# ---- message_word_array_flat ----
Figure 1. Signal wires on met1 (message_word_array_flat).
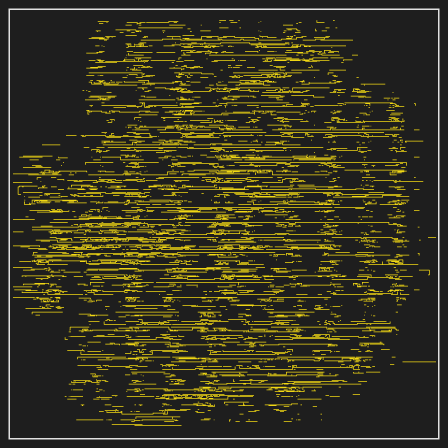

===== src/rtl/msg_pkg.sv =====
// Shared definitions for the message word array: state encoding, byte width
// and the index-width helper used for lane, word and address counters.
package msg_pkg;

  localparam int ByteW = 8;

  typedef enum logic [1:0] {
    COLLECT = 2'd0,
    CHECK   = 2'd1,
    COMMIT  = 2'd2,
    DONE    = 2'd3
  } msgState_t;

  // clog2 that never collapses to a zero-width index
  function automatic int idxWidth(input int n);
    return (n <= 1) ? 1 : $clog2(n);
  endfunction

endpackage


===== src/rtl/message_word_array_if.sv =====
// MsgRouter-side byte stream plus read/status bus of the message word array.
// ChecksumErr exists only when MSG_WORD_CHECKSUM_EN is defined.
interface message_word_array_if #(
  parameter int BytesPerWord = 4,
  parameter int NumWords     = 4
);
  import msg_pkg::*;

  localparam int W      = ByteW * BytesPerWord;
  localparam int AddrW  = idxWidth(NumWords);
  localparam int CountW = $clog2(NumWords * BytesPerWord + 2);

  logic              ClearAddr;
  logic              WriteByte;
  logic [ByteW-1:0]  DataByte;
  logic [AddrW-1:0]  ReadAddr;
  logic [W-1:0]      ReadData;
  logic              Complete;
  logic              MsgDone;
  logic              Overflow;
  logic [CountW-1:0] ByteCount;
`ifdef MSG_WORD_CHECKSUM_EN
  logic              ChecksumErr;

  modport master (output ClearAddr, WriteByte, DataByte, ReadAddr,
                  input  ReadData, Complete, MsgDone, Overflow, ByteCount, ChecksumErr);
  modport slave  (input  ClearAddr, WriteByte, DataByte, ReadAddr,
                  output ReadData, Complete, MsgDone, Overflow, ByteCount, ChecksumErr);
`else
  modport master (output ClearAddr, WriteByte, DataByte, ReadAddr,
                  input  ReadData, Complete, MsgDone, Overflow, ByteCount);
  modport slave  (input  ClearAddr, WriteByte, DataByte, ReadAddr,
                  output ReadData, Complete, MsgDone, Overflow, ByteCount);
`endif

endinterface


===== src/rtl/msg_checksum8.sv =====
// Modulo-256 byte accumulator with clear/add and compare against a received byte.
// Only compiled when MSG_WORD_CHECKSUM_EN is defined.
`ifdef MSG_WORD_CHECKSUM_EN
module msg_checksum8
  import msg_pkg::*;
(
  input  logic             Clock,
  input  logic             Reset,
  input  logic             Clear,
  input  logic             Add,
  input  logic [ByteW-1:0] DataByte,
  input  logic [ByteW-1:0] CheckByte,
  output logic             Match
);

  logic [ByteW-1:0] sum;

  always_ff @(posedge Clock) begin
    if (Reset || Clear) begin
      sum <= '0;
    end else if (Add) begin
      sum <= sum + DataByte;
    end
  end

  assign Match = (sum == CheckByte);

endmodule
`endif


===== src/rtl/message_word_array.sv =====
// Assembles NumWords little-endian words from a byte stream, commits them atomically
// to a read bank. Optional trailing checksum byte with MSG_WORD_CHECKSUM_EN.
module message_word_array
  import msg_pkg::*;
#(
  parameter int                            BytesPerWord = 4,
  parameter int                            NumWords     = 4,
  parameter logic [ByteW*BytesPerWord-1:0] Default      = '0
) (
  input logic                 Clock,
  input logic                 Reset,
  message_word_array_if.slave Bus
);

  localparam int W      = ByteW * BytesPerWord;
  localparam int LaneW  = idxWidth(BytesPerWord);
  localparam int WordW  = idxWidth(NumWords);
  localparam int CountW = $clog2(NumWords * BytesPerWord + 2);

  msgState_t         state;
  logic [LaneW-1:0]  lane;
  logic [WordW-1:0]  wordIdx;
  logic [CountW-1:0] byteCount;
  logic [W-1:0]      workBank   [NumWords];
  logic [W-1:0]      commitBank [NumWords];
  logic [W-1:0]      readData;
  logic              complete;
  logic              msgDone;
  logic              overflow;
  logic              lastLane;
  logic              lastWord;

  function automatic logic [CountW-1:0] satInc(input logic [CountW-1:0] c);
    return (c == '1) ? c : c + 1'b1;
  endfunction

  assign lastLane = (lane == LaneW'(BytesPerWord - 1));
  assign lastWord = (wordIdx == WordW'(NumWords - 1));

`ifdef MSG_WORD_CHECKSUM_EN
  logic chkErr;
  logic chkMatch;
  logic acceptByte;

  assign acceptByte = (state == COLLECT) && Bus.WriteByte && !Bus.ClearAddr;

  msg_checksum8 uChecksum (
    .Clock     (Clock),
    .Reset     (Reset),
    .Clear     (Bus.ClearAddr),
    .Add       (acceptByte),
    .DataByte  (Bus.DataByte),
    .CheckByte (Bus.DataByte),
    .Match     (chkMatch)
  );

  assign Bus.ChecksumErr = chkErr;
`endif

  always_ff @(posedge Clock) begin
    if (Reset) begin
      state     <= COLLECT;
      lane      <= '0;
      wordIdx   <= '0;
      byteCount <= '0;
      complete  <= 1'b0;
      msgDone   <= 1'b0;
      overflow  <= 1'b0;
      readData  <= Default;
      for (int i = 0; i < NumWords; i++) begin
        workBank[i]   <= Default;
        commitBank[i] <= Default;
      end
`ifdef MSG_WORD_CHECKSUM_EN
      chkErr    <= 1'b0;
`endif
    end else begin
      msgDone  <= 1'b0;
      // Read port always sees the committed bank; a commit this cycle shows next cycle
      readData <= (int'(Bus.ReadAddr) < NumWords) ? commitBank[Bus.ReadAddr] : Default;

      if (Bus.ClearAddr) begin
        state     <= COLLECT;
        lane      <= '0;
        wordIdx   <= '0;
        byteCount <= '0;
        complete  <= 1'b0;
        overflow  <= 1'b0;
`ifdef MSG_WORD_CHECKSUM_EN
        chkErr    <= 1'b0;
`endif
      end else begin
        case (state)
          COLLECT: if (Bus.WriteByte) begin
            workBank[wordIdx][lane*ByteW +: ByteW] <= Bus.DataByte;
            byteCount <= satInc(byteCount);
            if (lastLane) begin
              lane <= '0;
              if (lastWord) begin
                wordIdx <= '0;
`ifdef MSG_WORD_CHECKSUM_EN
                state   <= CHECK;
`else
                state   <= COMMIT;
`endif
              end else begin
                wordIdx <= wordIdx + 1'b1;
              end
            end else begin
              lane <= lane + 1'b1;
            end
          end
`ifdef MSG_WORD_CHECKSUM_EN
          CHECK: if (Bus.WriteByte) begin
            byteCount <= satInc(byteCount);
            if (chkMatch) begin
              state <= COMMIT;
            end else begin
              chkErr   <= 1'b1;
              complete <= 1'b1;
              state    <= DONE;
            end
          end
`endif
          COMMIT: begin
            for (int i = 0; i < NumWords; i++) begin
              commitBank[i] <= workBank[i];
            end
            msgDone  <= 1'b1;
            complete <= 1'b1;
            state    <= DONE;
            if (Bus.WriteByte) overflow <= 1'b1;
          end
          DONE: if (Bus.WriteByte) overflow <= 1'b1;
          default: ;
        endcase
      end
    end
  end

  assign Bus.ReadData  = readData;
  assign Bus.Complete  = complete;
  assign Bus.MsgDone   = msgDone;
  assign Bus.Overflow  = overflow;
  assign Bus.ByteCount = byteCount;

endmodule


===== src/flat_wrapper.sv =====
// flat-port wrapper written by rule: the top's interface ports become plain ports
module message_word_array_flat import msg_pkg::*;
#(
  parameter int                            BytesPerWord = 4,
  parameter int                            NumWords     = 4,
  parameter logic [ByteW*BytesPerWord-1:0] Default      = '0
)
  (Clock, Reset, Bus_ClearAddr, Bus_WriteByte, Bus_DataByte, Bus_ReadAddr, Bus_ReadData, Bus_Complete, Bus_MsgDone, Bus_Overflow, Bus_ByteCount);
  message_word_array_if #(.BytesPerWord(BytesPerWord), .NumWords(NumWords)) Bus_i ();
  input logic Clock;
  input logic Reset;
  input wire logic [$bits(Bus_i.ClearAddr)-1:0] Bus_ClearAddr;
  input wire logic [$bits(Bus_i.WriteByte)-1:0] Bus_WriteByte;
  input wire logic [$bits(Bus_i.DataByte)-1:0] Bus_DataByte;
  input wire logic [$bits(Bus_i.ReadAddr)-1:0] Bus_ReadAddr;
  output wire logic [$bits(Bus_i.ReadData)-1:0] Bus_ReadData;
  output wire logic [$bits(Bus_i.Complete)-1:0] Bus_Complete;
  output wire logic [$bits(Bus_i.MsgDone)-1:0] Bus_MsgDone;
  output wire logic [$bits(Bus_i.Overflow)-1:0] Bus_Overflow;
  output wire logic [$bits(Bus_i.ByteCount)-1:0] Bus_ByteCount;
  assign Bus_i.ClearAddr = Bus_ClearAddr;
  assign Bus_i.WriteByte = Bus_WriteByte;
  assign Bus_i.DataByte = Bus_DataByte;
  assign Bus_i.ReadAddr = Bus_ReadAddr;
  assign Bus_ReadData = Bus_i.ReadData;
  assign Bus_Complete = Bus_i.Complete;
  assign Bus_MsgDone = Bus_i.MsgDone;
  assign Bus_Overflow = Bus_i.Overflow;
  assign Bus_ByteCount = Bus_i.ByteCount;
  message_word_array #(.BytesPerWord(BytesPerWord), .NumWords(NumWords), .Default(Default)) u_core (.Clock(Clock), .Reset(Reset), .Bus(Bus_i));
endmodule

===== config.mk =====
export PLATFORM = sky130hd
export DESIGN_NAME = message_word_array_flat
export DESIGN_NICKNAME = d
export VERILOG_FILES = /design/src/rtl/msg_pkg.sv /design/src/rtl/message_word_array_if.sv /design/src/rtl/msg_checksum8.sv /design/src/rtl/message_word_array.sv /design/src/flat_wrapper.sv
export SDC_FILE = /design/constraint.sdc
export NUM_CORES = 1
export LEC_CHECK = 0
export ABC_AREA = 1
export CORE_MARGIN = 3
export CORE_UTILIZATION = 55
export CTS_CLUSTER_DIAMETER = 50
export DETAILED_ROUTE_END_ITERATION = 10
export GPL_ROUTABILITY_DRIVEN = 0
export GPL_TIMING_DRIVEN = 0
export HOLD_SLACK_MARGIN = 0.15
export PLACE_DENSITY = 0.76
export SYNTH_ARGS = -nofsm -noshare
export SYNTH_HDL_FRONTEND = slang
export SYNTH_SLANG_ARGS = --single-unit

===== constraint.sdc =====
create_clock -name Clock -period 24.4 [get_ports Clock]
set_input_delay 4.88 -clock Clock [delete_from_list [all_inputs] [get_ports Clock]]
set_output_delay 4.88 -clock Clock [all_outputs]
set_load 0.02 [all_outputs]

# ---- battleship_btn_debounce ----
### src/rtl/battleship_btn_debounce.sv
// N-channel button/switch debouncer: 2-flop synchroniser, shared tick prescaler,
// per-channel confirm FSM with level + press/release pulses. Optional auto-repeat via BTN_AUTOREPEAT_EN.
module battleship_btn_debounce #(
  parameter int CHANNELS     = 5,
  parameter int TICK_DIV     = 500000,
  parameter int STABLE_TICKS = 4,
  parameter int REPEAT_DELAY = 100,
  parameter int REPEAT_RATE  = 20
) (
  input  logic                clk,
  input  logic                rst_n,
  input  logic [CHANNELS-1:0] btn_in,
  output logic [CHANNELS-1:0] btn_level,
  output logic [CHANNELS-1:0] btn_press,
  output logic [CHANNELS-1:0] btn_release,
  output logic                tick
);

  localparam int DIV_W = (TICK_DIV > 1) ? $clog2(TICK_DIV) : 1;
  localparam int CNT_W = $clog2(STABLE_TICKS + 1);
  localparam logic [DIV_W-1:0] DIV_MAX = DIV_W'(TICK_DIV - 1);
  localparam logic [DIV_W-1:0] DIV_ONE = DIV_W'(1);
  localparam logic [CNT_W-1:0] CNT_MAX = CNT_W'(STABLE_TICKS);
  localparam logic [CNT_W-1:0] CNT_ONE = CNT_W'(1);

`ifdef BTN_AUTOREPEAT_EN
  localparam int REP_MAX = (REPEAT_DELAY > REPEAT_RATE) ? REPEAT_DELAY : REPEAT_RATE;
  localparam int REP_W   = $clog2(REP_MAX + 1);
  localparam logic [REP_W-1:0] REP_ONE   = REP_W'(1);
  localparam logic [REP_W-1:0] REP_DELAY = REP_W'(REPEAT_DELAY);
  localparam logic [REP_W-1:0] REP_RATE  = REP_W'(REPEAT_RATE);
`endif

  if (CHANNELS < 1 || TICK_DIV < 1 || STABLE_TICKS < 1 || REPEAT_DELAY < 1 || REPEAT_RATE < 1) begin : g_param_check
    $error("battleship_btn_debounce: all parameters must be >= 1");
  end

  typedef enum logic [1:0] {
    ST_LOW          = 2'd0,
    ST_CONFIRM_HIGH = 2'd1,
    ST_HIGH         = 2'd2,
    ST_CONFIRM_LOW  = 2'd3
  } state_e;

  logic [CHANNELS-1:0] sync0_q;
  logic [CHANNELS-1:0] sync_q;
  logic [DIV_W-1:0]    div_q;
  logic                tick_q;
  state_e              state_q [CHANNELS];
  logic [CNT_W-1:0]    cnt_q   [CHANNELS];
  logic [CHANNELS-1:0] level_q;
  logic [CHANNELS-1:0] press_q;
  logic [CHANNELS-1:0] release_q;
`ifdef BTN_AUTOREPEAT_EN
  logic [REP_W-1:0]    rep_q   [CHANNELS];
  logic [CHANNELS-1:0] armed_q;
`endif

  // Two-flop synchroniser for the asynchronous raw inputs
  always_ff @(posedge clk or negedge rst_n) begin
    if (!rst_n) begin
      sync0_q <= '0;
      sync_q  <= '0;
    end else begin
      sync0_q <= btn_in;
      sync_q  <= sync0_q;
    end
  end

  // Shared prescaler; tick is registered so it lands the cycle after the wrap value
  always_ff @(posedge clk or negedge rst_n) begin
    if (!rst_n) begin
      div_q  <= '0;
      tick_q <= 1'b0;
    end else begin
      if (div_q == DIV_MAX) begin
        div_q <= '0;
      end else begin
        div_q <= div_q + DIV_ONE;
      end
      tick_q <= (div_q == DIV_MAX);
    end
  end

  // Per-channel confirmation FSM with registered level and one-cycle pulses
  always_ff @(posedge clk or negedge rst_n) begin
    if (!rst_n) begin
      level_q   <= '0;
      press_q   <= '0;
      release_q <= '0;
`ifdef BTN_AUTOREPEAT_EN
      armed_q   <= '0;
`endif
      for (int i = 0; i < CHANNELS; i++) begin
        state_q[i] <= ST_LOW;
        cnt_q[i]   <= '0;
`ifdef BTN_AUTOREPEAT_EN
        rep_q[i]   <= '0;
`endif
      end
    end else begin
      press_q   <= '0;
      release_q <= '0;
      if (tick_q) begin
        for (int i = 0; i < CHANNELS; i++) begin
`ifdef BTN_AUTOREPEAT_EN
          // Any tick spent outside HIGH restarts the repeat delay
          if (state_q[i] != ST_HIGH) begin
            rep_q[i]   <= '0;
            armed_q[i] <= 1'b0;
          end
`endif
          case (state_q[i])
            ST_LOW: begin
              if (sync_q[i]) begin
                if (CNT_MAX == CNT_ONE) begin
                  state_q[i] <= ST_HIGH;
                  level_q[i] <= 1'b1;
                  press_q[i] <= 1'b1;
                  cnt_q[i]   <= '0;
                end else begin
                  state_q[i] <= ST_CONFIRM_HIGH;
                  cnt_q[i]   <= CNT_ONE;
                end
              end
            end
            ST_CONFIRM_HIGH: begin
              if (!sync_q[i]) begin
                state_q[i] <= ST_LOW;
                cnt_q[i]   <= '0;
              end else if ((cnt_q[i] + CNT_ONE) == CNT_MAX) begin
                state_q[i] <= ST_HIGH;
                level_q[i] <= 1'b1;
                press_q[i] <= 1'b1;
                cnt_q[i]   <= '0;
              end else begin
                cnt_q[i] <= cnt_q[i] + CNT_ONE;
              end
            end
            ST_HIGH: begin
              if (!sync_q[i]) begin
`ifdef BTN_AUTOREPEAT_EN
                rep_q[i]   <= '0;
                armed_q[i] <= 1'b0;
`endif
                if (CNT_MAX == CNT_ONE) begin
                  state_q[i]   <= ST_LOW;
                  level_q[i]   <= 1'b0;
                  release_q[i] <= 1'b1;
                  cnt_q[i]     <= '0;
                end else begin
                  state_q[i] <= ST_CONFIRM_LOW;
                  cnt_q[i]   <= CNT_ONE;
                end
              end
`ifdef BTN_AUTOREPEAT_EN
              else if ((rep_q[i] + REP_ONE) == (armed_q[i] ? REP_RATE : REP_DELAY)) begin
                press_q[i] <= 1'b1;
                rep_q[i]   <= '0;
                armed_q[i] <= 1'b1;
              end else begin
                rep_q[i] <= rep_q[i] + REP_ONE;
              end
`endif
            end
            ST_CONFIRM_LOW: begin
              if (sync_q[i]) begin
                state_q[i] <= ST_HIGH;
                cnt_q[i]   <= '0;
              end else if ((cnt_q[i] + CNT_ONE) == CNT_MAX) begin
                state_q[i]   <= ST_LOW;
                level_q[i]   <= 1'b0;
                release_q[i] <= 1'b1;
                cnt_q[i]     <= '0;
              end else begin
                cnt_q[i] <= cnt_q[i] + CNT_ONE;
              end
            end
            default: begin
              state_q[i] <= ST_LOW;
              level_q[i] <= 1'b0;
              cnt_q[i]   <= '0;
            end
          endcase
        end
      end
    end
  end

  assign btn_level   = level_q;
  assign btn_press   = press_q;
  assign btn_release = release_q;
  assign tick        = tick_q;

endmodule

### config.mk
export PLATFORM = sky130hd
export DESIGN_NAME = battleship_btn_debounce
export DESIGN_NICKNAME = d
export VERILOG_FILES = /design/src/rtl/battleship_btn_debounce.sv
export SDC_FILE = /design/constraint.sdc
export NUM_CORES = 1
export LEC_CHECK = 0
export ABC_AREA = 1
export CAP_MARGIN = 10
export CORE_AREA = 3 3 108 110
export CTS_CLUSTER_SIZE = 30
export DETAILED_ROUTE_END_ITERATION = 10
export DIE_AREA = 0 0 111 113
export SLEW_MARGIN = 20
export SYNTH_ARGS = -nofsm -noshare
export SYNTH_HDL_FRONTEND = slang
export SYNTH_SLANG_ARGS = --single-unit
### constraint.sdc
create_clock -name clk -period 1.9 [get_ports clk]
set_clock_uncertainty 0.1 [all_clocks]
set_input_delay 0.38 -clock clk [delete_from_list [all_inputs] [get_ports clk]]
set_output_delay 0.38 -clock clk [all_outputs]
set_load 0.005 [all_outputs]
# ---- ball_ctrl ----
==> config.mk <==
export PLATFORM = sky130hd
export DESIGN_NAME = ball_ctrl
export DESIGN_NICKNAME = d
export VERILOG_FILES = /design/src/rtl/pong_pkg.sv /design/src/rtl/ball_ctrl_hit.sv /design/src/rtl/ball_ctrl.sv
export SDC_FILE = /design/constraint.sdc
export NUM_CORES = 1
export LEC_CHECK = 0
export CORE_MARGIN = 1.5
export CORE_UTILIZATION = 47
export DETAILED_ROUTE_END_ITERATION = 12
export MAX_ROUTING_LAYER = met4
export PLACE_DENSITY = 0.86
export SETUP_SLACK_MARGIN = 0.02
export SLEW_MARGIN = 25
export SYNTH_ARGS = -nofsm -noshare
export SYNTH_HDL_FRONTEND = slang
export SYNTH_SLANG_ARGS = --single-unit
==> constraint.sdc <==
create_clock -name clk -period 2 [get_ports clk]
set_input_delay 0.5 -clock clk [delete_from_list [all_inputs] [get_ports clk]]
set_output_delay 0.5 -clock clk [all_outputs]
set_load 0.01 [all_outputs]
==> src/rtl/pong_pkg.sv <==
// Shared encodings for the pong ball controller.
// Holds the per-axis step codes, the FSM state enum and small helpers.
package pong_pkg;

  localparam logic [1:0] STEP_ZERO = 2'b00;
  localparam logic [1:0] STEP_POS  = 2'b01;
  localparam logic [1:0] STEP_NEG  = 2'b11;

  typedef enum logic [2:0] {
    ST_IDLE,
    ST_SERVE,
    ST_PLAY,
    ST_POINT,
    ST_DONE
  } ball_state_e;

  typedef struct packed {
    logic [1:0] x;
    logic [1:0] y;
  } vec_t;

  localparam vec_t VEC_ZERO = '{x: STEP_ZERO, y: STEP_ZERO};

  // Score counter that parks at the limit instead of wrapping.
  function automatic logic [3:0] sat_inc(
    input logic [3:0] v,
    input logic [3:0] lim
  );
    return (v < lim) ? v + 4'd1 : v;
  endfunction

endpackage

==> src/rtl/ball_ctrl_hit.sv <==
// Paddle span compare: is the ball row inside [pad, pad+PAD_LEN-1]?
// Ports: pad_i top row of paddle, y_i ball row, hit_o row is covered.
module ball_ctrl_hit #(
  parameter int BIT_OF_WIDTH = 3,
  parameter int PAD_LEN      = 3
) (
  input  logic [BIT_OF_WIDTH-1:0] pad_i,
  input  logic [BIT_OF_WIDTH-1:0] y_i,
  output logic                    hit_o
);

  // One extra bit so a paddle hanging off the bottom edge
  // does not wrap around to the top rows.
  localparam int EW = BIT_OF_WIDTH + 1;
  localparam logic [EW-1:0] SPAN = EW'(PAD_LEN - 1);

  logic [EW-1:0] lo;
  logic [EW-1:0] hi;
  logic [EW-1:0] yy;

  assign lo = {1'b0, pad_i};
  assign hi = lo + SPAN;
  assign yy = {1'b0, y_i};

  assign hit_o = (yy >= lo) && (yy <= hi);

endmodule

==> src/rtl/ball_ctrl.sv <==
// Pong rally/score FSM: steers the ball step vector and keeps score.
// Ports: clk, rst (sync high), start, serve_dir, pad_l, pad_r, pos
//   in; en, vector, score_l, score_r, point_l, point_r, game_over out.
// Option: BALL_CTRL_AUTO_SERVE_EN re-serves after a point without
//   start, toward the side that conceded.
module ball_ctrl
  import pong_pkg::*;
#(
  parameter int WIDTH        = 8,
  parameter int BIT_OF_WIDTH = 3,
  parameter int PAD_LEN      = 3,
  parameter int MAX_SCORE    = 9
) (
  input  logic                      clk,
  input  logic                      rst,
  input  logic                      start,
  input  logic                      serve_dir,
  input  logic [BIT_OF_WIDTH-1:0]   pad_l,
  input  logic [BIT_OF_WIDTH-1:0]   pad_r,
  input  logic [2*BIT_OF_WIDTH-1:0] pos,
  output logic                      en,
  output logic [3:0]                vector,
  output logic [3:0]                score_l,
  output logic [3:0]                score_r,
  output logic                      point_l,
  output logic                      point_r,
  output logic                      game_over
);

  localparam int BW = BIT_OF_WIDTH;

  localparam logic [BW-1:0] C_ZERO = '0;
  localparam logic [BW-1:0] C_MAX  = BW'(WIDTH - 1);
  localparam logic [BW-1:0] C_LPAD = BW'(1);
  localparam logic [BW-1:0] C_RPAD = BW'(WIDTH - 2);
  localparam logic [3:0]    SC_MAX = 4'(MAX_SCORE);

  ball_state_e state_q, state_d;
  vec_t        vec_q, vec_d;
  logic [3:0]  sl_q, sl_d;
  logic [3:0]  sr_q, sr_d;
  logic        pl_q, pl_d;
  logic        pr_q, pr_d;
  logic        en_q, en_d;
  logic        go_q, go_d;

  logic [BW-1:0] x;
  logic [BW-1:0] y;
  logic          hit_l;
  logic          hit_r;
  logic [1:0]    x_nx;
  logic [1:0]    y_nx;
  logic          sdir;
  logic          won;

  assign x = pos[2*BW-1:BW];
  assign y = pos[BW-1:0];

  ball_ctrl_hit #(
    .BIT_OF_WIDTH (BW),
    .PAD_LEN      (PAD_LEN)
  ) u_hit_l (
    .pad_i (pad_l),
    .y_i   (y),
    .hit_o (hit_l)
  );

  ball_ctrl_hit #(
    .BIT_OF_WIDTH (BW),
    .PAD_LEN      (PAD_LEN)
  ) u_hit_r (
    .pad_i (pad_r),
    .y_i   (y),
    .hit_o (hit_r)
  );

`ifdef BALL_CTRL_AUTO_SERVE_EN
  // adir_q: direction toward the side that last conceded.
  // auto_q: the pending serve came from a point, not from start.
  logic adir_q, adir_d;
  logic auto_q, auto_d;

  assign sdir = auto_q ? adir_q : serve_dir;
`else
  assign sdir = serve_dir;
`endif

  // Wall and paddle bounces are independent per axis, so a
  // corner hit naturally flips both steps.
  always_comb begin
    y_nx = vec_q.y;
    if (y == C_ZERO && vec_q.y == STEP_NEG) begin
      y_nx = STEP_POS;
    end else if (y == C_MAX && vec_q.y == STEP_POS) begin
      y_nx = STEP_NEG;
    end

    x_nx = vec_q.x;
    if (x == C_LPAD && vec_q.x == STEP_NEG && hit_l) begin
      x_nx = STEP_POS;
    end else if (x == C_RPAD && vec_q.x == STEP_POS && hit_r) begin
      x_nx = STEP_NEG;
    end
  end

  assign won = (sl_q == SC_MAX) || (sr_q == SC_MAX);

  always_comb begin
    state_d = state_q;
    vec_d   = vec_q;
    sl_d    = sl_q;
    sr_d    = sr_q;
    pl_d    = 1'b0;
    pr_d    = 1'b0;
`ifdef BALL_CTRL_AUTO_SERVE_EN
    adir_d  = adir_q;
    auto_d  = auto_q;
`endif

    unique case (state_q)
      ST_IDLE: begin
        vec_d = VEC_ZERO;
        if (start) begin
          state_d = ST_SERVE;
`ifdef BALL_CTRL_AUTO_SERVE_EN
          auto_d  = 1'b0;
`endif
        end
      end

      ST_SERVE: begin
        vec_d.x = sdir ? STEP_POS : STEP_NEG;
        vec_d.y = STEP_POS;
        state_d = ST_PLAY;
      end

      ST_PLAY: begin
        if (x == C_ZERO) begin
          sr_d    = sat_inc(sr_q, SC_MAX);
          pr_d    = 1'b1;
          vec_d   = VEC_ZERO;
          state_d = ST_POINT;
`ifdef BALL_CTRL_AUTO_SERVE_EN
          adir_d  = 1'b0;
`endif
        end else if (x == C_MAX) begin
          sl_d    = sat_inc(sl_q, SC_MAX);
          pl_d    = 1'b1;
          vec_d   = VEC_ZERO;
          state_d = ST_POINT;
`ifdef BALL_CTRL_AUTO_SERVE_EN
          adir_d  = 1'b1;
`endif
        end else begin
          vec_d.x = x_nx;
          vec_d.y = y_nx;
        end
      end

      ST_POINT: begin
        vec_d = VEC_ZERO;
        if (won) begin
          state_d = ST_DONE;
        end else begin
`ifdef BALL_CTRL_AUTO_SERVE_EN
          state_d = ST_SERVE;
          auto_d  = 1'b1;
`else
          state_d = ST_IDLE;
`endif
        end
      end

      ST_DONE: begin
        vec_d = VEC_ZERO;
      end

      default: begin
        state_d = ST_IDLE;
        vec_d   = VEC_ZERO;
      end
    endcase

    en_d = (state_d == ST_PLAY);
    go_d = (state_d == ST_DONE);
  end

  always_ff @(posedge clk) begin
    if (rst) begin
      state_q <= ST_IDLE;
      vec_q   <= VEC_ZERO;
      sl_q    <= '0;
      sr_q    <= '0;
      pl_q    <= 1'b0;
      pr_q    <= 1'b0;
      en_q    <= 1'b0;
      go_q    <= 1'b0;
    end else begin
      state_q <= state_d;
      vec_q   <= vec_d;
      sl_q    <= sl_d;
      sr_q    <= sr_d;
      pl_q    <= pl_d;
      pr_q    <= pr_d;
      en_q    <= en_d;
      go_q    <= go_d;
    end
  end

`ifdef BALL_CTRL_AUTO_SERVE_EN
  always_ff @(posedge clk) begin
    if (rst) begin
      adir_q <= 1'b0;
      auto_q <= 1'b0;
    end else begin
      adir_q <= adir_d;
      auto_q <= auto_d;
    end
  end
`endif

  assign en        = en_q;
  assign vector    = vec_q;
  assign score_l   = sl_q;
  assign score_r   = sr_q;
  assign point_l   = pl_q;
  assign point_r   = pr_q;
  assign game_over = go_q;

endmodule

Figure 2. Sequential cells coloured by netlist name (message_word_array_flat).
Other sequential cells in the stronger grey, the rest of the logic in the fainter grey.
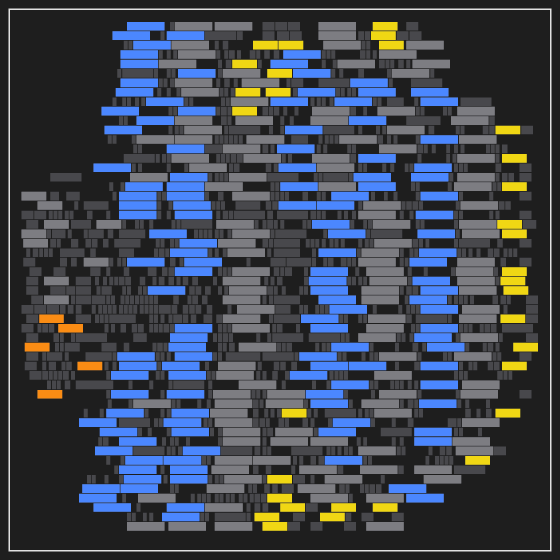
| colour | name in the netlist | sequential cells |
|---|---|---|
| blue | u_core.workBank | 128 |
| yellow | u_core.Bus.ReadData | 32 |
| orange | u_core.Bus.ByteCount | 5 |
not coloured: 137
FF/Latch Area: 0.00861 mm2
flop share of the area: 60.4%

About Figure 1:
wire length on this layer: 10,500 um
longest straight run: 42.3 um
nets with wire on the layer: 1,207
main direction: horizontal
share of all routed wire: 41%
vias: 7,905
WL final: 25,300 um

==> flow_metrics.env, message_word_array_flat <==
# flow metrics
export IMPL_status="finished clean"
export IMPL_max_freq_ghz=0.149
export IMPL_finalSetupViolations=0
export IMPL_synth_largest_area_cell="edfxtp_1"
export IMPL_cts_resized=0
export IMPL_syn2layout_area_growth_pct=15.7
export IMPL_highest_layer="met4"
export IMPL_grt_pass1_wl_um=39800
export IMPL_min_period_ps=6700
export IMPL_num_antenna_cells=0
export IMPL_drtAntennaViolNets=0
export IMPL_io_pins=54
export IMPL_final_comb_area_mm2=0.00272
export IMPL_layout_top_cell="nor2_1"
export IMPL_postCtsHoldBufs=0
export IMPL_clockPowerShare_pct=40.4
export IMPL_internal_power_uw=853
export IMPL_grt_util_met1_pct=27.5
export IMPL_antenna_found_initial=0
export IMPL_place_ws_ps=17170
export IMPL_ys_flop_type="edfxtp_1"
export IMPL_critPathArrivalTime_ps=6880
==> message_word_array_flat: how the worst max path moves through the flow <==
| stage | start | to | slack [ps] | depth (start not counted) |
|---|---|---|---|---|
| finish | Bus_WriteByte | u_core.workBank[1][9] | 17700 | 7 |
| global route | Bus_WriteByte | u_core.workBank[2][16] | 17550 | 7 |
| global placement | Bus_ClearAddr | u_core.commitBank[2][21] | 6120 | 2 |
| CTS | Bus_WriteByte | u_core.workBank[2][16] | 17730 | 7 |
| floorplan | Bus_ClearAddr | u_core.commitBank[0][0] | 9780 | 1 |
| detailed placement | Bus_WriteByte | u_core.workBank[2][22] | 17170 | 7 |
==> message_word_array_flat: logic make-up (layout without fill, tap and decap cells) <==
kind of cell / Yosys count / count (layout)
simple gates: 467 / 467
flops: 302 / 302
buf+inv: 250 / 363
compound gates: 115 / 115
fa+ha+maj: 8 / 8
==> message_word_array_flat: layout make-up <==
type | instances | area share, %
clock inverter | 10 | 0.545
buffer | 48 | 1.66
tap | 280 | 2.46
timing repair buffer | 56 | 4.39
clock buffer | 47 | 6.08
multi-input combinational | 590 | 19.1
inverter | 202 | 5.34
sequential | 302 | 60.4
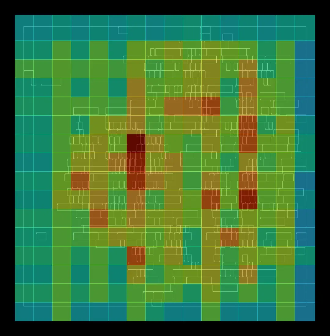
Figure 3: battleship_btn_debounce, congestion heat map.
Most Crowded Layer GR: met2
met2 GRT Util: 18.7%

==> flow_metrics.env, battleship_btn_debounce <==
# flow metrics
export IMPL_status="finished clean"
export IMPL_grt_pass1_wl_um=11500
export IMPL_io_buffer_count=22
export IMPL_reg_largest_list="div_q x19, cnt_q x15"
export IMPL_timing_final_max_slew_violations=0
export IMPL_syn_inst=414
export IMPL_total_power_mw=2.59
export IMPL_critPathTopFamily="buffers and inverters"
export IMPL_rows=38
export IMPL_post_route_util_pct=37.2
export IMPL_path_cells="clkdlybuf4s50_1"
export IMPL_min_delay_start="sync0_q[2]"
export IMPL_finalSetupViolations=0
export IMPL_routed_via_density=4.62
export IMPL_synth_top_cell_by_count="nand2_1"
export IMPL_clockBufferDepth=2
export IMPL_fin_crit_sh_pct=94.2
export IMPL_dr_wl_met3_um=333
export IMPL_detail_route_wirelength_um=6550
## battleship_btn_debounce: report_power, final
group	internal [mW]	leakage (nW)	switching [mW]	total, mW
sequential	1.50	0.939	0.00699	1.51
combinational	0.0209	0.868	0.0439	0.0649
clock	0.471	0.0841	0.546	1.02
## battleship_btn_debounce: logic make-up after synthesis
group	share of synthesized area, %
compound gates	6.85
xor+xnor	3.30
fa+ha+maj	5.80
buf+inv	7.76
flops	50.8
simple gates	25.5
## battleship_btn_debounce: layout make-up
cell class                      instances  area [um2]  share of cell area (%)
Tap cell                              140         175                    4.36
Sequential cell                        70        1750                    43.7
Timing Repair Buffer                   25         253                    6.29
Inverter                               65         244                    6.08
Multi-Input combinational cell        276        1430                    35.6
Clock inverter                          4        23.8                   0.592
Clock buffer                           12         135                    3.37
## battleship_btn_debounce: worst max-delay path by stage
stage	start	to	slack (ps)	depth (start not counted)
3_3_place_gp	div_q[0]	div_q[15]	330	6
2_1_floorplan	cnt_q[3]	state_q[2]	410	8
3_5_place_dp	div_q[0]	div_q[15]	260	6
4_1_cts	tick	tick	80	1
5_1_grt	div_q[0]	div_q[15]	50	6
6_report	tick	tick	110	1
Figure 4. Congestion heat map (ball_ctrl).
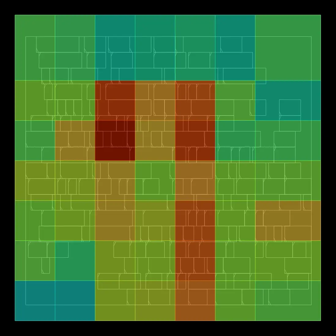
met3 Track Usage GR: 4.86%
met2 GRT Util: 35.6%
drt wl/cell: 12.3 um
GRT Util Overall: 21.2%
grt met1 use: 26.1%

Figure 5. Routed clock nets over the placement (ball_ctrl).
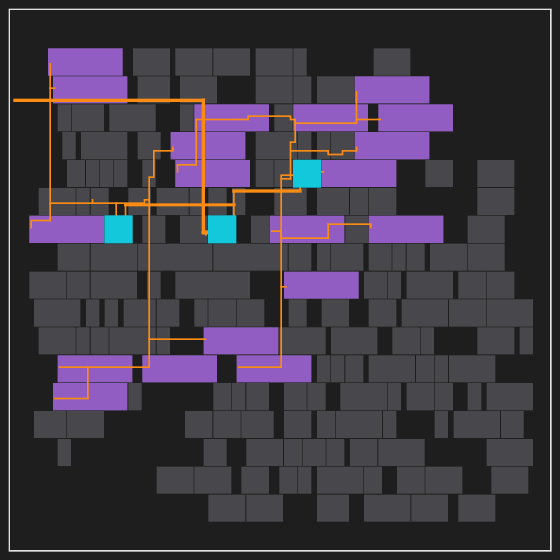
[purple] flip-flops | count: 19
[cyan] cells driving clock nets | count: 3
[orange] clock wires | length: 217 um
routed clock nets: 4
Clock Skews: 5.99 ps
clock network power: 194 uW

==> flow_metrics.env, ball_ctrl <==
# flow metrics
export IMPL_status="finished clean"
export IMPL_num_antenna_cells=0
export IMPL_yosysCellCount=132
export IMPL_sequentialPower_uw=415
export IMPL_rsz0062_at_grt="no"
export IMPL_clockPowerShare_pct=23.7
export IMPL_synthTopCellsByArea="dfxtp_1 (33%), ha_1 (19%), nor2_1 (6.5%), a21oi_1 (3.9%), inv_1 (3.6%)"
export IMPL_max_freq_ghz=0.526
export IMPL_hold_violations=0
export IMPL_final_comb_area_um2=724
export IMPL_maxCapViolCount=0
export IMPL_slowest_stage="clkdlybuf4s50_1"
export IMPL_layout_top_cell="clkdlybuf4s50_1"
export IMPL_top_area_share_pct=32.8
export IMPL_fp_util_pct=51.0
export IMPL_ys_ff=19
export IMPL_p_sw_uw=234
export IMPL_worstPathMaxFanout=2
export IMPL_rows=17
export IMPL_io_pins=32
## ball_ctrl: repair_timing
item | in CTS | in global routing
setup buffers | 0 | 0
setup endpoints to repair | 1 | 1
resized | 2 | 6
pin swaps | 1 | 3
## ball_ctrl: layout make-up
cell class / instances / share of cell area (%)
multi-input combinational: 98 / 45.0
timing repair buffer: 43 / 25.0
sequential: 19 / 23.6
inverter: 11 / 2.56
tap: 28 / 2.17
clock buffer: 3 / 1.40
clock inverter: 1 / 0.311
## ball_ctrl: path summary, 6_finish.rpt
path,from,end,slack [ps],cells after the start
max,pos[0],vector[3],100,8
min,vector[2],vector[2],540,1
max reg2reg,state_q[1],score_r[2],300,5
min reg2reg,vector[2],vector[2],540,1
## ball_ctrl: flip-flops by register name, summed over array words and instances (netlist names)
signal / cells
en: 1
point_r: 1
vector: 4
score_l: 4
game_over: 1
score_r: 4
state_q: 3
point_l: 1
## ball_ctrl: kinds of logic after synthesis
group	after synthesis	synth area share, %
AND-OR/OR-AND	23	14.2
XOR/XNOR	5	3.78
adder cells (fa/ha/maj)	18	19.4
buffers and inverters	15	5.61
flip-flops	19	32.8
AND/OR/NAND/NOR	52	24.2

# ---- alu_issue_ctrl_flat ----
Figure 6. Signal wires on met1 (alu_issue_ctrl_flat).
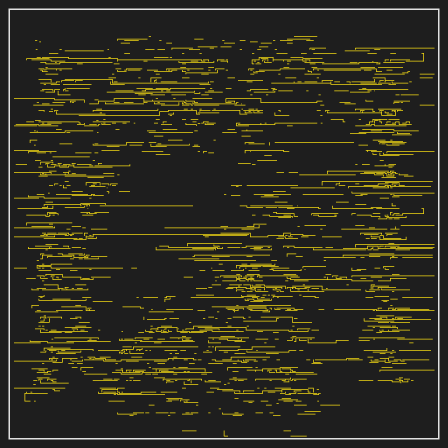

## src/rtl/alu_issue_ctrl_if.sv

```systemverilog
// Request / ALU / response bundle between an execute-stage requester and
// the alu_issue_ctrl block. The slave view is the controller itself; the
// master view is whoever issues requests, consumes responses and hosts the ALU.
interface alu_issue_ctrl_if #(parameter int XLEN = 32);
    // request channel
    logic            req_valid;
    logic            req_ready;
    logic [1:0]      req_alu_op;
    logic [2:0]      req_funct3;
    logic            req_funct7b5;
    logic [XLEN-1:0] req_a;
    logic [XLEN-1:0] req_b;
    // ALU side
    logic [XLEN-1:0] alu_a;
    logic [XLEN-1:0] alu_b;
    logic [3:0]      alu_control;
    logic [XLEN-1:0] alu_result;
    logic            alu_zero;
    // response channel
    logic            rsp_valid;
    logic            rsp_ready;
    logic [XLEN-1:0] rsp_result;
    logic            rsp_zero;
    logic            rsp_branch_taken;
    logic            rsp_illegal;

    modport slave (
        input  req_valid, req_alu_op, req_funct3, req_funct7b5, req_a, req_b,
        output req_ready,
        output alu_a, alu_b, alu_control,
        input  alu_result, alu_zero,
        output rsp_valid, rsp_result, rsp_zero, rsp_branch_taken, rsp_illegal,
        input  rsp_ready
    );

    modport master (
        output req_valid, req_alu_op, req_funct3, req_funct7b5, req_a, req_b,
        input  req_ready,
        input  alu_a, alu_b, alu_control,
        output alu_result, alu_zero,
        input  rsp_valid, rsp_result, rsp_zero, rsp_branch_taken, rsp_illegal,
        output rsp_ready
    );
endinterface

```

## src/rtl/alu_issue_ctrl.sv

```systemverilog
// Execute-stage ALU requester: decodes an ALUOp/funct request into the ALU
// control code, holds operands at the ALU for one cycle, captures the result
// and zero flag, and returns them with a branch decision.
module alu_issue_ctrl #(
    parameter int XLEN = 32
) (
    input  logic             clk,
    input  logic             reset,
    alu_issue_ctrl_if.slave  bus
);

    typedef enum logic [1:0] {IDLE, EXEC, RESP} state_t;
    typedef enum logic [1:0] {BR_NONE, BR_EQ, BR_NE} br_t;

    localparam logic [3:0] CODE_AND = 4'b0000;
    localparam logic [3:0] CODE_OR  = 4'b0001;
    localparam logic [3:0] CODE_ADD = 4'b0010;
    localparam logic [3:0] CODE_SUB = 4'b0110;

    state_t          state_reg, state_next;
    logic [XLEN-1:0] alu_a_reg, alu_b_reg;
    logic [3:0]      alu_control_reg;
    br_t             br_reg;
    logic            illegal_reg;
    logic [XLEN-1:0] rsp_result_reg;
    logic            rsp_zero_reg, rsp_taken_reg, rsp_illegal_reg;

    logic [3:0]      dec_code;
    logic            dec_illegal;
    br_t             dec_br;
    logic            accept, capture, taken_next;

    // Decode the request fields into an ALU code, branch kind and illegal flag
    always_comb begin
        dec_code    = CODE_ADD;
        dec_illegal = 1'b0;
        dec_br      = BR_NONE;
        case (bus.req_alu_op)
            2'b00: dec_code = CODE_ADD;
            2'b01: begin
                dec_code = CODE_SUB;
                case (bus.req_funct3)
                    3'b000:  dec_br = BR_EQ;
                    3'b001:  dec_br = BR_NE;
                    default: dec_illegal = 1'b1;
                endcase
            end
            2'b10: begin
                case (bus.req_funct3)
                    3'b000:  dec_code = bus.req_funct7b5 ? CODE_SUB : CODE_ADD;
                    3'b111:  dec_code = CODE_AND;
                    3'b110:  dec_code = CODE_OR;
                    default: dec_illegal = 1'b1;
                endcase
            end
            default: dec_illegal = 1'b1;
        endcase
    end

    // Ready only while idle and out of reset, so a request can never be
    // taken in the same cycle a response completes.
    assign bus.req_ready = (state_reg == IDLE) && !reset;
    assign bus.rsp_valid = (state_reg == RESP);
    assign accept        = bus.req_valid && bus.req_ready;

    // Next-state logic and the strobes that qualify the datapath registers
    always_comb begin
        state_next = state_reg;
        capture    = 1'b0;
        taken_next = 1'b0;
        case (state_reg)
            IDLE: if (accept) state_next = EXEC;
            EXEC: begin
                state_next = RESP;
                capture    = 1'b1;
            end
            RESP: if (bus.rsp_ready) state_next = IDLE;
            default: state_next = IDLE;
        endcase
        if (!illegal_reg) begin
            if (br_reg == BR_EQ)      taken_next = bus.alu_zero;
            else if (br_reg == BR_NE) taken_next = !bus.alu_zero;
        end
    end

    // State register
    always_ff @(posedge clk) begin
        if (reset) state_reg <= IDLE;
        else       state_reg <= state_next;
    end

    // Operand/control hold registers, loaded only on request accept
    always_ff @(posedge clk) begin
        if (reset) begin
            alu_a_reg       <= '0;
            alu_b_reg       <= '0;
            alu_control_reg <= CODE_ADD;
            br_reg          <= BR_NONE;
            illegal_reg     <= 1'b0;
        end else if (accept) begin
            alu_a_reg       <= bus.req_a;
            alu_b_reg       <= bus.req_b;
            alu_control_reg <= dec_code;
            br_reg          <= dec_br;
            illegal_reg     <= dec_illegal;
        end
    end

    // Response registers, captured from the ALU at the end of EXEC and held
    // until the next operation reaches that point
    always_ff @(posedge clk) begin
        if (reset) begin
            rsp_result_reg  <= '0;
            rsp_zero_reg    <= 1'b0;
            rsp_taken_reg   <= 1'b0;
            rsp_illegal_reg <= 1'b0;
        end else if (capture) begin
            rsp_result_reg  <= bus.alu_result;
            rsp_zero_reg    <= bus.alu_zero;
            rsp_taken_reg   <= taken_next;
            rsp_illegal_reg <= illegal_reg;
        end
    end

    assign bus.alu_a            = alu_a_reg;
    assign bus.alu_b            = alu_b_reg;
    assign bus.alu_control      = alu_control_reg;
    assign bus.rsp_result       = rsp_result_reg;
    assign bus.rsp_zero         = rsp_zero_reg;
    assign bus.rsp_branch_taken = rsp_taken_reg;
    assign bus.rsp_illegal      = rsp_illegal_reg;

endmodule

```

## src/flat_wrapper.sv

```systemverilog
// flat-port wrapper written by rule: the top's interface ports become plain ports
module alu_issue_ctrl_flat 
#(
    parameter int XLEN = 32
)
  (clk, reset, bus_req_valid, bus_req_alu_op, bus_req_funct3, bus_req_funct7b5, bus_req_a, bus_req_b, bus_req_ready, bus_alu_a, bus_alu_b, bus_alu_control, bus_alu_result, bus_alu_zero, bus_rsp_valid, bus_rsp_result, bus_rsp_zero, bus_rsp_branch_taken, bus_rsp_illegal, bus_rsp_ready);
  alu_issue_ctrl_if #(.XLEN(XLEN)) bus_i ();
  input  logic clk;
  input  logic reset;
  input wire logic [$bits(bus_i.req_valid)-1:0] bus_req_valid;
  input wire logic [$bits(bus_i.req_alu_op)-1:0] bus_req_alu_op;
  input wire logic [$bits(bus_i.req_funct3)-1:0] bus_req_funct3;
  input wire logic [$bits(bus_i.req_funct7b5)-1:0] bus_req_funct7b5;
  input wire logic [$bits(bus_i.req_a)-1:0] bus_req_a;
  input wire logic [$bits(bus_i.req_b)-1:0] bus_req_b;
  output wire logic [$bits(bus_i.req_ready)-1:0] bus_req_ready;
  output wire logic [$bits(bus_i.alu_a)-1:0] bus_alu_a;
  output wire logic [$bits(bus_i.alu_b)-1:0] bus_alu_b;
  output wire logic [$bits(bus_i.alu_control)-1:0] bus_alu_control;
  input wire logic [$bits(bus_i.alu_result)-1:0] bus_alu_result;
  input wire logic [$bits(bus_i.alu_zero)-1:0] bus_alu_zero;
  output wire logic [$bits(bus_i.rsp_valid)-1:0] bus_rsp_valid;
  output wire logic [$bits(bus_i.rsp_result)-1:0] bus_rsp_result;
  output wire logic [$bits(bus_i.rsp_zero)-1:0] bus_rsp_zero;
  output wire logic [$bits(bus_i.rsp_branch_taken)-1:0] bus_rsp_branch_taken;
  output wire logic [$bits(bus_i.rsp_illegal)-1:0] bus_rsp_illegal;
  input wire logic [$bits(bus_i.rsp_ready)-1:0] bus_rsp_ready;
  assign bus_i.req_valid = bus_req_valid;
  assign bus_i.req_alu_op = bus_req_alu_op;
  assign bus_i.req_funct3 = bus_req_funct3;
  assign bus_i.req_funct7b5 = bus_req_funct7b5;
  assign bus_i.req_a = bus_req_a;
  assign bus_i.req_b = bus_req_b;
  assign bus_req_ready = bus_i.req_ready;
  assign bus_alu_a = bus_i.alu_a;
  assign bus_alu_b = bus_i.alu_b;
  assign bus_alu_control = bus_i.alu_control;
  assign bus_i.alu_result = bus_alu_result;
  assign bus_i.alu_zero = bus_alu_zero;
  assign bus_rsp_valid = bus_i.rsp_valid;
  assign bus_rsp_result = bus_i.rsp_result;
  assign bus_rsp_zero = bus_i.rsp_zero;
  assign bus_rsp_branch_taken = bus_i.rsp_branch_taken;
  assign bus_rsp_illegal = bus_i.rsp_illegal;
  assign bus_i.rsp_ready = bus_rsp_ready;
  alu_issue_ctrl #(.XLEN(XLEN)) u_core (.clk(clk), .reset(reset), .bus(bus_i));
endmodule
```

## config.mk

```make
export PLATFORM = sky130hd
export DESIGN_NAME = alu_issue_ctrl_flat
export DESIGN_NICKNAME = d
export VERILOG_FILES = /design/src/rtl/alu_issue_ctrl_if.sv /design/src/rtl/alu_issue_ctrl.sv /design/src/flat_wrapper.sv
export SDC_FILE = /design/constraint.sdc
export NUM_CORES = 1
export LEC_CHECK = 0
export ABC_CLOCK_PERIOD_IN_PS = 1400
export CAP_MARGIN = 20
export CORE_MARGIN = 4
export CORE_UTILIZATION = 35
export DETAILED_ROUTE_END_ITERATION = 8
export GPL_ROUTABILITY_DRIVEN = 0
export PLACE_DENSITY = 0.81
export SLEW_MARGIN = 25
export SYNTH_ARGS = -nofsm -noshare
export SYNTH_HDL_FRONTEND = slang
export SYNTH_SLANG_ARGS = --single-unit
```

## constraint.sdc

```tcl
create_clock -name clk -period 1.4 [get_ports clk]
set_input_delay 0.14 -clock clk [delete_from_list [all_inputs] [get_ports clk]]
set_output_delay 0.14 -clock clk [all_outputs]
set_load 0.01 [all_outputs]
```

# ---- oled_spi_tx ----
`config.mk`:
```
export PLATFORM = sky130hd
export DESIGN_NAME = oled_spi_tx
export DESIGN_NICKNAME = d
export VERILOG_FILES = /design/src/rtl/oled_spi_tx.sv
export SDC_FILE = /design/constraint.sdc
export NUM_CORES = 1
export LEC_CHECK = 0
export CAP_MARGIN = 20
export CELL_PAD_IN_SITES_DETAIL_PLACEMENT = 0
export CELL_PAD_IN_SITES_GLOBAL_PLACEMENT = 2
export CORE_MARGIN = 2
export CORE_UTILIZATION = 40
export DETAILED_ROUTE_END_ITERATION = 10
export PLACE_DENSITY = 0.73
export SETUP_SLACK_MARGIN = 0.3
export SLEW_MARGIN = 15
export SYNTH_ARGS = -nofsm -noshare
export SYNTH_HDL_FRONTEND = slang
export SYNTH_SLANG_ARGS = --single-unit
export TNS_END_PERCENT = 50
```
`constraint.sdc`:
```
create_clock -name clk -period 2.75 [get_ports clk]
set_input_delay 0.275 -clock clk [delete_from_list [all_inputs] [get_ports clk]]
set_output_delay 0.275 -clock clk [all_outputs]
set_load 0.1 [all_outputs]
```
`src/rtl/oled_spi_tx.sv`:
```
// oled_spi_tx: byte-wide SPI write engine for the SSD1306 PmodOLED.
// Bytes tagged with a D/C flag are queued in a small FIFO, then sent MSB-first
// on sdo/sclk. The dc line is held for the whole byte and keeps its value
// between bytes.
module oled_spi_tx #(
    parameter int clkdiv = 4,
    parameter int depth  = 4,
    parameter int aw     = 2
) (
    input  logic          clk,
    input  logic          rst,
    input  logic          wr_en,
    input  logic [7:0]    wr_data,
    input  logic          wr_dc,
    output logic          full,
    output logic [aw:0]   count,
    output logic          sdo,
    output logic          sclk,
    output logic          dc,
    output logic          done,
    output logic          busy
);

    typedef enum logic [2:0] {IDLE, LOAD, LOW, HIGH, GAP} state_t;

    localparam logic [7:0]  div_last_val = 8'(clkdiv - 1);
    localparam logic [aw:0] full_lvl     = (aw + 1)'(depth);

    logic [8:0]    mem [depth];
    logic [8:0]    head;
    logic [aw-1:0] wptr;
    logic [aw-1:0] rptr;
    logic [7:0]    shreg;
    logic [7:0]    div;
    logic [2:0]    bitidx;
    logic          push;
    logic          pop;
    logic          div_last;
    logic          last_bit;
    state_t        state;
    state_t        state_nx;

    assign full     = (count == full_lvl);
    assign push     = wr_en && !full;
    assign head     = mem[rptr];
    assign div_last = (div == div_last_val);
    assign last_bit = (bitidx == 3'd0);

    // FIFO storage; entries are {dc, data} and need no reset
    always_ff @(posedge clk) begin
        if (push) mem[wptr] <= {wr_dc, wr_data};
    end

    // FIFO pointers and occupancy; a push and a pop in one cycle cancel out
    always_ff @(posedge clk or negedge rst) begin
        if (!rst) begin
            wptr  <= '0;
            rptr  <= '0;
            count <= '0;
        end else begin
            if (push) wptr <= wptr + aw'(1);
            if (pop)  rptr <= rptr + aw'(1);
            case ({push, pop})
                2'b10:   count <= count + (aw + 1)'(1);
                2'b01:   count <= count - (aw + 1)'(1);
                default: count <= count;
            endcase
        end
    end

    // Shifter state register
    always_ff @(posedge clk or negedge rst) begin
        if (!rst) state <= IDLE;
        else      state <= state_nx;
    end

    // Next-state logic; sclk is low only in LOW, so it idles high
    always_comb begin
        state_nx = state;
        pop      = 1'b0;
        sclk     = 1'b1;
        case (state)
            IDLE: if (count != '0) state_nx = LOAD;
            LOAD: begin
                pop      = 1'b1;
                state_nx = LOW;
            end
            LOW: begin
                sclk = 1'b0;
                if (div_last) state_nx = HIGH;
            end
            HIGH: if (div_last) state_nx = last_bit ? GAP : LOW;
            GAP:  state_nx = IDLE;
            default: state_nx = IDLE;
        endcase
    end

    // Serial control: sdo moves only in LOAD or at the HIGH->LOW boundary
    always_ff @(posedge clk or negedge rst) begin
        if (!rst) begin
            sdo    <= 1'b0;
            dc     <= 1'b0;
            done   <= 1'b0;
            bitidx <= 3'd7;
            div    <= '0;
        end else begin
            done <= 1'b0;
            case (state)
                LOAD: begin
                    dc     <= head[8];
                    sdo    <= head[7];
                    bitidx <= 3'd7;
                    div    <= '0;
                end
                LOW: div <= div_last ? '0 : div + 8'd1;
                HIGH: begin
                    div <= div_last ? '0 : div + 8'd1;
                    if (div_last) begin
                        if (last_bit) begin
                            done <= 1'b1;
                        end else begin
                            bitidx <= bitidx - 3'd1;
                            sdo    <= shreg[6];
                        end
                    end
                end
                default: ;
            endcase
        end
    end

    // Shift register contents (pure data path)
    always_ff @(posedge clk) begin
        if (state == LOAD)
            shreg <= head[7:0];
        else if (state == HIGH && div_last && !last_bit)
            shreg <= {shreg[6:0], 1'b0};
    end

    // Registered busy: covers both a pending FIFO entry and an active byte
    always_ff @(posedge clk or negedge rst) begin
        if (!rst) busy <= 1'b0;
        else      busy <= (state != IDLE) || (count != '0);
    end

endmodule
```
# ---- clf_stream_wrapper ----
`config.mk`:
```
export PLATFORM = sky130hd
export DESIGN_NAME = clf_stream_wrapper
export DESIGN_NICKNAME = d
export VERILOG_FILES = /design/src/rtl/clf_pkg.sv /design/src/rtl/clf_feature_deser.sv /design/src/rtl/clf_stream_wrapper.sv
export SDC_FILE = /design/constraint.sdc
export NUM_CORES = 1
export LEC_CHECK = 0
export ABC_AREA = 1
export CAP_MARGIN = 20
export CORE_ASPECT_RATIO = 1.1
export CORE_MARGIN = 10
export CORE_UTILIZATION = 38
export CTS_CLUSTER_SIZE = 30
export DETAILED_ROUTE_END_ITERATION = 10
export PLACE_DENSITY = 0.69
export SLEW_MARGIN = 40
export SYNTH_ARGS = -nofsm -noshare
export SYNTH_HDL_FRONTEND = slang
export SYNTH_SLANG_ARGS = --single-unit
```
`constraint.sdc`:
```
create_clock -name clk -period 2 [get_ports clk]
set_input_delay 0.4 -clock clk [delete_from_list [all_inputs] [get_ports clk]]
set_output_delay 0.4 -clock clk [all_outputs]
set_load 0.01 [all_outputs]
```
`src/rtl/clf_pkg.sv`:
```
// rtl/clf_pkg.sv - shared types and default dataset dimensions for the classifier stream wrapper
package clf_pkg;

    typedef enum logic [1:0] {
        LOAD,
        SETTLE,
        OUT
    } state_t;

    // WW dataset defaults
    localparam int WW_WIDTH_A  = 4;
    localparam int WW_NUM_A    = 11;
    localparam int WW_OUTWIDTH = 13;

    localparam int DEF_SETTLE_CYC = 2;
    localparam int DEF_IDXW       = 16;

endpackage

```
`src/rtl/clf_feature_deser.sv`:
```
// rtl/clf_feature_deser.sv - feature slot register array with slot index and framing checks
module clf_feature_deser
    import clf_pkg::*;
#(
    parameter int WIDTH_A = WW_WIDTH_A,
    parameter int NUM_A   = WW_NUM_A
) (
    input  logic                       clk,
    input  logic                       rst_n,
    input  logic                       load,
    input  logic [WIDTH_A-1:0]         s_data,
    input  logic                       s_last,
    output logic [NUM_A*WIDTH_A-1:0]   cls_inp,
    output logic                       done,
    output logic                       err
);

    localparam int IW = (NUM_A > 1) ? $clog2(NUM_A) : 1;
    localparam logic [IW-1:0] LAST_IDX = IW'(NUM_A - 1);

    logic [IW-1:0]             idx_q;
    logic [NUM_A*WIDTH_A-1:0]  slots_q;
    logic                      at_last;
    logic                      abort;

    assign at_last = (idx_q == LAST_IDX);
    assign done    = load & at_last;
    assign abort   = load & s_last & ~at_last;
    // A short frame and a final feature without s_last are both framing errors
    assign err     = abort | (done & ~s_last);
    assign cls_inp = slots_q;

    always_ff @(posedge clk or negedge rst_n) begin
        if (!rst_n) begin
            idx_q   <= '0;
            slots_q <= '0;
        end else if (load) begin
            slots_q[int'(idx_q)*WIDTH_A +: WIDTH_A] <= s_data;
            if (at_last || s_last) begin
                idx_q <= '0;
            end else begin
                idx_q <= idx_q + 1'b1;
            end
        end
    end

endmodule

```
`src/rtl/clf_stream_wrapper.sv`:
```
// rtl/clf_stream_wrapper.sv - clocked stream front/back end around a combinational classifier
module clf_stream_wrapper
    import clf_pkg::*;
#(
    parameter int WIDTH_A    = WW_WIDTH_A,
    parameter int NUM_A      = WW_NUM_A,
    parameter int OUTWIDTH   = WW_OUTWIDTH,
    parameter int SETTLE_CYC = DEF_SETTLE_CYC,
    parameter int IDXW       = DEF_IDXW
) (
    input  logic                      clk,
    input  logic                      rst_n,
    input  logic                      s_valid,
    output logic                      s_ready,
    input  logic [WIDTH_A-1:0]        s_data,
    input  logic                      s_last,
    output logic [NUM_A*WIDTH_A-1:0]  cls_inp,
    input  logic [OUTWIDTH-1:0]       cls_out,
    output logic                      m_valid,
    input  logic                      m_ready,
    output logic [OUTWIDTH-1:0]       m_data,
    output logic [IDXW-1:0]           m_index,
    output logic                      frame_err
);

    state_t               state_q, state_d;
    logic [7:0]           cnt_q, cnt_d;
    logic                 m_valid_d;
    logic [OUTWIDTH-1:0]  m_data_d;
    logic [IDXW-1:0]      m_index_d;
    logic                 frame_err_d;
    logic                 load;
    logic                 deser_done;
    logic                 deser_err;

    assign s_ready = (state_q == LOAD);
    assign load    = s_valid & s_ready;

    clf_feature_deser #(
        .WIDTH_A (WIDTH_A),
        .NUM_A   (NUM_A)
    ) u_deser (
        .clk     (clk),
        .rst_n   (rst_n),
        .load    (load),
        .s_data  (s_data),
        .s_last  (s_last),
        .cls_inp (cls_inp),
        .done    (deser_done),
        .err     (deser_err)
    );

    always_comb begin
        state_d     = state_q;
        cnt_d       = cnt_q;
        m_valid_d   = m_valid;
        m_data_d    = m_data;
        m_index_d   = m_index;
        frame_err_d = frame_err | deser_err;
        case (state_q)
            LOAD: begin
                if (deser_done) begin
                    state_d = SETTLE;
                    cnt_d   = 8'(SETTLE_CYC - 1);
                end
            end
            SETTLE: begin
                // cls_inp is frozen here, so the classifier output is stable at capture
                if (cnt_q == 8'd0) begin
                    m_data_d  = cls_out;
                    m_valid_d = 1'b1;
                    state_d   = OUT;
                end else begin
                    cnt_d = cnt_q - 8'd1;
                end
            end
            OUT: begin
                if (m_ready) begin
                    m_valid_d = 1'b0;
                    m_index_d = m_index + 1'b1;
                    state_d   = LOAD;
                end
            end
            default: state_d = LOAD;
        endcase
    end

    always_ff @(posedge clk or negedge rst_n) begin
        if (!rst_n) begin
            state_q   <= LOAD;
            cnt_q     <= '0;
            m_valid   <= 1'b0;
            m_data    <= '0;
            m_index   <= '0;
            frame_err <= 1'b0;
        end else begin
            state_q   <= state_d;
            cnt_q     <= cnt_d;
            m_valid   <= m_valid_d;
            m_data    <= m_data_d;
            m_index   <= m_index_d;
            frame_err <= frame_err_d;
        end
    end

endmodule

```
# ---- issue_queue_flat ----
$ cat config.mk
export PLATFORM = sky130hd
export DESIGN_NAME = issue_queue_flat
export DESIGN_NICKNAME = d
export VERILOG_FILES = /design/src/rtl/tomasulo_pkg.sv /design/src/rtl/issue_queue_if.sv /design/src/rtl/inst_fifo.sv /design/src/rtl/issue_queue.sv /design/src/flat_wrapper.sv
export SDC_FILE = /design/constraint.sdc
export NUM_CORES = 1
export LEC_CHECK = 0
export CORE_MARGIN = 10
export CORE_UTILIZATION = 35
export CTS_CLUSTER_DIAMETER = 80
export DETAILED_ROUTE_END_ITERATION = 7
export SLEW_MARGIN = 10
export SYNTH_ARGS = -nofsm -noshare
export SYNTH_HDL_FRONTEND = slang
export SYNTH_SLANG_ARGS = --single-unit
$ cat constraint.sdc
create_clock -name clk1 -period 2.9 [get_ports clk1]
set_input_delay 0.29 -clock clk1 [delete_from_list [all_inputs] [get_ports clk1]]
set_output_delay 0.29 -clock clk1 [all_outputs]
set_load 0.02 [all_outputs]
$ cat src/rtl/tomasulo_pkg.sv
// Shared definitions for the instruction issue front end.
// Holds the opcode and funct field constants, the reservation-station class
// and operation encodings, the issue-queue FSM state enum, and the decoder
// that maps a 32-bit instruction word onto issue fields.
package tomasulo_pkg;

   localparam logic [6:0] OPC_LW     = 7'b0000011;
   localparam logic [6:0] OPC_ALU    = 7'b0110011;
   localparam logic [6:0] OPC_MULDIV = 7'b1100011;
   localparam logic [6:0] OPC_HALT   = 7'b0010100;

   localparam logic [6:0] F7_ADD     = 7'b0000000;
   localparam logic [6:0] F7_SUB     = 7'b0100000;
   localparam logic [6:0] F7_MULDIV  = 7'b0000001;
   localparam logic [2:0] F3_MUL     = 3'b000;
   localparam logic [2:0] F3_DIV     = 3'b001;

   typedef enum logic [1:0] {
      CLS_LOAD   = 2'd0,
      CLS_ADDSUB = 2'd1,
      CLS_MULDIV = 2'd2
   } iclass_t;

   typedef enum logic [2:0] {
      OP_LW  = 3'd0,
      OP_ADD = 3'd1,
      OP_SUB = 3'd2,
      OP_MUL = 3'd3,
      OP_DIV = 3'd4
   } iop_t;

   typedef enum logic [1:0] {
      ST_RUN   = 2'd0,
      ST_DRAIN = 2'd1,
      ST_HALT  = 2'd2
   } state_t;

   typedef struct packed {
      logic        legal;
      logic        halt;
      iclass_t     cls;
      iop_t        op;
      logic [4:0]  rd;
      logic [4:0]  rs1;
      logic [4:0]  rs2;
      logic [11:0] imm;
   } dec_t;

   // Register fields are always taken from their fixed bit positions;
   // only LW carries an immediate, everything else reports zero.
   function automatic dec_t decode(input logic [31:0] w);
      dec_t d;
      d.legal = 1'b1;
      d.halt  = 1'b0;
      d.cls   = CLS_LOAD;
      d.op    = OP_LW;
      d.rd    = w[11:7];
      d.rs1   = w[19:15];
      d.rs2   = w[24:20];
      d.imm   = '0;
      case (w[6:0])
         OPC_LW: begin
            d.imm = w[31:20];
         end
         OPC_ALU: begin
            d.cls = CLS_ADDSUB;
            if (w[31:25] == F7_ADD)      d.op = OP_ADD;
            else if (w[31:25] == F7_SUB) d.op = OP_SUB;
            else                         d.legal = 1'b0;
         end
         OPC_MULDIV: begin
            d.cls = CLS_MULDIV;
            if (w[31:25] == F7_MULDIV && w[14:12] == F3_MUL)      d.op = OP_MUL;
            else if (w[31:25] == F7_MULDIV && w[14:12] == F3_DIV) d.op = OP_DIV;
            else                                                  d.legal = 1'b0;
         end
         OPC_HALT: begin
            d.halt = 1'b1;
         end
         default: begin
            d.legal = 1'b0;
         end
      endcase
      return d;
   endfunction

endpackage

$ cat src/rtl/issue_queue_if.sv
// Fetch and issue bus of the issue queue.
//   pc            fetch address toward the fetch stage
//   inst_in       fetched word, valid one cycle after pc
//   rs_free       per-class free-slot flags (bit0 LOAD, bit1 ADDSUB, bit2 MULDIV)
//   issue_*       decoded instruction presented to the reservation stations
//   halted        sticky HALT-reached flag
//   illegal       one-cycle pulse when an unrecognised word is dropped
// The master modport is the issue queue itself; slave is the surrounding
// fetch/reservation-station side.
interface issue_queue_if #(
   parameter int PCW = 7
);
   logic [PCW-1:0] pc;
   logic [31:0]    inst_in;
   logic [2:0]     rs_free;
   logic           issue_valid;
   logic [1:0]     issue_class;
   logic [2:0]     issue_op;
   logic [4:0]     issue_rd;
   logic [4:0]     issue_rs1;
   logic [4:0]     issue_rs2;
   logic [11:0]    issue_imm;
   logic           halted;
   logic           illegal;

   modport master (
      output pc, issue_valid, issue_class, issue_op, issue_rd, issue_rs1,
             issue_rs2, issue_imm, halted, illegal,
      input  inst_in, rs_free
   );

   modport slave (
      input  pc, issue_valid, issue_class, issue_op, issue_rd, issue_rs1,
             issue_rs2, issue_imm, halted, illegal,
      output inst_in, rs_free
   );
endinterface

$ cat src/rtl/inst_fifo.sv
// Instruction FIFO behind the fetch stage.
//   clk1   clock, rising edge
//   rst    asynchronous active-high reset (pointers and count only)
//   flush  synchronous empty, has priority over push/pop
//   push   write din at the tail
//   din    instruction word
//   pop    drop the head entry
//   dout   head entry (meaningful while not empty)
//   count  number of valid entries, 0..DEPTH
//   empty  count == 0
// The caller guarantees no push when full and no pop when empty.
module inst_fifo #(
   parameter  int DEPTH = 4,
   parameter  int W     = 32,
   localparam int AW    = $clog2(DEPTH)
) (
   input  logic          clk1,
   input  logic          rst,
   input  logic          flush,
   input  logic          push,
   input  logic [W-1:0]  din,
   input  logic          pop,
   output logic [W-1:0]  dout,
   output logic [AW:0]   count,
   output logic          empty
);
   logic [W-1:0]  mem [DEPTH];
   logic [AW-1:0] wr_ptr;
   logic [AW-1:0] rd_ptr;

   always_ff @(posedge clk1 or posedge rst) begin
      if (rst) begin
         wr_ptr <= '0;
         rd_ptr <= '0;
         count  <= '0;
      end else if (flush) begin
         wr_ptr <= '0;
         rd_ptr <= '0;
         count  <= '0;
      end else begin
         if (push) wr_ptr <= wr_ptr + AW'(1);
         if (pop)  rd_ptr <= rd_ptr + AW'(1);
         case ({push, pop})
            2'b10:   count <= count + (AW+1)'(1);
            2'b01:   count <= count - (AW+1)'(1);
            default: count <= count;
         endcase
      end
   end

   // Storage carries no reset; only entries covered by count are ever read.
   always_ff @(posedge clk1) begin
      if (push) mem[wr_ptr] <= din;
   end

   assign dout  = mem[rd_ptr];
   assign empty = (count == '0);

endmodule

$ cat src/rtl/issue_queue.sv
// In-order fetch/decode/issue front end.
// A PC counter requests one word per cycle while the queue plus the one
// outstanding request still fit; the returned word is captured a cycle later
// into inst_fifo, and the head is decoded combinationally and issued to the
// reservation station of its class when that class has a free slot.
// Ports:
//   clk1  clock, all state on the rising edge
//   rst   asynchronous active-high reset
//   bus   issue_queue_if master: pc/inst_in fetch side, rs_free and
//         issue_* toward the reservation stations, halted/illegal status
module issue_queue
   import tomasulo_pkg::*;
#(
   parameter int QDEPTH = 4,
   parameter int PCW    = 7
) (
   input  logic          clk1,
   input  logic          rst,
   issue_queue_if.master bus
);
   localparam int AW = $clog2(QDEPTH);

   logic [PCW-1:0] pc_q;
   logic           vld_p1;
   state_t         state;
   logic           halted_q;

   logic [31:0]    head;
   logic [AW:0]    fifo_cnt;
   logic           fifo_empty;
   logic [AW+1:0]  occ;
   dec_t           dec;

   logic fetch_req, push, pop, flush;
   logic head_vld, cls_free, show, do_issue, halt_pop, ill_pop;

   // Fetch stage: request while entries held plus the outstanding request
   // leave room, so the FIFO can never overflow.
   assign occ       = {1'b0, fifo_cnt} + (AW+2)'(vld_p1);
   assign fetch_req = (state == ST_RUN) && (occ < (AW+2)'(QDEPTH));

   // Capture stage: an all-zero word is a fetch bubble and is dropped. A word
   // arriving on the edge that retires HALT is younger than HALT and is lost.
   assign push  = vld_p1 && (state == ST_RUN) && !halt_pop && (bus.inst_in != '0);
   assign flush = halt_pop || (state != ST_RUN);

   inst_fifo #(
      .DEPTH (QDEPTH),
      .W     (32)
   ) u_fifo (
      .clk1  (clk1),
      .rst   (rst),
      .flush (flush),
      .push  (push),
      .din   (bus.inst_in),
      .pop   (pop),
      .dout  (head),
      .count (fifo_cnt),
      .empty (fifo_empty)
   );

   // Issue stage: decode the head, then issue, retire HALT or drop illegal.
   assign dec      = decode(head);
   assign head_vld = !fifo_empty && (state == ST_RUN);

   always_comb begin
      cls_free = 1'b0;
      case (dec.cls)
         CLS_LOAD:   cls_free = bus.rs_free[0];
         CLS_ADDSUB: cls_free = bus.rs_free[1];
         CLS_MULDIV: cls_free = bus.rs_free[2];
         default:    cls_free = 1'b0;
      endcase
   end

   assign show     = head_vld && dec.legal && !dec.halt;
   assign do_issue = show && cls_free;
   assign halt_pop = head_vld && dec.legal && dec.halt;
   assign ill_pop  = head_vld && !dec.legal;
   assign pop      = do_issue || halt_pop || ill_pop;

   always_ff @(posedge clk1 or posedge rst) begin
      if (rst) begin
         state    <= ST_RUN;
         halted_q <= 1'b0;
         pc_q     <= '0;
         vld_p1   <= 1'b0;
      end else begin
         vld_p1 <= fetch_req;
         if (fetch_req) pc_q <= pc_q + PCW'(1);
         case (state)
            ST_RUN: begin
               if (halt_pop) begin
                  state    <= ST_DRAIN;
                  halted_q <= 1'b1;
               end
            end
            ST_DRAIN: state <= ST_HALT;
            ST_HALT:  state <= ST_HALT;
            default:  state <= ST_RUN;
         endcase
      end
   end

   // Fields stay visible while a legal head is stalled on rs_free.
   assign bus.pc          = pc_q;
   assign bus.issue_valid = do_issue;
   assign bus.issue_class = show ? dec.cls : 2'd0;
   assign bus.issue_op    = show ? dec.op  : 3'd0;
   assign bus.issue_rd    = show ? dec.rd  : 5'd0;
   assign bus.issue_rs1   = show ? dec.rs1 : 5'd0;
   assign bus.issue_rs2   = show ? dec.rs2 : 5'd0;
   assign bus.issue_imm   = show ? dec.imm : 12'd0;
   assign bus.halted      = halted_q;
   assign bus.illegal     = ill_pop;

endmodule
$ cat src/flat_wrapper.sv
// flat-port wrapper written by rule: the top's interface ports become plain ports
module issue_queue_flat import tomasulo_pkg::*;
#(
   parameter int QDEPTH = 4,
   parameter int PCW    = 7
)
  (clk1, rst, bus_pc, bus_issue_valid, bus_issue_class, bus_issue_op, bus_issue_rd, bus_issue_rs1, bus_issue_rs2, bus_issue_imm, bus_halted, bus_illegal, bus_inst_in, bus_rs_free);
  issue_queue_if #(.PCW(PCW)) bus_i ();
  input  logic clk1;
  input  logic rst;
  output wire logic [$bits(bus_i.pc)-1:0] bus_pc;
  output wire logic [$bits(bus_i.issue_valid)-1:0] bus_issue_valid;
  output wire logic [$bits(bus_i.issue_class)-1:0] bus_issue_class;
  output wire logic [$bits(bus_i.issue_op)-1:0] bus_issue_op;
  output wire logic [$bits(bus_i.issue_rd)-1:0] bus_issue_rd;
  output wire logic [$bits(bus_i.issue_rs1)-1:0] bus_issue_rs1;
  output wire logic [$bits(bus_i.issue_rs2)-1:0] bus_issue_rs2;
  output wire logic [$bits(bus_i.issue_imm)-1:0] bus_issue_imm;
  output wire logic [$bits(bus_i.halted)-1:0] bus_halted;
  output wire logic [$bits(bus_i.illegal)-1:0] bus_illegal;
  input wire logic [$bits(bus_i.inst_in)-1:0] bus_inst_in;
  input wire logic [$bits(bus_i.rs_free)-1:0] bus_rs_free;
  assign bus_pc = bus_i.pc;
  assign bus_issue_valid = bus_i.issue_valid;
  assign bus_issue_class = bus_i.issue_class;
  assign bus_issue_op = bus_i.issue_op;
  assign bus_issue_rd = bus_i.issue_rd;
  assign bus_issue_rs1 = bus_i.issue_rs1;
  assign bus_issue_rs2 = bus_i.issue_rs2;
  assign bus_issue_imm = bus_i.issue_imm;
  assign bus_halted = bus_i.halted;
  assign bus_illegal = bus_i.illegal;
  assign bus_i.inst_in = bus_inst_in;
  assign bus_i.rs_free = bus_rs_free;
  issue_queue #(.QDEPTH(QDEPTH), .PCW(PCW)) u_core (.clk1(clk1), .rst(rst), .bus(bus_i));
endmodule
Figure 7. I/O nets highlighted (issue_queue_flat).
The bar under the picture is 50 um long.
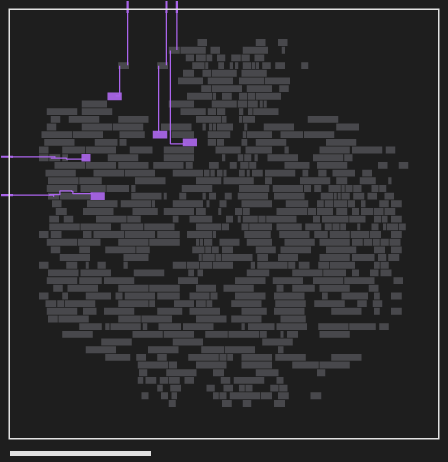
| colour | port | direction | edge | end cells | buffers | wire |
|---|---|---|---|---|---|---|
| purple | bus_issue_rd | output | 3 top, 2 left | 5 | 5 | 188 um |
port bufs: 78
IO Count: 79

==> flow_metrics.env, issue_queue_flat <==
# flow metrics
export IMPL_status="finished with violations"
export IMPL_violations="negative setup slack"
export IMPL_synth_cell_type_count=46
export IMPL_die_area_mm2=0.0230
export IMPL_postLayoutSetupSlackWorst_ps=-298
export IMPL_clockPowerShare_pct=24.0
export IMPL_finalSetupViolations=36
export IMPL_crit_buf_inv=2
export IMPL_hold_violations=0
export IMPL_num_antenna_cells=0
export IMPL_layout_top_cell="edfxtp_1"
export IMPL_cts_buffers=17
export IMPL_peakVddDrop_mv=0.464
export IMPL_finalNonFillerCells=713
export IMPL_synthTopCellsByArea="edfxtp_1 (63%), mux4_2 (7.8%), dfrtp_1 (7.4%), mux4_1 (4.3%), and2_1 (1.9%)"
-- issue_queue_flat: sequential cells by signal, summed over array words and instances, names as in the netlist --
name and cells:
u_core.state 2, u_core.u_fifo.rd_ptr 2, u_core.vld_p1 1, u_core.bus.pc 7, u_core.u_fifo.wr_ptr 2, u_core.bus.halted 1, u_core.u_fifo.mem 128, u_core.u_fifo.count 3
-- issue_queue_flat: final timing paths --
check                                     endpoint  slack, ps                    start  cells after the start
min reg2reg                      u_core.bus.halted        460        u_core.bus.halted                      1
max in group asynchronous  u_core.u_fifo.rd_ptr[1]       2120                      rst                      2
max                                bus_issue_valid       -300  u_core.u_fifo.rd_ptr[0]                      8
min in group clk1                u_core.bus.halted        460        u_core.bus.halted                      1
min                        u_core.u_fifo.wr_ptr[1]        290                      rst                      2
max reg2reg                 u_core.u_fifo.count[2]       -300  u_core.u_fifo.rd_ptr[0]                     14
-- issue_queue_flat: layout make-up --
cell class              instances  area (um2)
multi-input cells             167        1890
inverters                       9        33.8
clock buffers                  20         437
clock inverters                12         140
flip-flops and latches        146        4300
fillers                      1444        8660
repair buffers                134        1380
well taps                     225         282
Figure 8. Routed clock nets over the placement (clf_stream_wrapper).
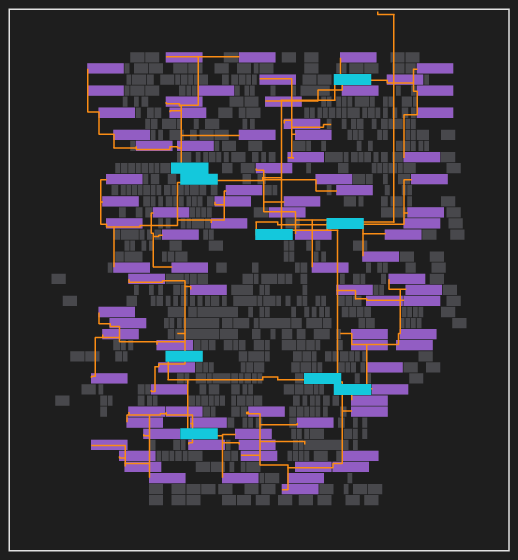
[cyan] cells driving clock nets | count: 9
[orange] clock wires | length: 1,110 um
[purple] flip-flops | count: 89
routed clock nets: 10
clock network power: 1.76 mW
clk latency of the worst-skew pair: 340 ps
Clock Skews: 6.30 ps
clock group share of total power: 27.1%

==> flow_metrics.env, clf_stream_wrapper <==
# flow metrics
export IMPL_cp_start_kind="flip-flop"
export IMPL_die_h_um=133
export IMPL_comb_multi_input_count=394
export IMPL_synth_cellmix_simpleShare_pct=33.6
export IMPL_n_tap_cell=150
export IMPL_fp_util_pct=38.5
export IMPL_mostFrequentLayoutCells="nand2_1 (170), clkdlybuf4s50_1 (96), dfrtp_1 (89), nand3_1 (63), nor2_1 (54)"
export IMPL_cts_tree="yes"
export IMPL_r2r_end="u_deser.cls_inp[27]"
export IMPL_slew_headroom_pct=68.4
export IMPL_slowest_stage="dfrtp_1"
export IMPL_status="finished clean"
export IMPL_fin_crit_sh_pct=93.5
export IMPL_wire_per_inst_um=13.9
export IMPL_clockBufferDepth=2
export IMPL_final_comb_area_mm2=0.00196
export IMPL_inv_count=42
export IMPL_antenna_found_initial=0
export IMPL_hold_class="input port to async pin"
export IMPL_hold_violations=0
export IMPL_buffers=115
export IMPL_grt_usage_pct=13.9
export IMPL_detail_route_wirelength_um=11200
export IMPL_power_frac_seq_pct=35.8
export IMPL_swShare_pct=33.9
export IMPL_drtAntennaViolNets=0
[clf_stream_wrapper: metal layers]
| metal | routed length (um) | vias up | track usage, % |
|---|---|---|---|
| met5 | 0 | - | 0 |
| met4 | 172 | 0 | 4.26 |
| met3 | 541 | 12 | 3.23 |
| met2 | 5720 | 87 | 23.7 |
| met1 | 4800 | 1821 | 16.9 |
| li1 | - | 1950 | - |
[clf_stream_wrapper: synthesized netlist by cell type (all sizes together)]
master / instances / share of area [%]
a21o: 1 / 0.17
a21oi: 2 / 0.23
buf: 10 / 1.4
clkbuf: 2 / 0.17
clkinv: 1 / 0.085
dfrtp: 89 / 51
ha: 9 / 2.6
inv: 41 / 3.6
nand2: 181 / 16
nand3: 63 / 7.2
nand3b: 1 / 0.17
nand4: 10 / 1.8
nor2: 65 / 6.5
nor3: 11 / 1.5
o21ai: 32 / 3.7
o22ai: 2 / 0.29
or2: 2 / 0.29
xnor2: 7 / 1.8
xor2: 8 / 1.6
[clf_stream_wrapper: power by group through the flow]
stage	sequential, mW	clock [mW]	combinational, mW
finish	2.32	1.76	2.40
detailed placement	2.34	0	2.36
CTS	2.32	1.79	2.37
floorplan	2.46	0	1.15
global placement	2.34	0	2.33
global route	2.36	1.87	2.65
Figure 9. Routed clock nets over the placement (oled_spi_tx).
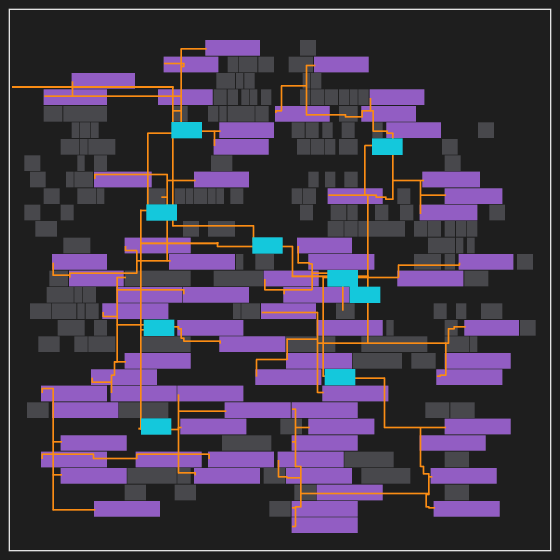
[cyan] cells driving clock nets | count: 9
[purple] flip-flops | count: 68
[orange] clock wires | length: 787 um
flops lie: widely spread
Clock Skews: 6.64 ps
clk latency of the worst-skew pair: 330 ps

==> flow_metrics.env, oled_spi_tx <==
# flow metrics
export IMPL_status="finished clean"
export IMPL_syn2layout_area_growth_pct=18.1
export IMPL_final_nets=241
export IMPL_max_freq_ghz=0.465
export IMPL_use_met3_pct=3.14
export IMPL_routed_via_density=4.91
export IMPL_highest_layer="met4"
export IMPL_async_flop_share_pct=36.8
export IMPL_clockBufferDepth=2
export IMPL_edf_count=43
export IMPL_min_period_ps=2150
export IMPL_rows=31
export IMPL_synthTopCellsByArea="edfxtp_1 (44%), dfrtp_1 (19%), mux4_2 (7.0%), ha_1 (3.4%), mux2_2 (3.1%)"
export IMPL_ys_sh_mux_pct=10.4
export IMPL_cts_tree="yes"
export IMPL_die_width_um=89.2
export IMPL_worstPathMaxFanout=8
export IMPL_pwr_density_cell_mw_per_mm2=1000
export IMPL_finalSetupViolations=0
export IMPL_reg2reg_from="div[0]"
export IMPL_antenna_found_initial=0
export IMPL_cts_buffers=9
export IMPL_ys_flop_type="edfxtp_1"
export IMPL_dr_pass1_iters=4
export IMPL_ys_area_mm2=0.00291
export IMPL_hold_class="input port to async pin"
export IMPL_placed_area_mm2=0.00322
export IMPL_reg2reg_depth=4
export IMPL_io_pins=21
export IMPL_p_sw_mw=1.23
export IMPL_io_buffer_count=20
export IMPL_cts_setup_buffers=0
export IMPL_place_ws_ps=562
export IMPL_drtIter0Drc=148
export IMPL_internal_power_mw=2.22
export IMPL_overflow=0
export IMPL_routabilityCongestion=0.768
export IMPL_rsz0062_at_grt="no"
export IMPL_cp_startpoint="div[0]"
export IMPL_drc=0
export IMPL_clk_pin_slew_ps=70
export IMPL_critPathTopFamily="simple AND/OR/NAND/NOR gates"
export IMPL_tns_ps=0
## oled_spi_tx: flip-flops by register name, summed over array words and instances, names as in the netlist
| signal | count |
|---|---|
| shreg | 7 |
| state | 3 |
| bitidx | 3 |
| div | 8 |
| count | 3 |
| done | 1 |
| sdo | 1 |
| busy | 1 |
| rptr | 2 |
| mem | 36 |
| dc | 1 |
| wptr | 2 |
## oled_spi_tx: metrics by stage
| stage | total power [mW] | cells | utilization, % |
|---|---|---|---|
| finish | 3.45 | 323 | 48.1 |
| global route | 3.65 | 323 | 48.1 |
| CTS | 3.49 | 323 | 48.1 |
| detailed placement | 2.61 | 308 | 45.1 |
| global placement | 2.56 | 308 | 45.1 |
| floorplan | 2.34 | 191 | - |
## oled_spi_tx: cell type report
type                    count  area, um2  share of cell area, %
well taps                  99        124                   3.61
multi-input cells         109        935                   27.2
clock buffers               9        124                   3.61
clock inverters             6       90.1                   2.62
repair buffers             22        193                   5.61
flip-flops and latches     68       1930                   56.2
inverters                  10       37.5                   1.09
Figure 10. I/O nets highlighted (alu_issue_ctrl_flat).
The bar under the picture is 20 um long.
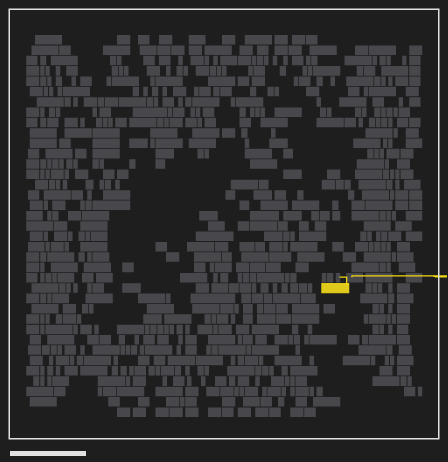
| colour | port | direction | edge | end cells | buffers | wire |
|---|---|---|---|---|---|---|
| yellow | bus_rsp_zero | output | right | 1 | 1 | 26.7 um |
port bufs: 210
IO Count: 212

Figure 11. Congestion heat map (alu_issue_ctrl_flat).
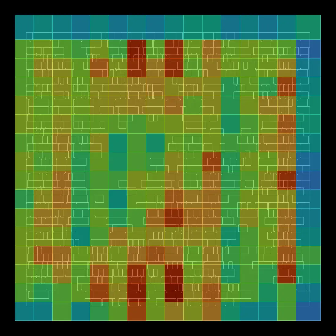
GRT Util Overall: 17.9%
met2 GRT Util: 32.9%
grt met1 use: 18.9%
met3 Track Usage GR: 7.65%

Notes on Figure 6 above:
nets with wire on the layer: 686
longest straight run: 40.9 um
wire length on this layer: 4,870 um
WL final: 12,200 um
vias: 3,934

==> flow_metrics.env, alu_issue_ctrl_flat <==
# flow metrics
export IMPL_status="finished with violations"
export IMPL_violations="negative setup slack"
export IMPL_die_area_mm2=0.0127
export IMPL_clock_skew_ps=13.0
export IMPL_final_nets=798
export IMPL_common_cells="nand2_1 (201), dfxtp_1 (107), a21oi_1 (101)"
export IMPL_design_area_mm2=0.00644
export IMPL_xor_share_pct=0
export IMPL_max_freq_ghz=0.665
export IMPL_grt_busiest_layer="met2"
export IMPL_dr_wl_met3_um=1120
export IMPL_critPathArrivalTime_ps=1740
export IMPL_placed_area_mm2=0.00608
export IMPL_postLayoutSetupSlackWorst_ps=-104
export IMPL_top_area_share_pct=56.0
export IMPL_hold_depth=3
export IMPL_maxCapViolCount=0
export IMPL_clockBufferDepth=2
export IMPL_r2r_slack_ps=-100
export IMPL_drive_gt1_share_pct=8.23
export IMPL_r2r_end="u_core.bus.alu_b[8]"
export IMPL_worstPathMaxFanout=9
export IMPL_swShare_pct=26.6
export IMPL_clockPowerShare_pct=28.1
export IMPL_syn_area_per_cell_um2=7.99
export IMPL_crit_type="flip-flop to flip-flop"
export IMPL_slowest_delay_ps=620
export IMPL_power_leakage_nw=3.09
export IMPL_clock_latency_late_pin_ps=360
export IMPL_fp_util_pct=36.4
export IMPL_drtIter0Drc=256
export IMPL_logic_family="simple AND/OR/NAND/NOR gates"
export IMPL_finalSetupViolations=68
export IMPL_num_antenna_cells=0
export IMPL_ctsHtreeMaxLevel=3
export IMPL_power_frac_seq_pct=53.7
export IMPL_drtAntennaViolNets=0
export IMPL_wl_met2_um=6090
alu_issue_ctrl_flat: final cells by class:
type / count / area (um2)
Clock buffer: 10 / 128
Multi-Input combinational cell: 333 / 1540
Tap cell: 136 / 170
Inverter: 4 / 27.5
Fill cell: 916 / 4070
Timing Repair Buffer: 232 / 2380
Timing Repair inverter: 1 / 8.76
Clock inverter: 6 / 41.3
Sequential cell: 107 / 2140
alu_issue_ctrl_flat: power groups by stage:
stage / Sequential (mW) / Combinational, mW / Clock (mW)
finish: 3.26 / 1.11 / 1.70
global route: 3.27 / 1.20 / 1.88
CTS: 3.26 / 1.10 / 1.76
detailed placement: 3.33 / 1.09 / 0
global placement: 3.32 / 1.08 / 0
floorplan: 3.39 / 0.351 / 0
alu_issue_ctrl_flat: worst max-delay path: cells and delay by family, from the launching register on:
family	cells	cell delay (ps)
DFF	1	340
AOI/OAI and AO/OA	1	50
and+or+nand+nor	2	680
buffers and inverters	1	310
alu_issue_ctrl_flat: metrics by stage:
step	setup TNS (ps)	power [mW]	utilization (%)
floorplan	-2050	3.74	-
global placement	-35960	4.40	57.9
detailed placement	-40620	4.42	57.9
CTS	-3160	6.12	60.0
global route	-8550	6.35	61.2
finish	-4360	6.07	61.2

==> layout pictures side by side <==
Sequential cells coloured by netlist name.
Other sequential cells in the stronger grey, the rest of the logic in the fainter grey.
panel A
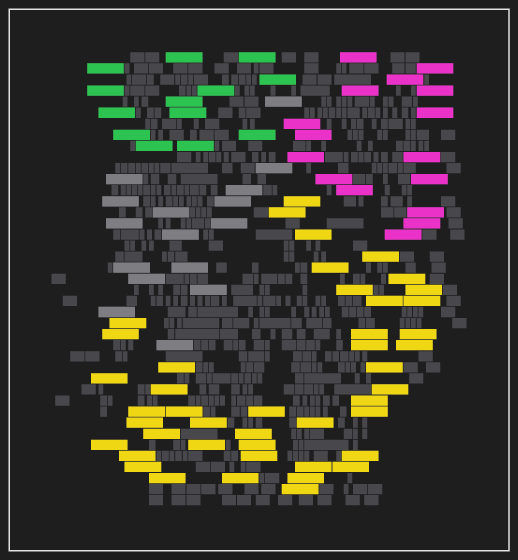
panel B
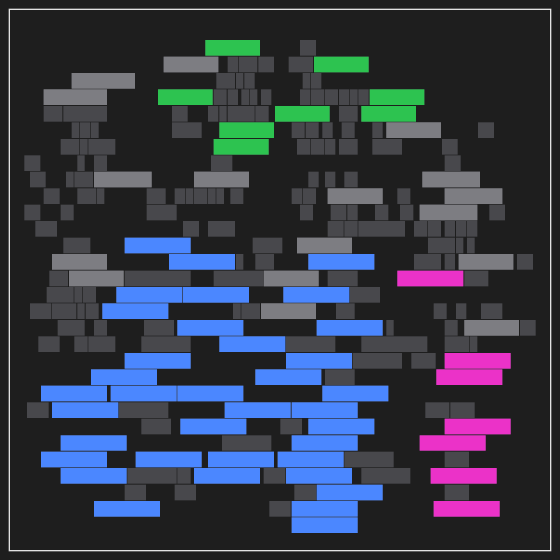
panel C
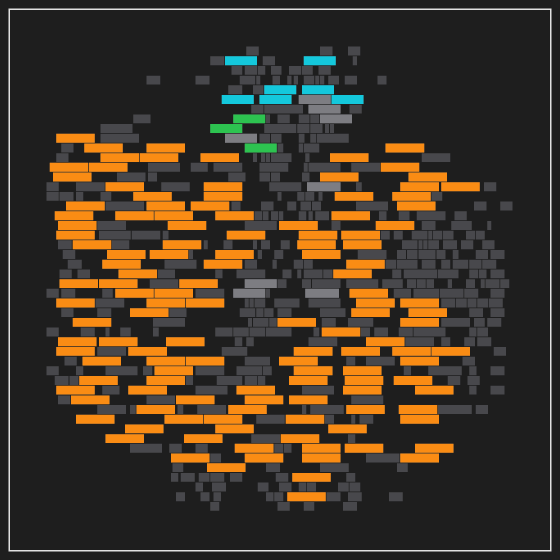
panel D
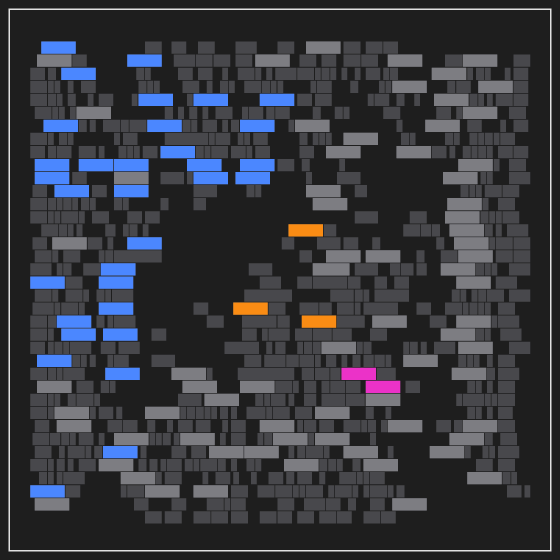
For clf_stream_wrapper, see panel A.
For issue_queue_flat, see panel C.
For oled_spi_tx, see panel B.
For alu_issue_ctrl_flat, see panel D.

Key to panel C:
| colour | name in the netlist | sequential cells |
|---|---|---|
| green | u_core.u_fifo.count | 3 |
| cyan | u_core.bus.pc | 7 |
| orange | u_core.u_fifo.mem | 128 |


# ---- mem_arbiter_flat ----
Figure 12. Sequential cells coloured by netlist name (mem_arbiter_flat).
Other sequential cells in the stronger grey, the rest of the logic in the fainter grey.
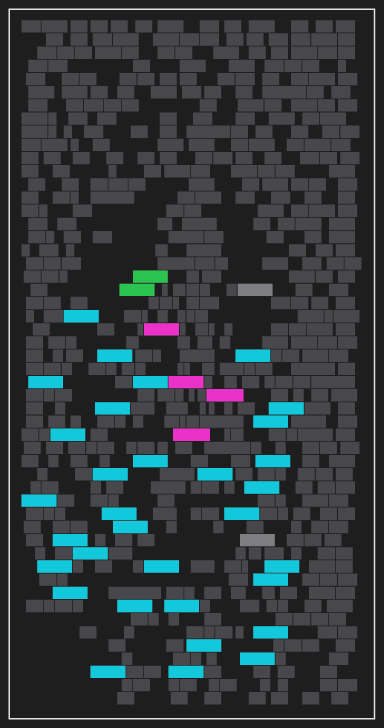

### config.mk
export PLATFORM = sky130hd
export DESIGN_NAME = mem_arbiter_flat
export DESIGN_NICKNAME = d
export VERILOG_FILES = /design/src/rtl/mem_arbiter_pkg.sv /design/src/rtl/mem_arbiter_if.sv /design/src/rtl/mem_arb_pick.sv /design/src/rtl/mem_arbiter.sv /design/src/flat_wrapper.sv
export SDC_FILE = /design/constraint.sdc
export NUM_CORES = 1
export LEC_CHECK = 0
export CORE_ASPECT_RATIO = 2
export CORE_MARGIN = 2
export CORE_UTILIZATION = 28
export CTS_BUF_LIST = sky130_fd_sc_hd__clkbuf_4 sky130_fd_sc_hd__clkbuf_8
export DETAILED_ROUTE_END_ITERATION = 10
export PLACE_DENSITY_LB_ADDON = 0.12
export RECOVER_POWER = 50
export SKIP_CTS_REPAIR_TIMING = 1
export SYNTH_ARGS = -nofsm -noshare
export SYNTH_HDL_FRONTEND = slang
export SYNTH_SLANG_ARGS = --single-unit
### constraint.sdc
create_clock -name clk -period 1.6 [get_ports clk]
set_input_delay 0.16 -clock clk [delete_from_list [all_inputs] [get_ports clk]]
set_output_delay 0.16 -clock clk [all_outputs]
set_load 0.01 [all_outputs]
### src/rtl/mem_arbiter_pkg.sv
// Shared types and helpers for the unified-memory arbiter.
// The address range check is used only when MEM_ARB_BOUNDS_CHECK_EN is defined.
package mem_arbiter_pkg;

    localparam int unsigned StreakW = 4;

    typedef enum logic [1:0] {
        ARB_OWNER__NONE = 2'd0,
        ARB_OWNER__CORE = 2'd1,
        ARB_OWNER__EXT  = 2'd2
    } arb_owner_t;

    // The word index lies past the end of a MEM_SIZE-word memory.
    function automatic logic addr_oob(input logic [31:0] addr, input int unsigned mem_size);
        return {2'b00, addr[31:2]} >= mem_size;
    endfunction

endpackage

### src/rtl/mem_arbiter_if.sv
// Requester, memory and read-return signals of the arbiter.
// The err signal is present only when MEM_ARB_BOUNDS_CHECK_EN is defined.
interface mem_arbiter_if;

    logic        core_req;
    logic        core_we;
    logic [31:0] core_addr;
    logic [31:0] core_wdata;
    logic        core_gnt;
    logic        core_rvalid;

    logic        ext_req;
    logic        ext_we;
    logic [31:0] ext_addr;
    logic [31:0] ext_wdata;
    logic        ext_lock;
    logic        ext_gnt;
    logic        ext_rvalid;

    logic [31:0] rdata;
    logic [31:0] mem_a;
    logic [31:0] mem_wd;
    logic        mem_we;
    logic [31:0] mem_rd;
`ifdef MEM_ARB_BOUNDS_CHECK_EN
    logic        err;
`endif

    modport master (
        output core_req, core_we, core_addr, core_wdata,
        output ext_req, ext_we, ext_addr, ext_wdata, ext_lock,
        output mem_rd,
        input  core_gnt, core_rvalid, ext_gnt, ext_rvalid, rdata,
        input  mem_a, mem_wd, mem_we
`ifdef MEM_ARB_BOUNDS_CHECK_EN
        , input err
`endif
    );

    modport slave (
        input  core_req, core_we, core_addr, core_wdata,
        input  ext_req, ext_we, ext_addr, ext_wdata, ext_lock,
        input  mem_rd,
        output core_gnt, core_rvalid, ext_gnt, ext_rvalid, rdata,
        output mem_a, mem_wd, mem_we
`ifdef MEM_ARB_BOUNDS_CHECK_EN
        , output err
`endif
    );

endinterface

### src/rtl/mem_arb_pick.sv
// Combinational winner selection between the core and the external requester.
module mem_arb_pick
    import mem_arbiter_pkg::*;
#(
    parameter int unsigned MAX_CORE_STREAK = 4
) (
    input  logic               core_req,
    input  logic               ext_req,
    input  logic               ext_lock,
    input  arb_owner_t         state,
    input  logic [StreakW-1:0] streak,
    output arb_owner_t         winner
);

    localparam logic [StreakW-1:0] StreakMax = StreakW'(MAX_CORE_STREAK);

    always_comb begin
        winner = ARB_OWNER__NONE;
        if (state == ARB_OWNER__EXT && ext_lock) begin
            // A locked owner keeps the port even while idle.
            winner = ext_req ? ARB_OWNER__EXT : ARB_OWNER__NONE;
        end else if (core_req && ext_req && streak == StreakMax) begin
            winner = ARB_OWNER__EXT;
        end else if (core_req) begin
            winner = ARB_OWNER__CORE;
        end else if (ext_req) begin
            winner = ARB_OWNER__EXT;
        end
    end

endmodule

### src/rtl/mem_arbiter.sv
// Shares one memory port between the core and an external requester.
// Define MEM_ARB_BOUNDS_CHECK_EN to block out-of-range writes and report them on err.
module mem_arbiter
    import mem_arbiter_pkg::*;
#(
    parameter int unsigned MEM_SIZE        = 1024,
    parameter int unsigned MAX_CORE_STREAK = 4
) (
    input logic          clk,
    input logic          reset,
    mem_arbiter_if.slave bus
);

    localparam logic [StreakW-1:0] StreakMax = StreakW'(MAX_CORE_STREAK);

    arb_owner_t         state_q, state_d, winner;
    logic [StreakW-1:0] streak_q, streak_d;
    logic               core_rvalid_q, ext_rvalid_q;
    logic [31:0]        rdata_q, rdata_d;
    logic               core_gnt, ext_gnt, any_gnt, sel_we, oob;

    mem_arb_pick #(
        .MAX_CORE_STREAK(MAX_CORE_STREAK)
    ) u_pick (
        .core_req(bus.core_req),
        .ext_req (bus.ext_req),
        .ext_lock(bus.ext_lock),
        .state   (state_q),
        .streak  (streak_q),
        .winner  (winner)
    );

    assign core_gnt = !reset && winner == ARB_OWNER__CORE;
    assign ext_gnt  = !reset && winner == ARB_OWNER__EXT;
    assign any_gnt  = core_gnt || ext_gnt;

    // With no grant the core fields stay on the bus.
    assign bus.mem_a  = (winner == ARB_OWNER__EXT) ? bus.ext_addr  : bus.core_addr;
    assign bus.mem_wd = (winner == ARB_OWNER__EXT) ? bus.ext_wdata : bus.core_wdata;
    assign sel_we     = (winner == ARB_OWNER__EXT) ? bus.ext_we    : bus.core_we;

`ifdef MEM_ARB_BOUNDS_CHECK_EN
    logic err_q;
    assign oob     = addr_oob(bus.mem_a, MEM_SIZE);
    assign bus.err = err_q;
`else
    logic unused_mem_size;
    assign unused_mem_size = ^MEM_SIZE;
    assign oob             = 1'b0;
`endif

    assign bus.mem_we      = any_gnt && sel_we && !oob;
    assign bus.core_gnt    = core_gnt;
    assign bus.ext_gnt     = ext_gnt;
    assign bus.core_rvalid = core_rvalid_q;
    assign bus.ext_rvalid  = ext_rvalid_q;
    assign bus.rdata       = rdata_q;

    always_comb begin
        state_d  = any_gnt ? winner : ARB_OWNER__NONE;
        streak_d = streak_q;
        rdata_d  = rdata_q;
        if (bus.ext_lock && (state_q == ARB_OWNER__EXT || winner == ARB_OWNER__EXT)) begin
            state_d = ARB_OWNER__EXT;
        end
        if (ext_gnt || !bus.ext_req) begin
            streak_d = '0;
        end else if (core_gnt && streak_q < StreakMax) begin
            streak_d = streak_q + 1'b1;
        end
        if (any_gnt && !sel_we) begin
            rdata_d = oob ? 32'h0 : bus.mem_rd;
        end
    end

    always_ff @(posedge clk) begin
        if (reset) begin
            state_q       <= ARB_OWNER__NONE;
            streak_q      <= '0;
            core_rvalid_q <= 1'b0;
            ext_rvalid_q  <= 1'b0;
            rdata_q       <= 32'h0;
`ifdef MEM_ARB_BOUNDS_CHECK_EN
            err_q         <= 1'b0;
`endif
        end else begin
            state_q       <= state_d;
            streak_q      <= streak_d;
            core_rvalid_q <= core_gnt && !bus.core_we;
            ext_rvalid_q  <= ext_gnt && !bus.ext_we;
            rdata_q       <= rdata_d;
`ifdef MEM_ARB_BOUNDS_CHECK_EN
            err_q         <= any_gnt && oob;
`endif
        end
    end

endmodule

### src/flat_wrapper.sv
// flat-port wrapper written by rule: the top's interface ports become plain ports
module mem_arbiter_flat import mem_arbiter_pkg::*;
#(
    parameter int unsigned MEM_SIZE        = 1024,
    parameter int unsigned MAX_CORE_STREAK = 4
)
  (clk, reset, bus_core_req, bus_core_we, bus_core_addr, bus_core_wdata, bus_ext_req, bus_ext_we, bus_ext_addr, bus_ext_wdata, bus_ext_lock, bus_mem_rd, bus_core_gnt, bus_core_rvalid, bus_ext_gnt, bus_ext_rvalid, bus_rdata, bus_mem_a, bus_mem_wd, bus_mem_we);
  mem_arbiter_if bus_i ();
  input logic clk;
  input logic reset;
  input wire logic [$bits(bus_i.core_req)-1:0] bus_core_req;
  input wire logic [$bits(bus_i.core_we)-1:0] bus_core_we;
  input wire logic [$bits(bus_i.core_addr)-1:0] bus_core_addr;
  input wire logic [$bits(bus_i.core_wdata)-1:0] bus_core_wdata;
  input wire logic [$bits(bus_i.ext_req)-1:0] bus_ext_req;
  input wire logic [$bits(bus_i.ext_we)-1:0] bus_ext_we;
  input wire logic [$bits(bus_i.ext_addr)-1:0] bus_ext_addr;
  input wire logic [$bits(bus_i.ext_wdata)-1:0] bus_ext_wdata;
  input wire logic [$bits(bus_i.ext_lock)-1:0] bus_ext_lock;
  input wire logic [$bits(bus_i.mem_rd)-1:0] bus_mem_rd;
  output wire logic [$bits(bus_i.core_gnt)-1:0] bus_core_gnt;
  output wire logic [$bits(bus_i.core_rvalid)-1:0] bus_core_rvalid;
  output wire logic [$bits(bus_i.ext_gnt)-1:0] bus_ext_gnt;
  output wire logic [$bits(bus_i.ext_rvalid)-1:0] bus_ext_rvalid;
  output wire logic [$bits(bus_i.rdata)-1:0] bus_rdata;
  output wire logic [$bits(bus_i.mem_a)-1:0] bus_mem_a;
  output wire logic [$bits(bus_i.mem_wd)-1:0] bus_mem_wd;
  output wire logic [$bits(bus_i.mem_we)-1:0] bus_mem_we;
  assign bus_i.core_req = bus_core_req;
  assign bus_i.core_we = bus_core_we;
  assign bus_i.core_addr = bus_core_addr;
  assign bus_i.core_wdata = bus_core_wdata;
  assign bus_i.ext_req = bus_ext_req;
  assign bus_i.ext_we = bus_ext_we;
  assign bus_i.ext_addr = bus_ext_addr;
  assign bus_i.ext_wdata = bus_ext_wdata;
  assign bus_i.ext_lock = bus_ext_lock;
  assign bus_i.mem_rd = bus_mem_rd;
  assign bus_core_gnt = bus_i.core_gnt;
  assign bus_core_rvalid = bus_i.core_rvalid;
  assign bus_ext_gnt = bus_i.ext_gnt;
  assign bus_ext_rvalid = bus_i.ext_rvalid;
  assign bus_rdata = bus_i.rdata;
  assign bus_mem_a = bus_i.mem_a;
  assign bus_mem_wd = bus_i.mem_wd;
  assign bus_mem_we = bus_i.mem_we;
  mem_arbiter #(.MEM_SIZE(MEM_SIZE), .MAX_CORE_STREAK(MAX_CORE_STREAK)) u_core (.clk(clk), .reset(reset), .bus(bus_i));
endmodule
# ---- dmem_arbiter ----
--- src/rtl/dmem_arb_pkg.sv ---
// Shared types and helpers for the data-memory arbiter.
// Optional feature macro used by the arbiter files: DMEM_MISALIGN_EN.
package dmem_arb_pkg;

  typedef enum logic [1:0] {
    SZ_B = 2'd0,
    SZ_H = 2'd1,
    SZ_W = 2'd2
  } size_e;

  typedef enum logic [1:0] {
    S_IDLE  = 2'd0,
    S_BEAT1 = 2'd1,
    S_BEAT2 = 2'd2,
    S_RESP  = 2'd3
  } state_e;

  localparam int DMEM_BYTES_DEF = 128;

  // Byte-lane mask of an access starting at lane 0; illegal size gives no lanes.
  function automatic logic [3:0] size_mask(input logic [1:0] size);
    case (size_e'(size))
      SZ_B:    size_mask = 4'b0001;
      SZ_H:    size_mask = 4'b0011;
      SZ_W:    size_mask = 4'b1111;
      default: size_mask = 4'b0000;
    endcase
  endfunction

  // Number of bytes touched; illegal size reports 0 (always flagged as error).
  function automatic logic [2:0] size_bytes(input logic [1:0] size);
    case (size_e'(size))
      SZ_B:    size_bytes = 3'd1;
      SZ_H:    size_bytes = 3'd2;
      SZ_W:    size_bytes = 3'd4;
      default: size_bytes = 3'd0;
    endcase
  endfunction

endpackage

--- src/rtl/dmem_lane_align.sv ---
// Combinational lane steering for the data-memory arbiter.
// Stores: byte-lane enables and lane-shifted data (second word only with
// DMEM_MISALIGN_EN). Loads: shift merged read data, mask to size, extend.
module dmem_lane_align
  import dmem_arb_pkg::*;
(
  input  logic [1:0]  off,
  input  logic [1:0]  size,
  input  logic        wr,
  input  logic        uns,
  input  logic [31:0] wdata,
  input  logic [63:0] rmerge,
  output logic [3:0]  we_lo,
  output logic [31:0] wdata_lo,
`ifdef DMEM_MISALIGN_EN
  output logic [3:0]  we_hi,
  output logic [31:0] wdata_hi,
`endif
  output logic [31:0] rdata
);

  logic [3:0]  mask;
  logic [31:0] rword;

  assign mask = wr ? size_mask(size) : 4'b0000;

`ifdef DMEM_MISALIGN_EN
  // Lanes/data that overflow the first word spill into the next word from lane 0.
  assign {we_hi, we_lo}       = {4'b0000, mask} << off;
  assign {wdata_hi, wdata_lo} = {32'h0, wdata} << {off, 3'b000};
`else
  assign we_lo    = mask << off;
  assign wdata_lo = wdata << {off, 3'b000};
`endif

  assign rword = 32'(rmerge >> {off, 3'b000});

  // Mask load data to its size and extend unless zero-extension requested.
  always_comb begin
    rdata = 32'h0;
    case (size_e'(size))
      SZ_B:    rdata = {{24{~uns & rword[7]}}, rword[7:0]};
      SZ_H:    rdata = {{16{~uns & rword[15]}}, rword[15:0]};
      SZ_W:    rdata = rword;
      default: rdata = 32'h0;
    endcase
  end

endmodule

--- src/rtl/dmem_arbiter.sv ---
// Round-robin arbiter sharing a single-port byte-addressed data memory.
// Optional feature macro: DMEM_MISALIGN_EN (split misaligned accesses into
// two memory beats; when undefined misaligned accesses return an error).
//
//   state   | meaning
//   --------+-----------------------------------------------------------
//   S_IDLE  | ready offered to round-robin winner; accept latches request
//   S_BEAT1 | first memory word: address, lanes, write data, read capture
//   S_BEAT2 | second word of a split access (misalign build only)
//   S_RESP  | one-cycle response pulse to the owning requester
module dmem_arbiter
  import dmem_arb_pkg::*;
#(
  parameter int NREQ       = 2,
  parameter int DMEM_BYTES = DMEM_BYTES_DEF
) (
  input  logic                  clk,
  input  logic                  rst,
  input  logic [NREQ-1:0]       req_valid,
  output logic [NREQ-1:0]       req_ready,
  input  logic [NREQ-1:0][31:0] req_addr,
  input  logic [NREQ-1:0][31:0] req_wdata,
  input  logic [NREQ-1:0]       req_wr,
  input  logic [NREQ-1:0][1:0]  req_size,
  input  logic [NREQ-1:0]       req_unsigned,
  output logic [NREQ-1:0]       rsp_valid,
  output logic [31:0]           rsp_rdata,
  output logic                  rsp_err,
  output logic [31:0]           m_daddr,
  output logic [31:0]           m_dwdata,
  output logic [3:0]            m_we,
  input  logic [31:0]           m_drdata
);

  localparam int PW = (NREQ > 2) ? 2 : 1;

  state_e        state, state_nxt;
  logic [PW-1:0] ptr, own, grant_idx;
  logic [PW:0]   cand;
  logic          grant_found, accept;

  logic [31:0]   addr_q, wdata_q;
  logic [1:0]    size_q;
  logic          wr_q, uns_q, err_q;
  logic [31:0]   merge_lo;
  logic [31:0]   daddr_hold, dwdata_hold;
  logic [63:0]   rmerge;

  logic [31:0]   sel_addr;
  logic [1:0]    sel_size;
  logic [2:0]    sel_nbytes;
  logic [32:0]   sel_end;
  logic          sel_err;

  logic [3:0]    we_lo;
  logic [31:0]   wdata_lo, lane_rdata;

`ifdef DMEM_MISALIGN_EN
  logic          split_q, sel_split;
  logic [31:0]   merge_hi;
  logic [3:0]    we_hi;
  logic [31:0]   wdata_hi;
  assign rmerge = {merge_hi, merge_lo};
`else
  logic          sel_mis;
  assign rmerge = {32'h0, merge_lo};
`endif

  // Round-robin pick: first valid requester at or after the pointer.
  always_comb begin
    grant_found = 1'b0;
    grant_idx   = '0;
    cand        = '0;
    for (int k = 0; k < NREQ; k++) begin
      cand = {1'b0, ptr} + (PW+1)'(k);
      if (cand >= (PW+1)'(NREQ)) cand = cand - (PW+1)'(NREQ);
      if (!grant_found && req_valid[cand[PW-1:0]]) begin
        grant_found = 1'b1;
        grant_idx   = cand[PW-1:0];
      end
    end
  end

  // Accept-time error and split classification of the winning request.
  always_comb begin
    sel_addr   = req_addr[grant_idx];
    sel_size   = req_size[grant_idx];
    sel_nbytes = size_bytes(sel_size);
    sel_end    = {1'b0, sel_addr} + {30'd0, sel_nbytes} - 33'd1;
`ifdef DMEM_MISALIGN_EN
    sel_split  = ({1'b0, sel_addr[1:0]} + sel_nbytes) > 3'd4;
    sel_err    = (sel_size == 2'd3) || (sel_end >= 33'(DMEM_BYTES));
`else
    sel_mis    = (sel_addr[1:0] & 2'(sel_nbytes - 3'd1)) != 2'b00;
    sel_err    = (sel_size == 2'd3) || (sel_end >= 33'(DMEM_BYTES)) || sel_mis;
`endif
  end

  dmem_lane_align u_lane (
    .off      (addr_q[1:0]),
    .size     (size_q),
    .wr       (wr_q),
    .uns      (uns_q),
    .wdata    (wdata_q),
    .rmerge   (rmerge),
    .we_lo    (we_lo),
    .wdata_lo (wdata_lo),
`ifdef DMEM_MISALIGN_EN
    .we_hi    (we_hi),
    .wdata_hi (wdata_hi),
`endif
    .rdata    (lane_rdata)
  );

  // FSM next state and all handshake/memory outputs.
  always_comb begin
    state_nxt = state;
    accept    = 1'b0;
    req_ready = '0;
    rsp_valid = '0;
    rsp_rdata = 32'h0;
    rsp_err   = 1'b0;
    m_we      = 4'b0000;
    m_daddr   = daddr_hold;
    m_dwdata  = dwdata_hold;
    case (state)
      S_IDLE: begin
        if (grant_found && !rst) begin
          req_ready = NREQ'(1) << grant_idx;
          accept    = 1'b1;
          state_nxt = sel_err ? S_RESP : S_BEAT1;
        end
      end
      S_BEAT1: begin
        m_daddr  = {addr_q[31:2], 2'b00};
        m_we     = we_lo;
        m_dwdata = wdata_lo;
`ifdef DMEM_MISALIGN_EN
        state_nxt = split_q ? S_BEAT2 : S_RESP;
`else
        state_nxt = S_RESP;
`endif
      end
`ifdef DMEM_MISALIGN_EN
      S_BEAT2: begin
        m_daddr   = {addr_q[31:2], 2'b00} + 32'd4;
        m_we      = we_hi;
        m_dwdata  = wdata_hi;
        state_nxt = S_RESP;
      end
`endif
      S_RESP: begin
        rsp_valid = NREQ'(1) << own;
        rsp_err   = err_q;
        rsp_rdata = (err_q || wr_q) ? 32'h0 : lane_rdata;
        state_nxt = S_IDLE;
      end
      default: state_nxt = S_IDLE;
    endcase
  end

  // FSM state register.
  always_ff @(posedge clk) begin
    if (rst) state <= S_IDLE;
    else     state <= state_nxt;
  end

  // Pointer advance and request latch on accept.
  always_ff @(posedge clk) begin
    if (rst) begin
      ptr     <= '0;
      own     <= '0;
      addr_q  <= 32'h0;
      wdata_q <= 32'h0;
      size_q  <= 2'd0;
      wr_q    <= 1'b0;
      uns_q   <= 1'b0;
      err_q   <= 1'b0;
`ifdef DMEM_MISALIGN_EN
      split_q <= 1'b0;
`endif
    end else if (accept) begin
      ptr     <= (grant_idx == PW'(NREQ-1)) ? '0 : grant_idx + 1'b1;
      own     <= grant_idx;
      addr_q  <= sel_addr;
      wdata_q <= req_wdata[grant_idx];
      size_q  <= sel_size;
      wr_q    <= req_wr[grant_idx];
      uns_q   <= req_unsigned[grant_idx];
      err_q   <= sel_err;
`ifdef DMEM_MISALIGN_EN
      split_q <= sel_split;
`endif
    end
  end

  // Read-data merge capture and hold of the last memory address/data.
  always_ff @(posedge clk) begin
    if (rst) begin
      merge_lo    <= 32'h0;
`ifdef DMEM_MISALIGN_EN
      merge_hi    <= 32'h0;
`endif
      daddr_hold  <= 32'h0;
      dwdata_hold <= 32'h0;
    end else begin
      if (state == S_BEAT1) merge_lo <= m_drdata;
`ifdef DMEM_MISALIGN_EN
      if (state == S_BEAT2) merge_hi <= m_drdata;
`endif
      if (state == S_BEAT1 || state == S_BEAT2) begin
        daddr_hold  <= m_daddr;
        dwdata_hold <= m_dwdata;
      end
    end
  end

endmodule
--- config.mk ---
export PLATFORM = sky130hd
export DESIGN_NAME = dmem_arbiter
export DESIGN_NICKNAME = d
export VERILOG_FILES = /design/src/rtl/dmem_arb_pkg.sv /design/src/rtl/dmem_lane_align.sv /design/src/rtl/dmem_arbiter.sv
export SDC_FILE = /design/constraint.sdc
export NUM_CORES = 1
export LEC_CHECK = 0
export CORE_ASPECT_RATIO = 1.2
export CORE_UTILIZATION = 55
export DETAILED_ROUTE_END_ITERATION = 6
export PLACE_DENSITY = 0.94
export SYNTH_ARGS = -nofsm -noshare
export SYNTH_HDL_FRONTEND = slang
export SYNTH_HIERARCHICAL = 1
export SYNTH_SLANG_ARGS = --single-unit
--- constraint.sdc ---
create_clock -name clk -period 11.59 [get_ports clk]
set_input_delay 2.318 -clock clk [delete_from_list [all_inputs] [get_ports clk]]
set_output_delay 2.318 -clock clk [all_outputs]
set_load 0.1 [all_outputs]
Figure 13. Placement by cell class (dmem_arbiter).
Fill, decap, tap and diode cells in grey.
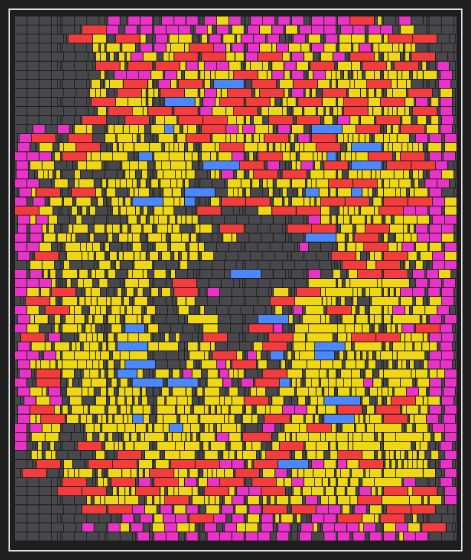
| colour | class | cells |
|---|---|---|
| magenta | other buffers and delay cells | 286 |
| blue | clock drivers and dummy loads | 32 |
| yellow | all other logic | 1,178 |
| red | flip-flops | 169 |
CORE AREA: 0.0210 mm2
post-route cell area: 0.0152 mm2
Rows: 58
Final Core Density: 72.7%

==> flow_metrics.env, dmem_arbiter <==
# flow metrics
export IMPL_die_area_mm2=0.0220
export IMPL_clock_latency_late_pin_ps=440
export IMPL_fin_crit_sh_pct=69.0
export IMPL_syn_cell_area_mm2=0.0118
export IMPL_placed_area_mm2=0.0146
export IMPL_cp_start_kind="input port"
export IMPL_clockNetworkAreaShare_pct=4.13
export IMPL_final_nets=1867
export IMPL_max_freq_ghz=0.125
export IMPL_num_antenna_cells=0
export IMPL_place_ws_ps=3370
export IMPL_design_seq_count=169
export IMPL_clock_buffer_count=17
export IMPL_finalSetupViolations=0
export IMPL_io_pins=277
export IMPL_status="finished clean"
export IMPL_postCtsHoldBufs=0
export IMPL_grt_busiest_layer="met2"
export IMPL_fp_util_pct=56.1
export IMPL_final_comb_area_mm2=0.00786
export IMPL_pwr_density_cell_mw_per_mm2=153
export IMPL_drc=0
export IMPL_yosys_warnings=6
export IMPL_r2r_slack_ps=5800
export IMPL_hold_class="flip-flop to flip-flop"
export IMPL_synth_cellmix_simpleShare_pct=20.3
-- dmem_arbiter: cells in the final DEF (no fill, tap or decap), types with 8 or more instances in the layout --
cell | Yosys | final
nor3_1 | 14 | 14
mux2_2 | 64 | 64
nand3_1 | 15 | 15
ha_1 | 42 | 41
o211ai_1 | 11 | 11
nor2_1 | 98 | 98
nand3_2 | 11 | 11
a21o_1 | 8 | 8
inv_1 | 50 | 50
clkbuf_16 | 0 | 17
nand3b_1 | 34 | 34
nand4_1 | 10 | 10
mux4_2 | 17 | 17
nor2b_1 | 25 | 25
conb_1 | 1 | 48
xor2_1 | 8 | 8
a211oi_1 | 62 | 62
and2_1 | 49 | 48
mux2i_1 | 135 | 135
clkdlybuf4s50_1 | 0 | 275
dfxtp_1 | 169 | 167
nand2_1 | 185 | 184
a21oi_1 | 111 | 111
buf_4 | 6 | 11
a31oi_1 | 11 | 11
o21ai_0 | 62 | 62
o21bai_1 | 9 | 9
-- dmem_arbiter: sequential cells by signal (all words and copies together), names as in the netlist --
name,count
addr_q,32
daddr_hold,32
dwdata_hold,32
merge_lo,32
wdata_q,32
size_q,2
state,2
err_q,1
own,1
ptr,1
uns_q,1
wr_q,1
Figure 14. Congestion heat map (mem_arbiter_flat).
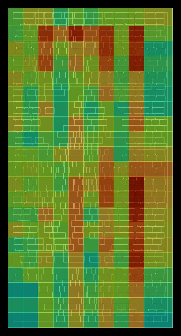
met3 Track Usage GR: 6.49%
drt wl/cell: 17.3 um
Final Core Density: 62.0%
met2 GRT Util: 35.8%
grt met1 use: 18.7%

## Picture notes: Figure 12
| colour | name in the netlist | sequential cells |
|---|---|---|
| magenta | u_core.streak_q | 4 |
| green | u_core.state_q | 2 |
| cyan | u_core.bus.rdata | 32 |
flop share of the area: 13.0%
sequential power: 1.09 mW

==> flow_metrics.env, mem_arbiter_flat <==
# flow metrics
export IMPL_rsz0062_at_grt="yes"
export IMPL_warning_count=29
export IMPL_edf_count=0
export IMPL_routabilityCongestion=0.784
export IMPL_crit_required_ps=1440
export IMPL_die_area_mm2=0.0110
export IMPL_status="finished with violations"
export IMPL_max_freq_ghz=0.440
export IMPL_synth_cell_type_count=30
export IMPL_cp_startpoint="u_core.streak_q[0]"
export IMPL_highest_layer="met4"
export IMPL_slew_headroom_pct=57.2
export IMPL_dr_pass1_iters=4
export IMPL_grt_busiest_layer="met2"
export IMPL_final_nets=720
export IMPL_rows=52
export IMPL_synthTopCellsByArea="dfxtp_1 (28%), mux2_4 (21%), nand2b_1 (14%), mux2i_1 (11%), mux2_2 (9.9%)"
export IMPL_holdWs_ps=426
export IMPL_syn_num_nets=423
export IMPL_finalSetupViolations=100
export IMPL_detail_route_wirelength_um=11900
export IMPL_dr_wl_met3_um=1290
export IMPL_reg2reg_depth=10
export IMPL_drtIter0Drc=43
export IMPL_path_cells="inv_2 -> ha_4 -> nand3b_4 -> a31oi_4 -> clkbuf_16 -> buf_12 -> buf_6 -> mux2_4 -> buf_6"
export IMPL_dp_hpwl_um=9230
export IMPL_postLayoutSetupSlackWorst_ps=-674
export IMPL_ys_ff=40
export IMPL_critPathArrivalTime_ps=2110
export IMPL_cts_tree="yes"
export IMPL_grt_start_max_net_pins=48
export IMPL_whs_endpoint="u_core.bus.rdata[13]"
export IMPL_final_fill_count=886
export IMPL_syn_inst=254
export IMPL_design_area_mm2=0.00618
export IMPL_syn_area_per_cell_um2=11.1
export IMPL_grt_pass1_vias=2944
export IMPL_async_flop_share_pct=0
export IMPL_common_cells="nand2b_1 (65), dfxtp_1 (40), mux2_4 (39)"
export IMPL_min_delay_start="bus_mem_rd[13]"
export IMPL_r2r_slack_ps=-320
export IMPL_io_pins=268
export IMPL_violations="negative setup slack"
-- mem_arbiter_flat: layout make-up --
class	instances	area [um2]	area share [%]
Tap cell	135	169	2.74
Multi-Input combinational cell	192	1900	30.8
Inverter	5	18.8	0.304
Clock buffer	6	76.3	1.24
Sequential cell	40	803	13.0
Timing Repair Buffer	307	3170	51.3
Clock inverter	2	35.0	0.567
-- mem_arbiter_flat: cell families (layout without fill, tap and decap cells) --
family	count (synthesis)	after routing	share of synthesized area [%]
mux	96	96	42.0
simple gates	86	86	19.1
flops	40	40	28.3
buf+inv	22	320	6.94
compound gates	7	7	2.56
fa+ha+maj	2	2	0.884
xor+xnor	1	1	0.310
-- mem_arbiter_flat: report_power, final --
part	switching (mW)	total [mW]	internal, mW
sequential	0.0300	1.09	1.06
combinational	0.508	1.56	1.05
clock	0.351	0.831	0.480
-- mem_arbiter_flat: stage by stage --
step / setup WS [ps] / cells
after floorplan: -9.61 / 254
after global placement: -783 / 660
after detailed placement: -791 / 660
after CTS: -876 / 668
after global routing: -750 / 687
final: -674 / 687

==> gallery <==
Signal wires on met1.
shot_01.png
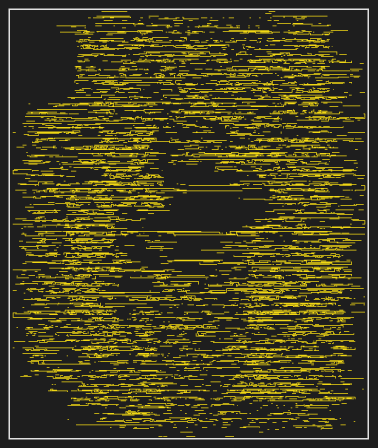
shot_02.png
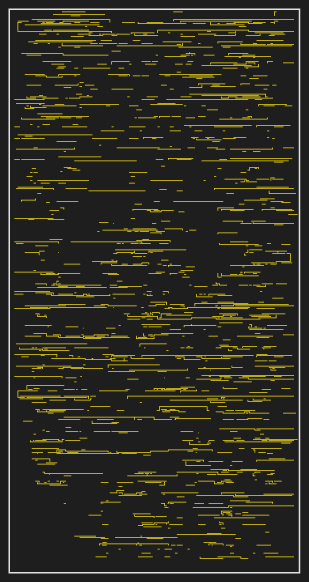
shot_01.png comes from dmem_arbiter.
shot_02.png comes from mem_arbiter_flat.



==> screenshots <==
Routed clock nets over the placement.
Plate I
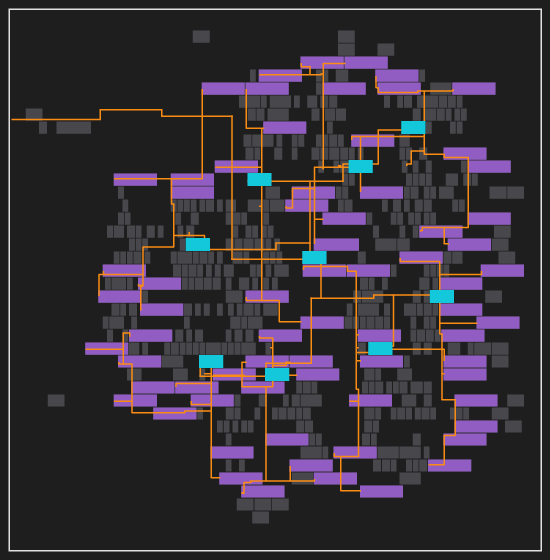
Plate II
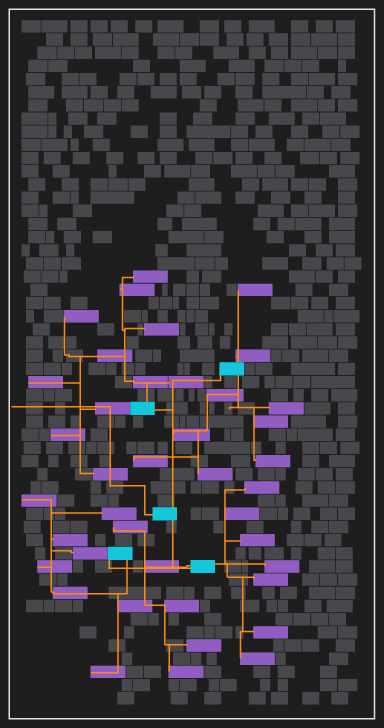
Plate III
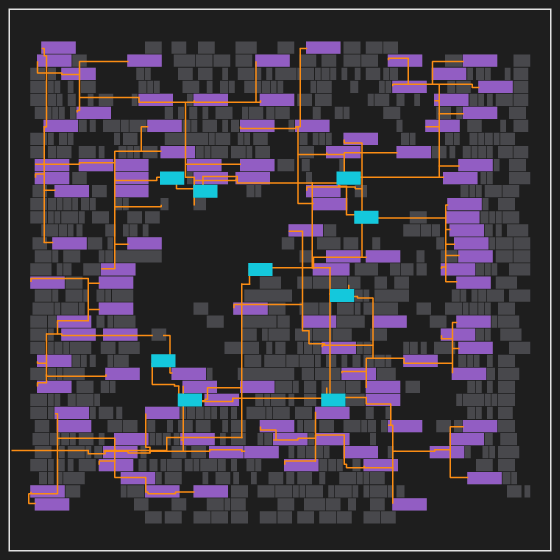
Plate IV
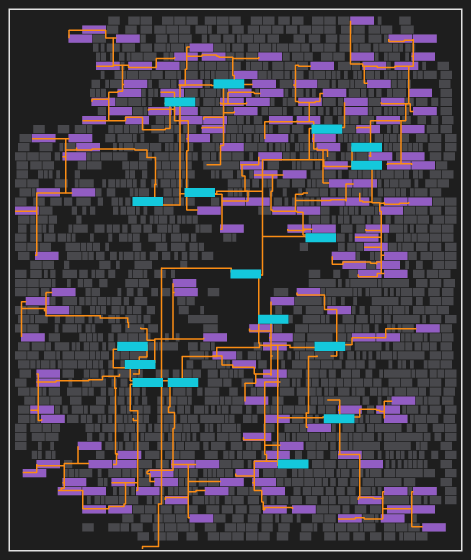
Plate V
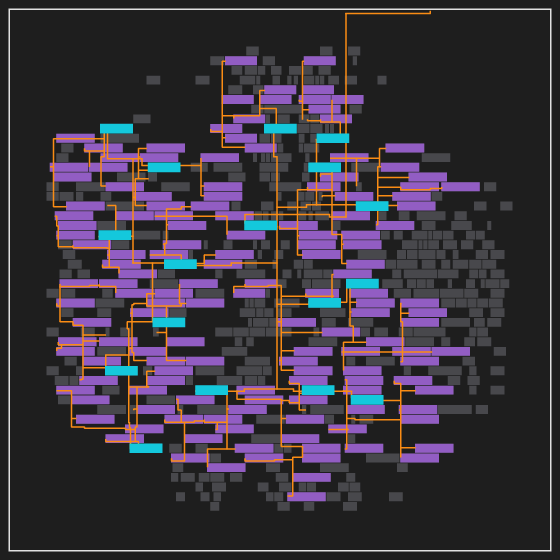
Plate VI
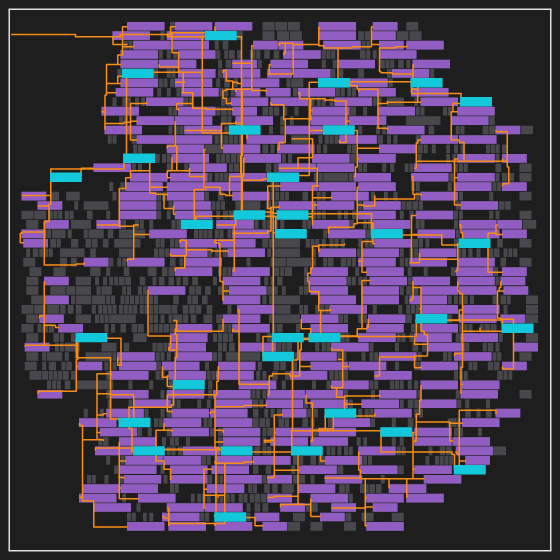
Of these, fewest sequential cells: Plate II
Of these, most sequential cells: Plate VI
battleship_btn_debounce is Plate I.
message_word_array_flat is Plate VI.
issue_queue_flat is Plate V.
dmem_arbiter is Plate IV.
alu_issue_ctrl_flat is Plate III.
mem_arbiter_flat is Plate II.


==> screenshots <==
Congestion heat map.
(a)
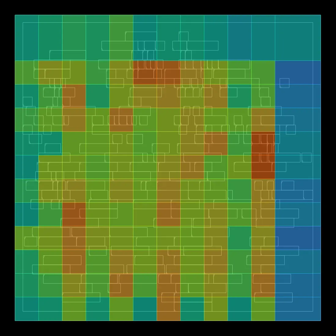
(b)
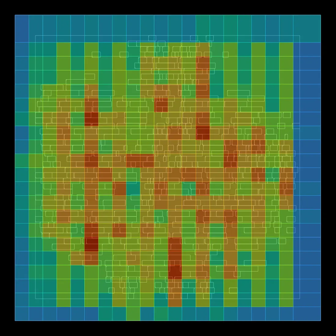
(c)
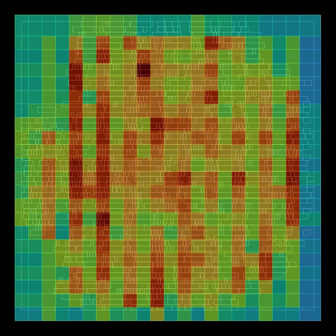
(d)
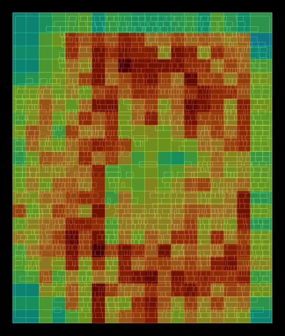
(e)
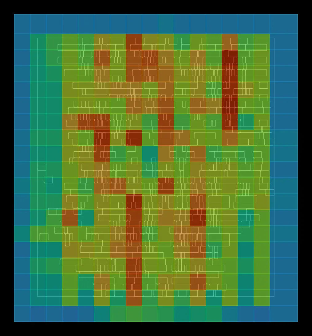
clf_stream_wrapper is (e).
dmem_arbiter is (d).
oled_spi_tx is (a).
issue_queue_flat is (b).
message_word_array_flat is (c).
The one with the highest track usage is (d).

Power and IR drop assume default switching activity.
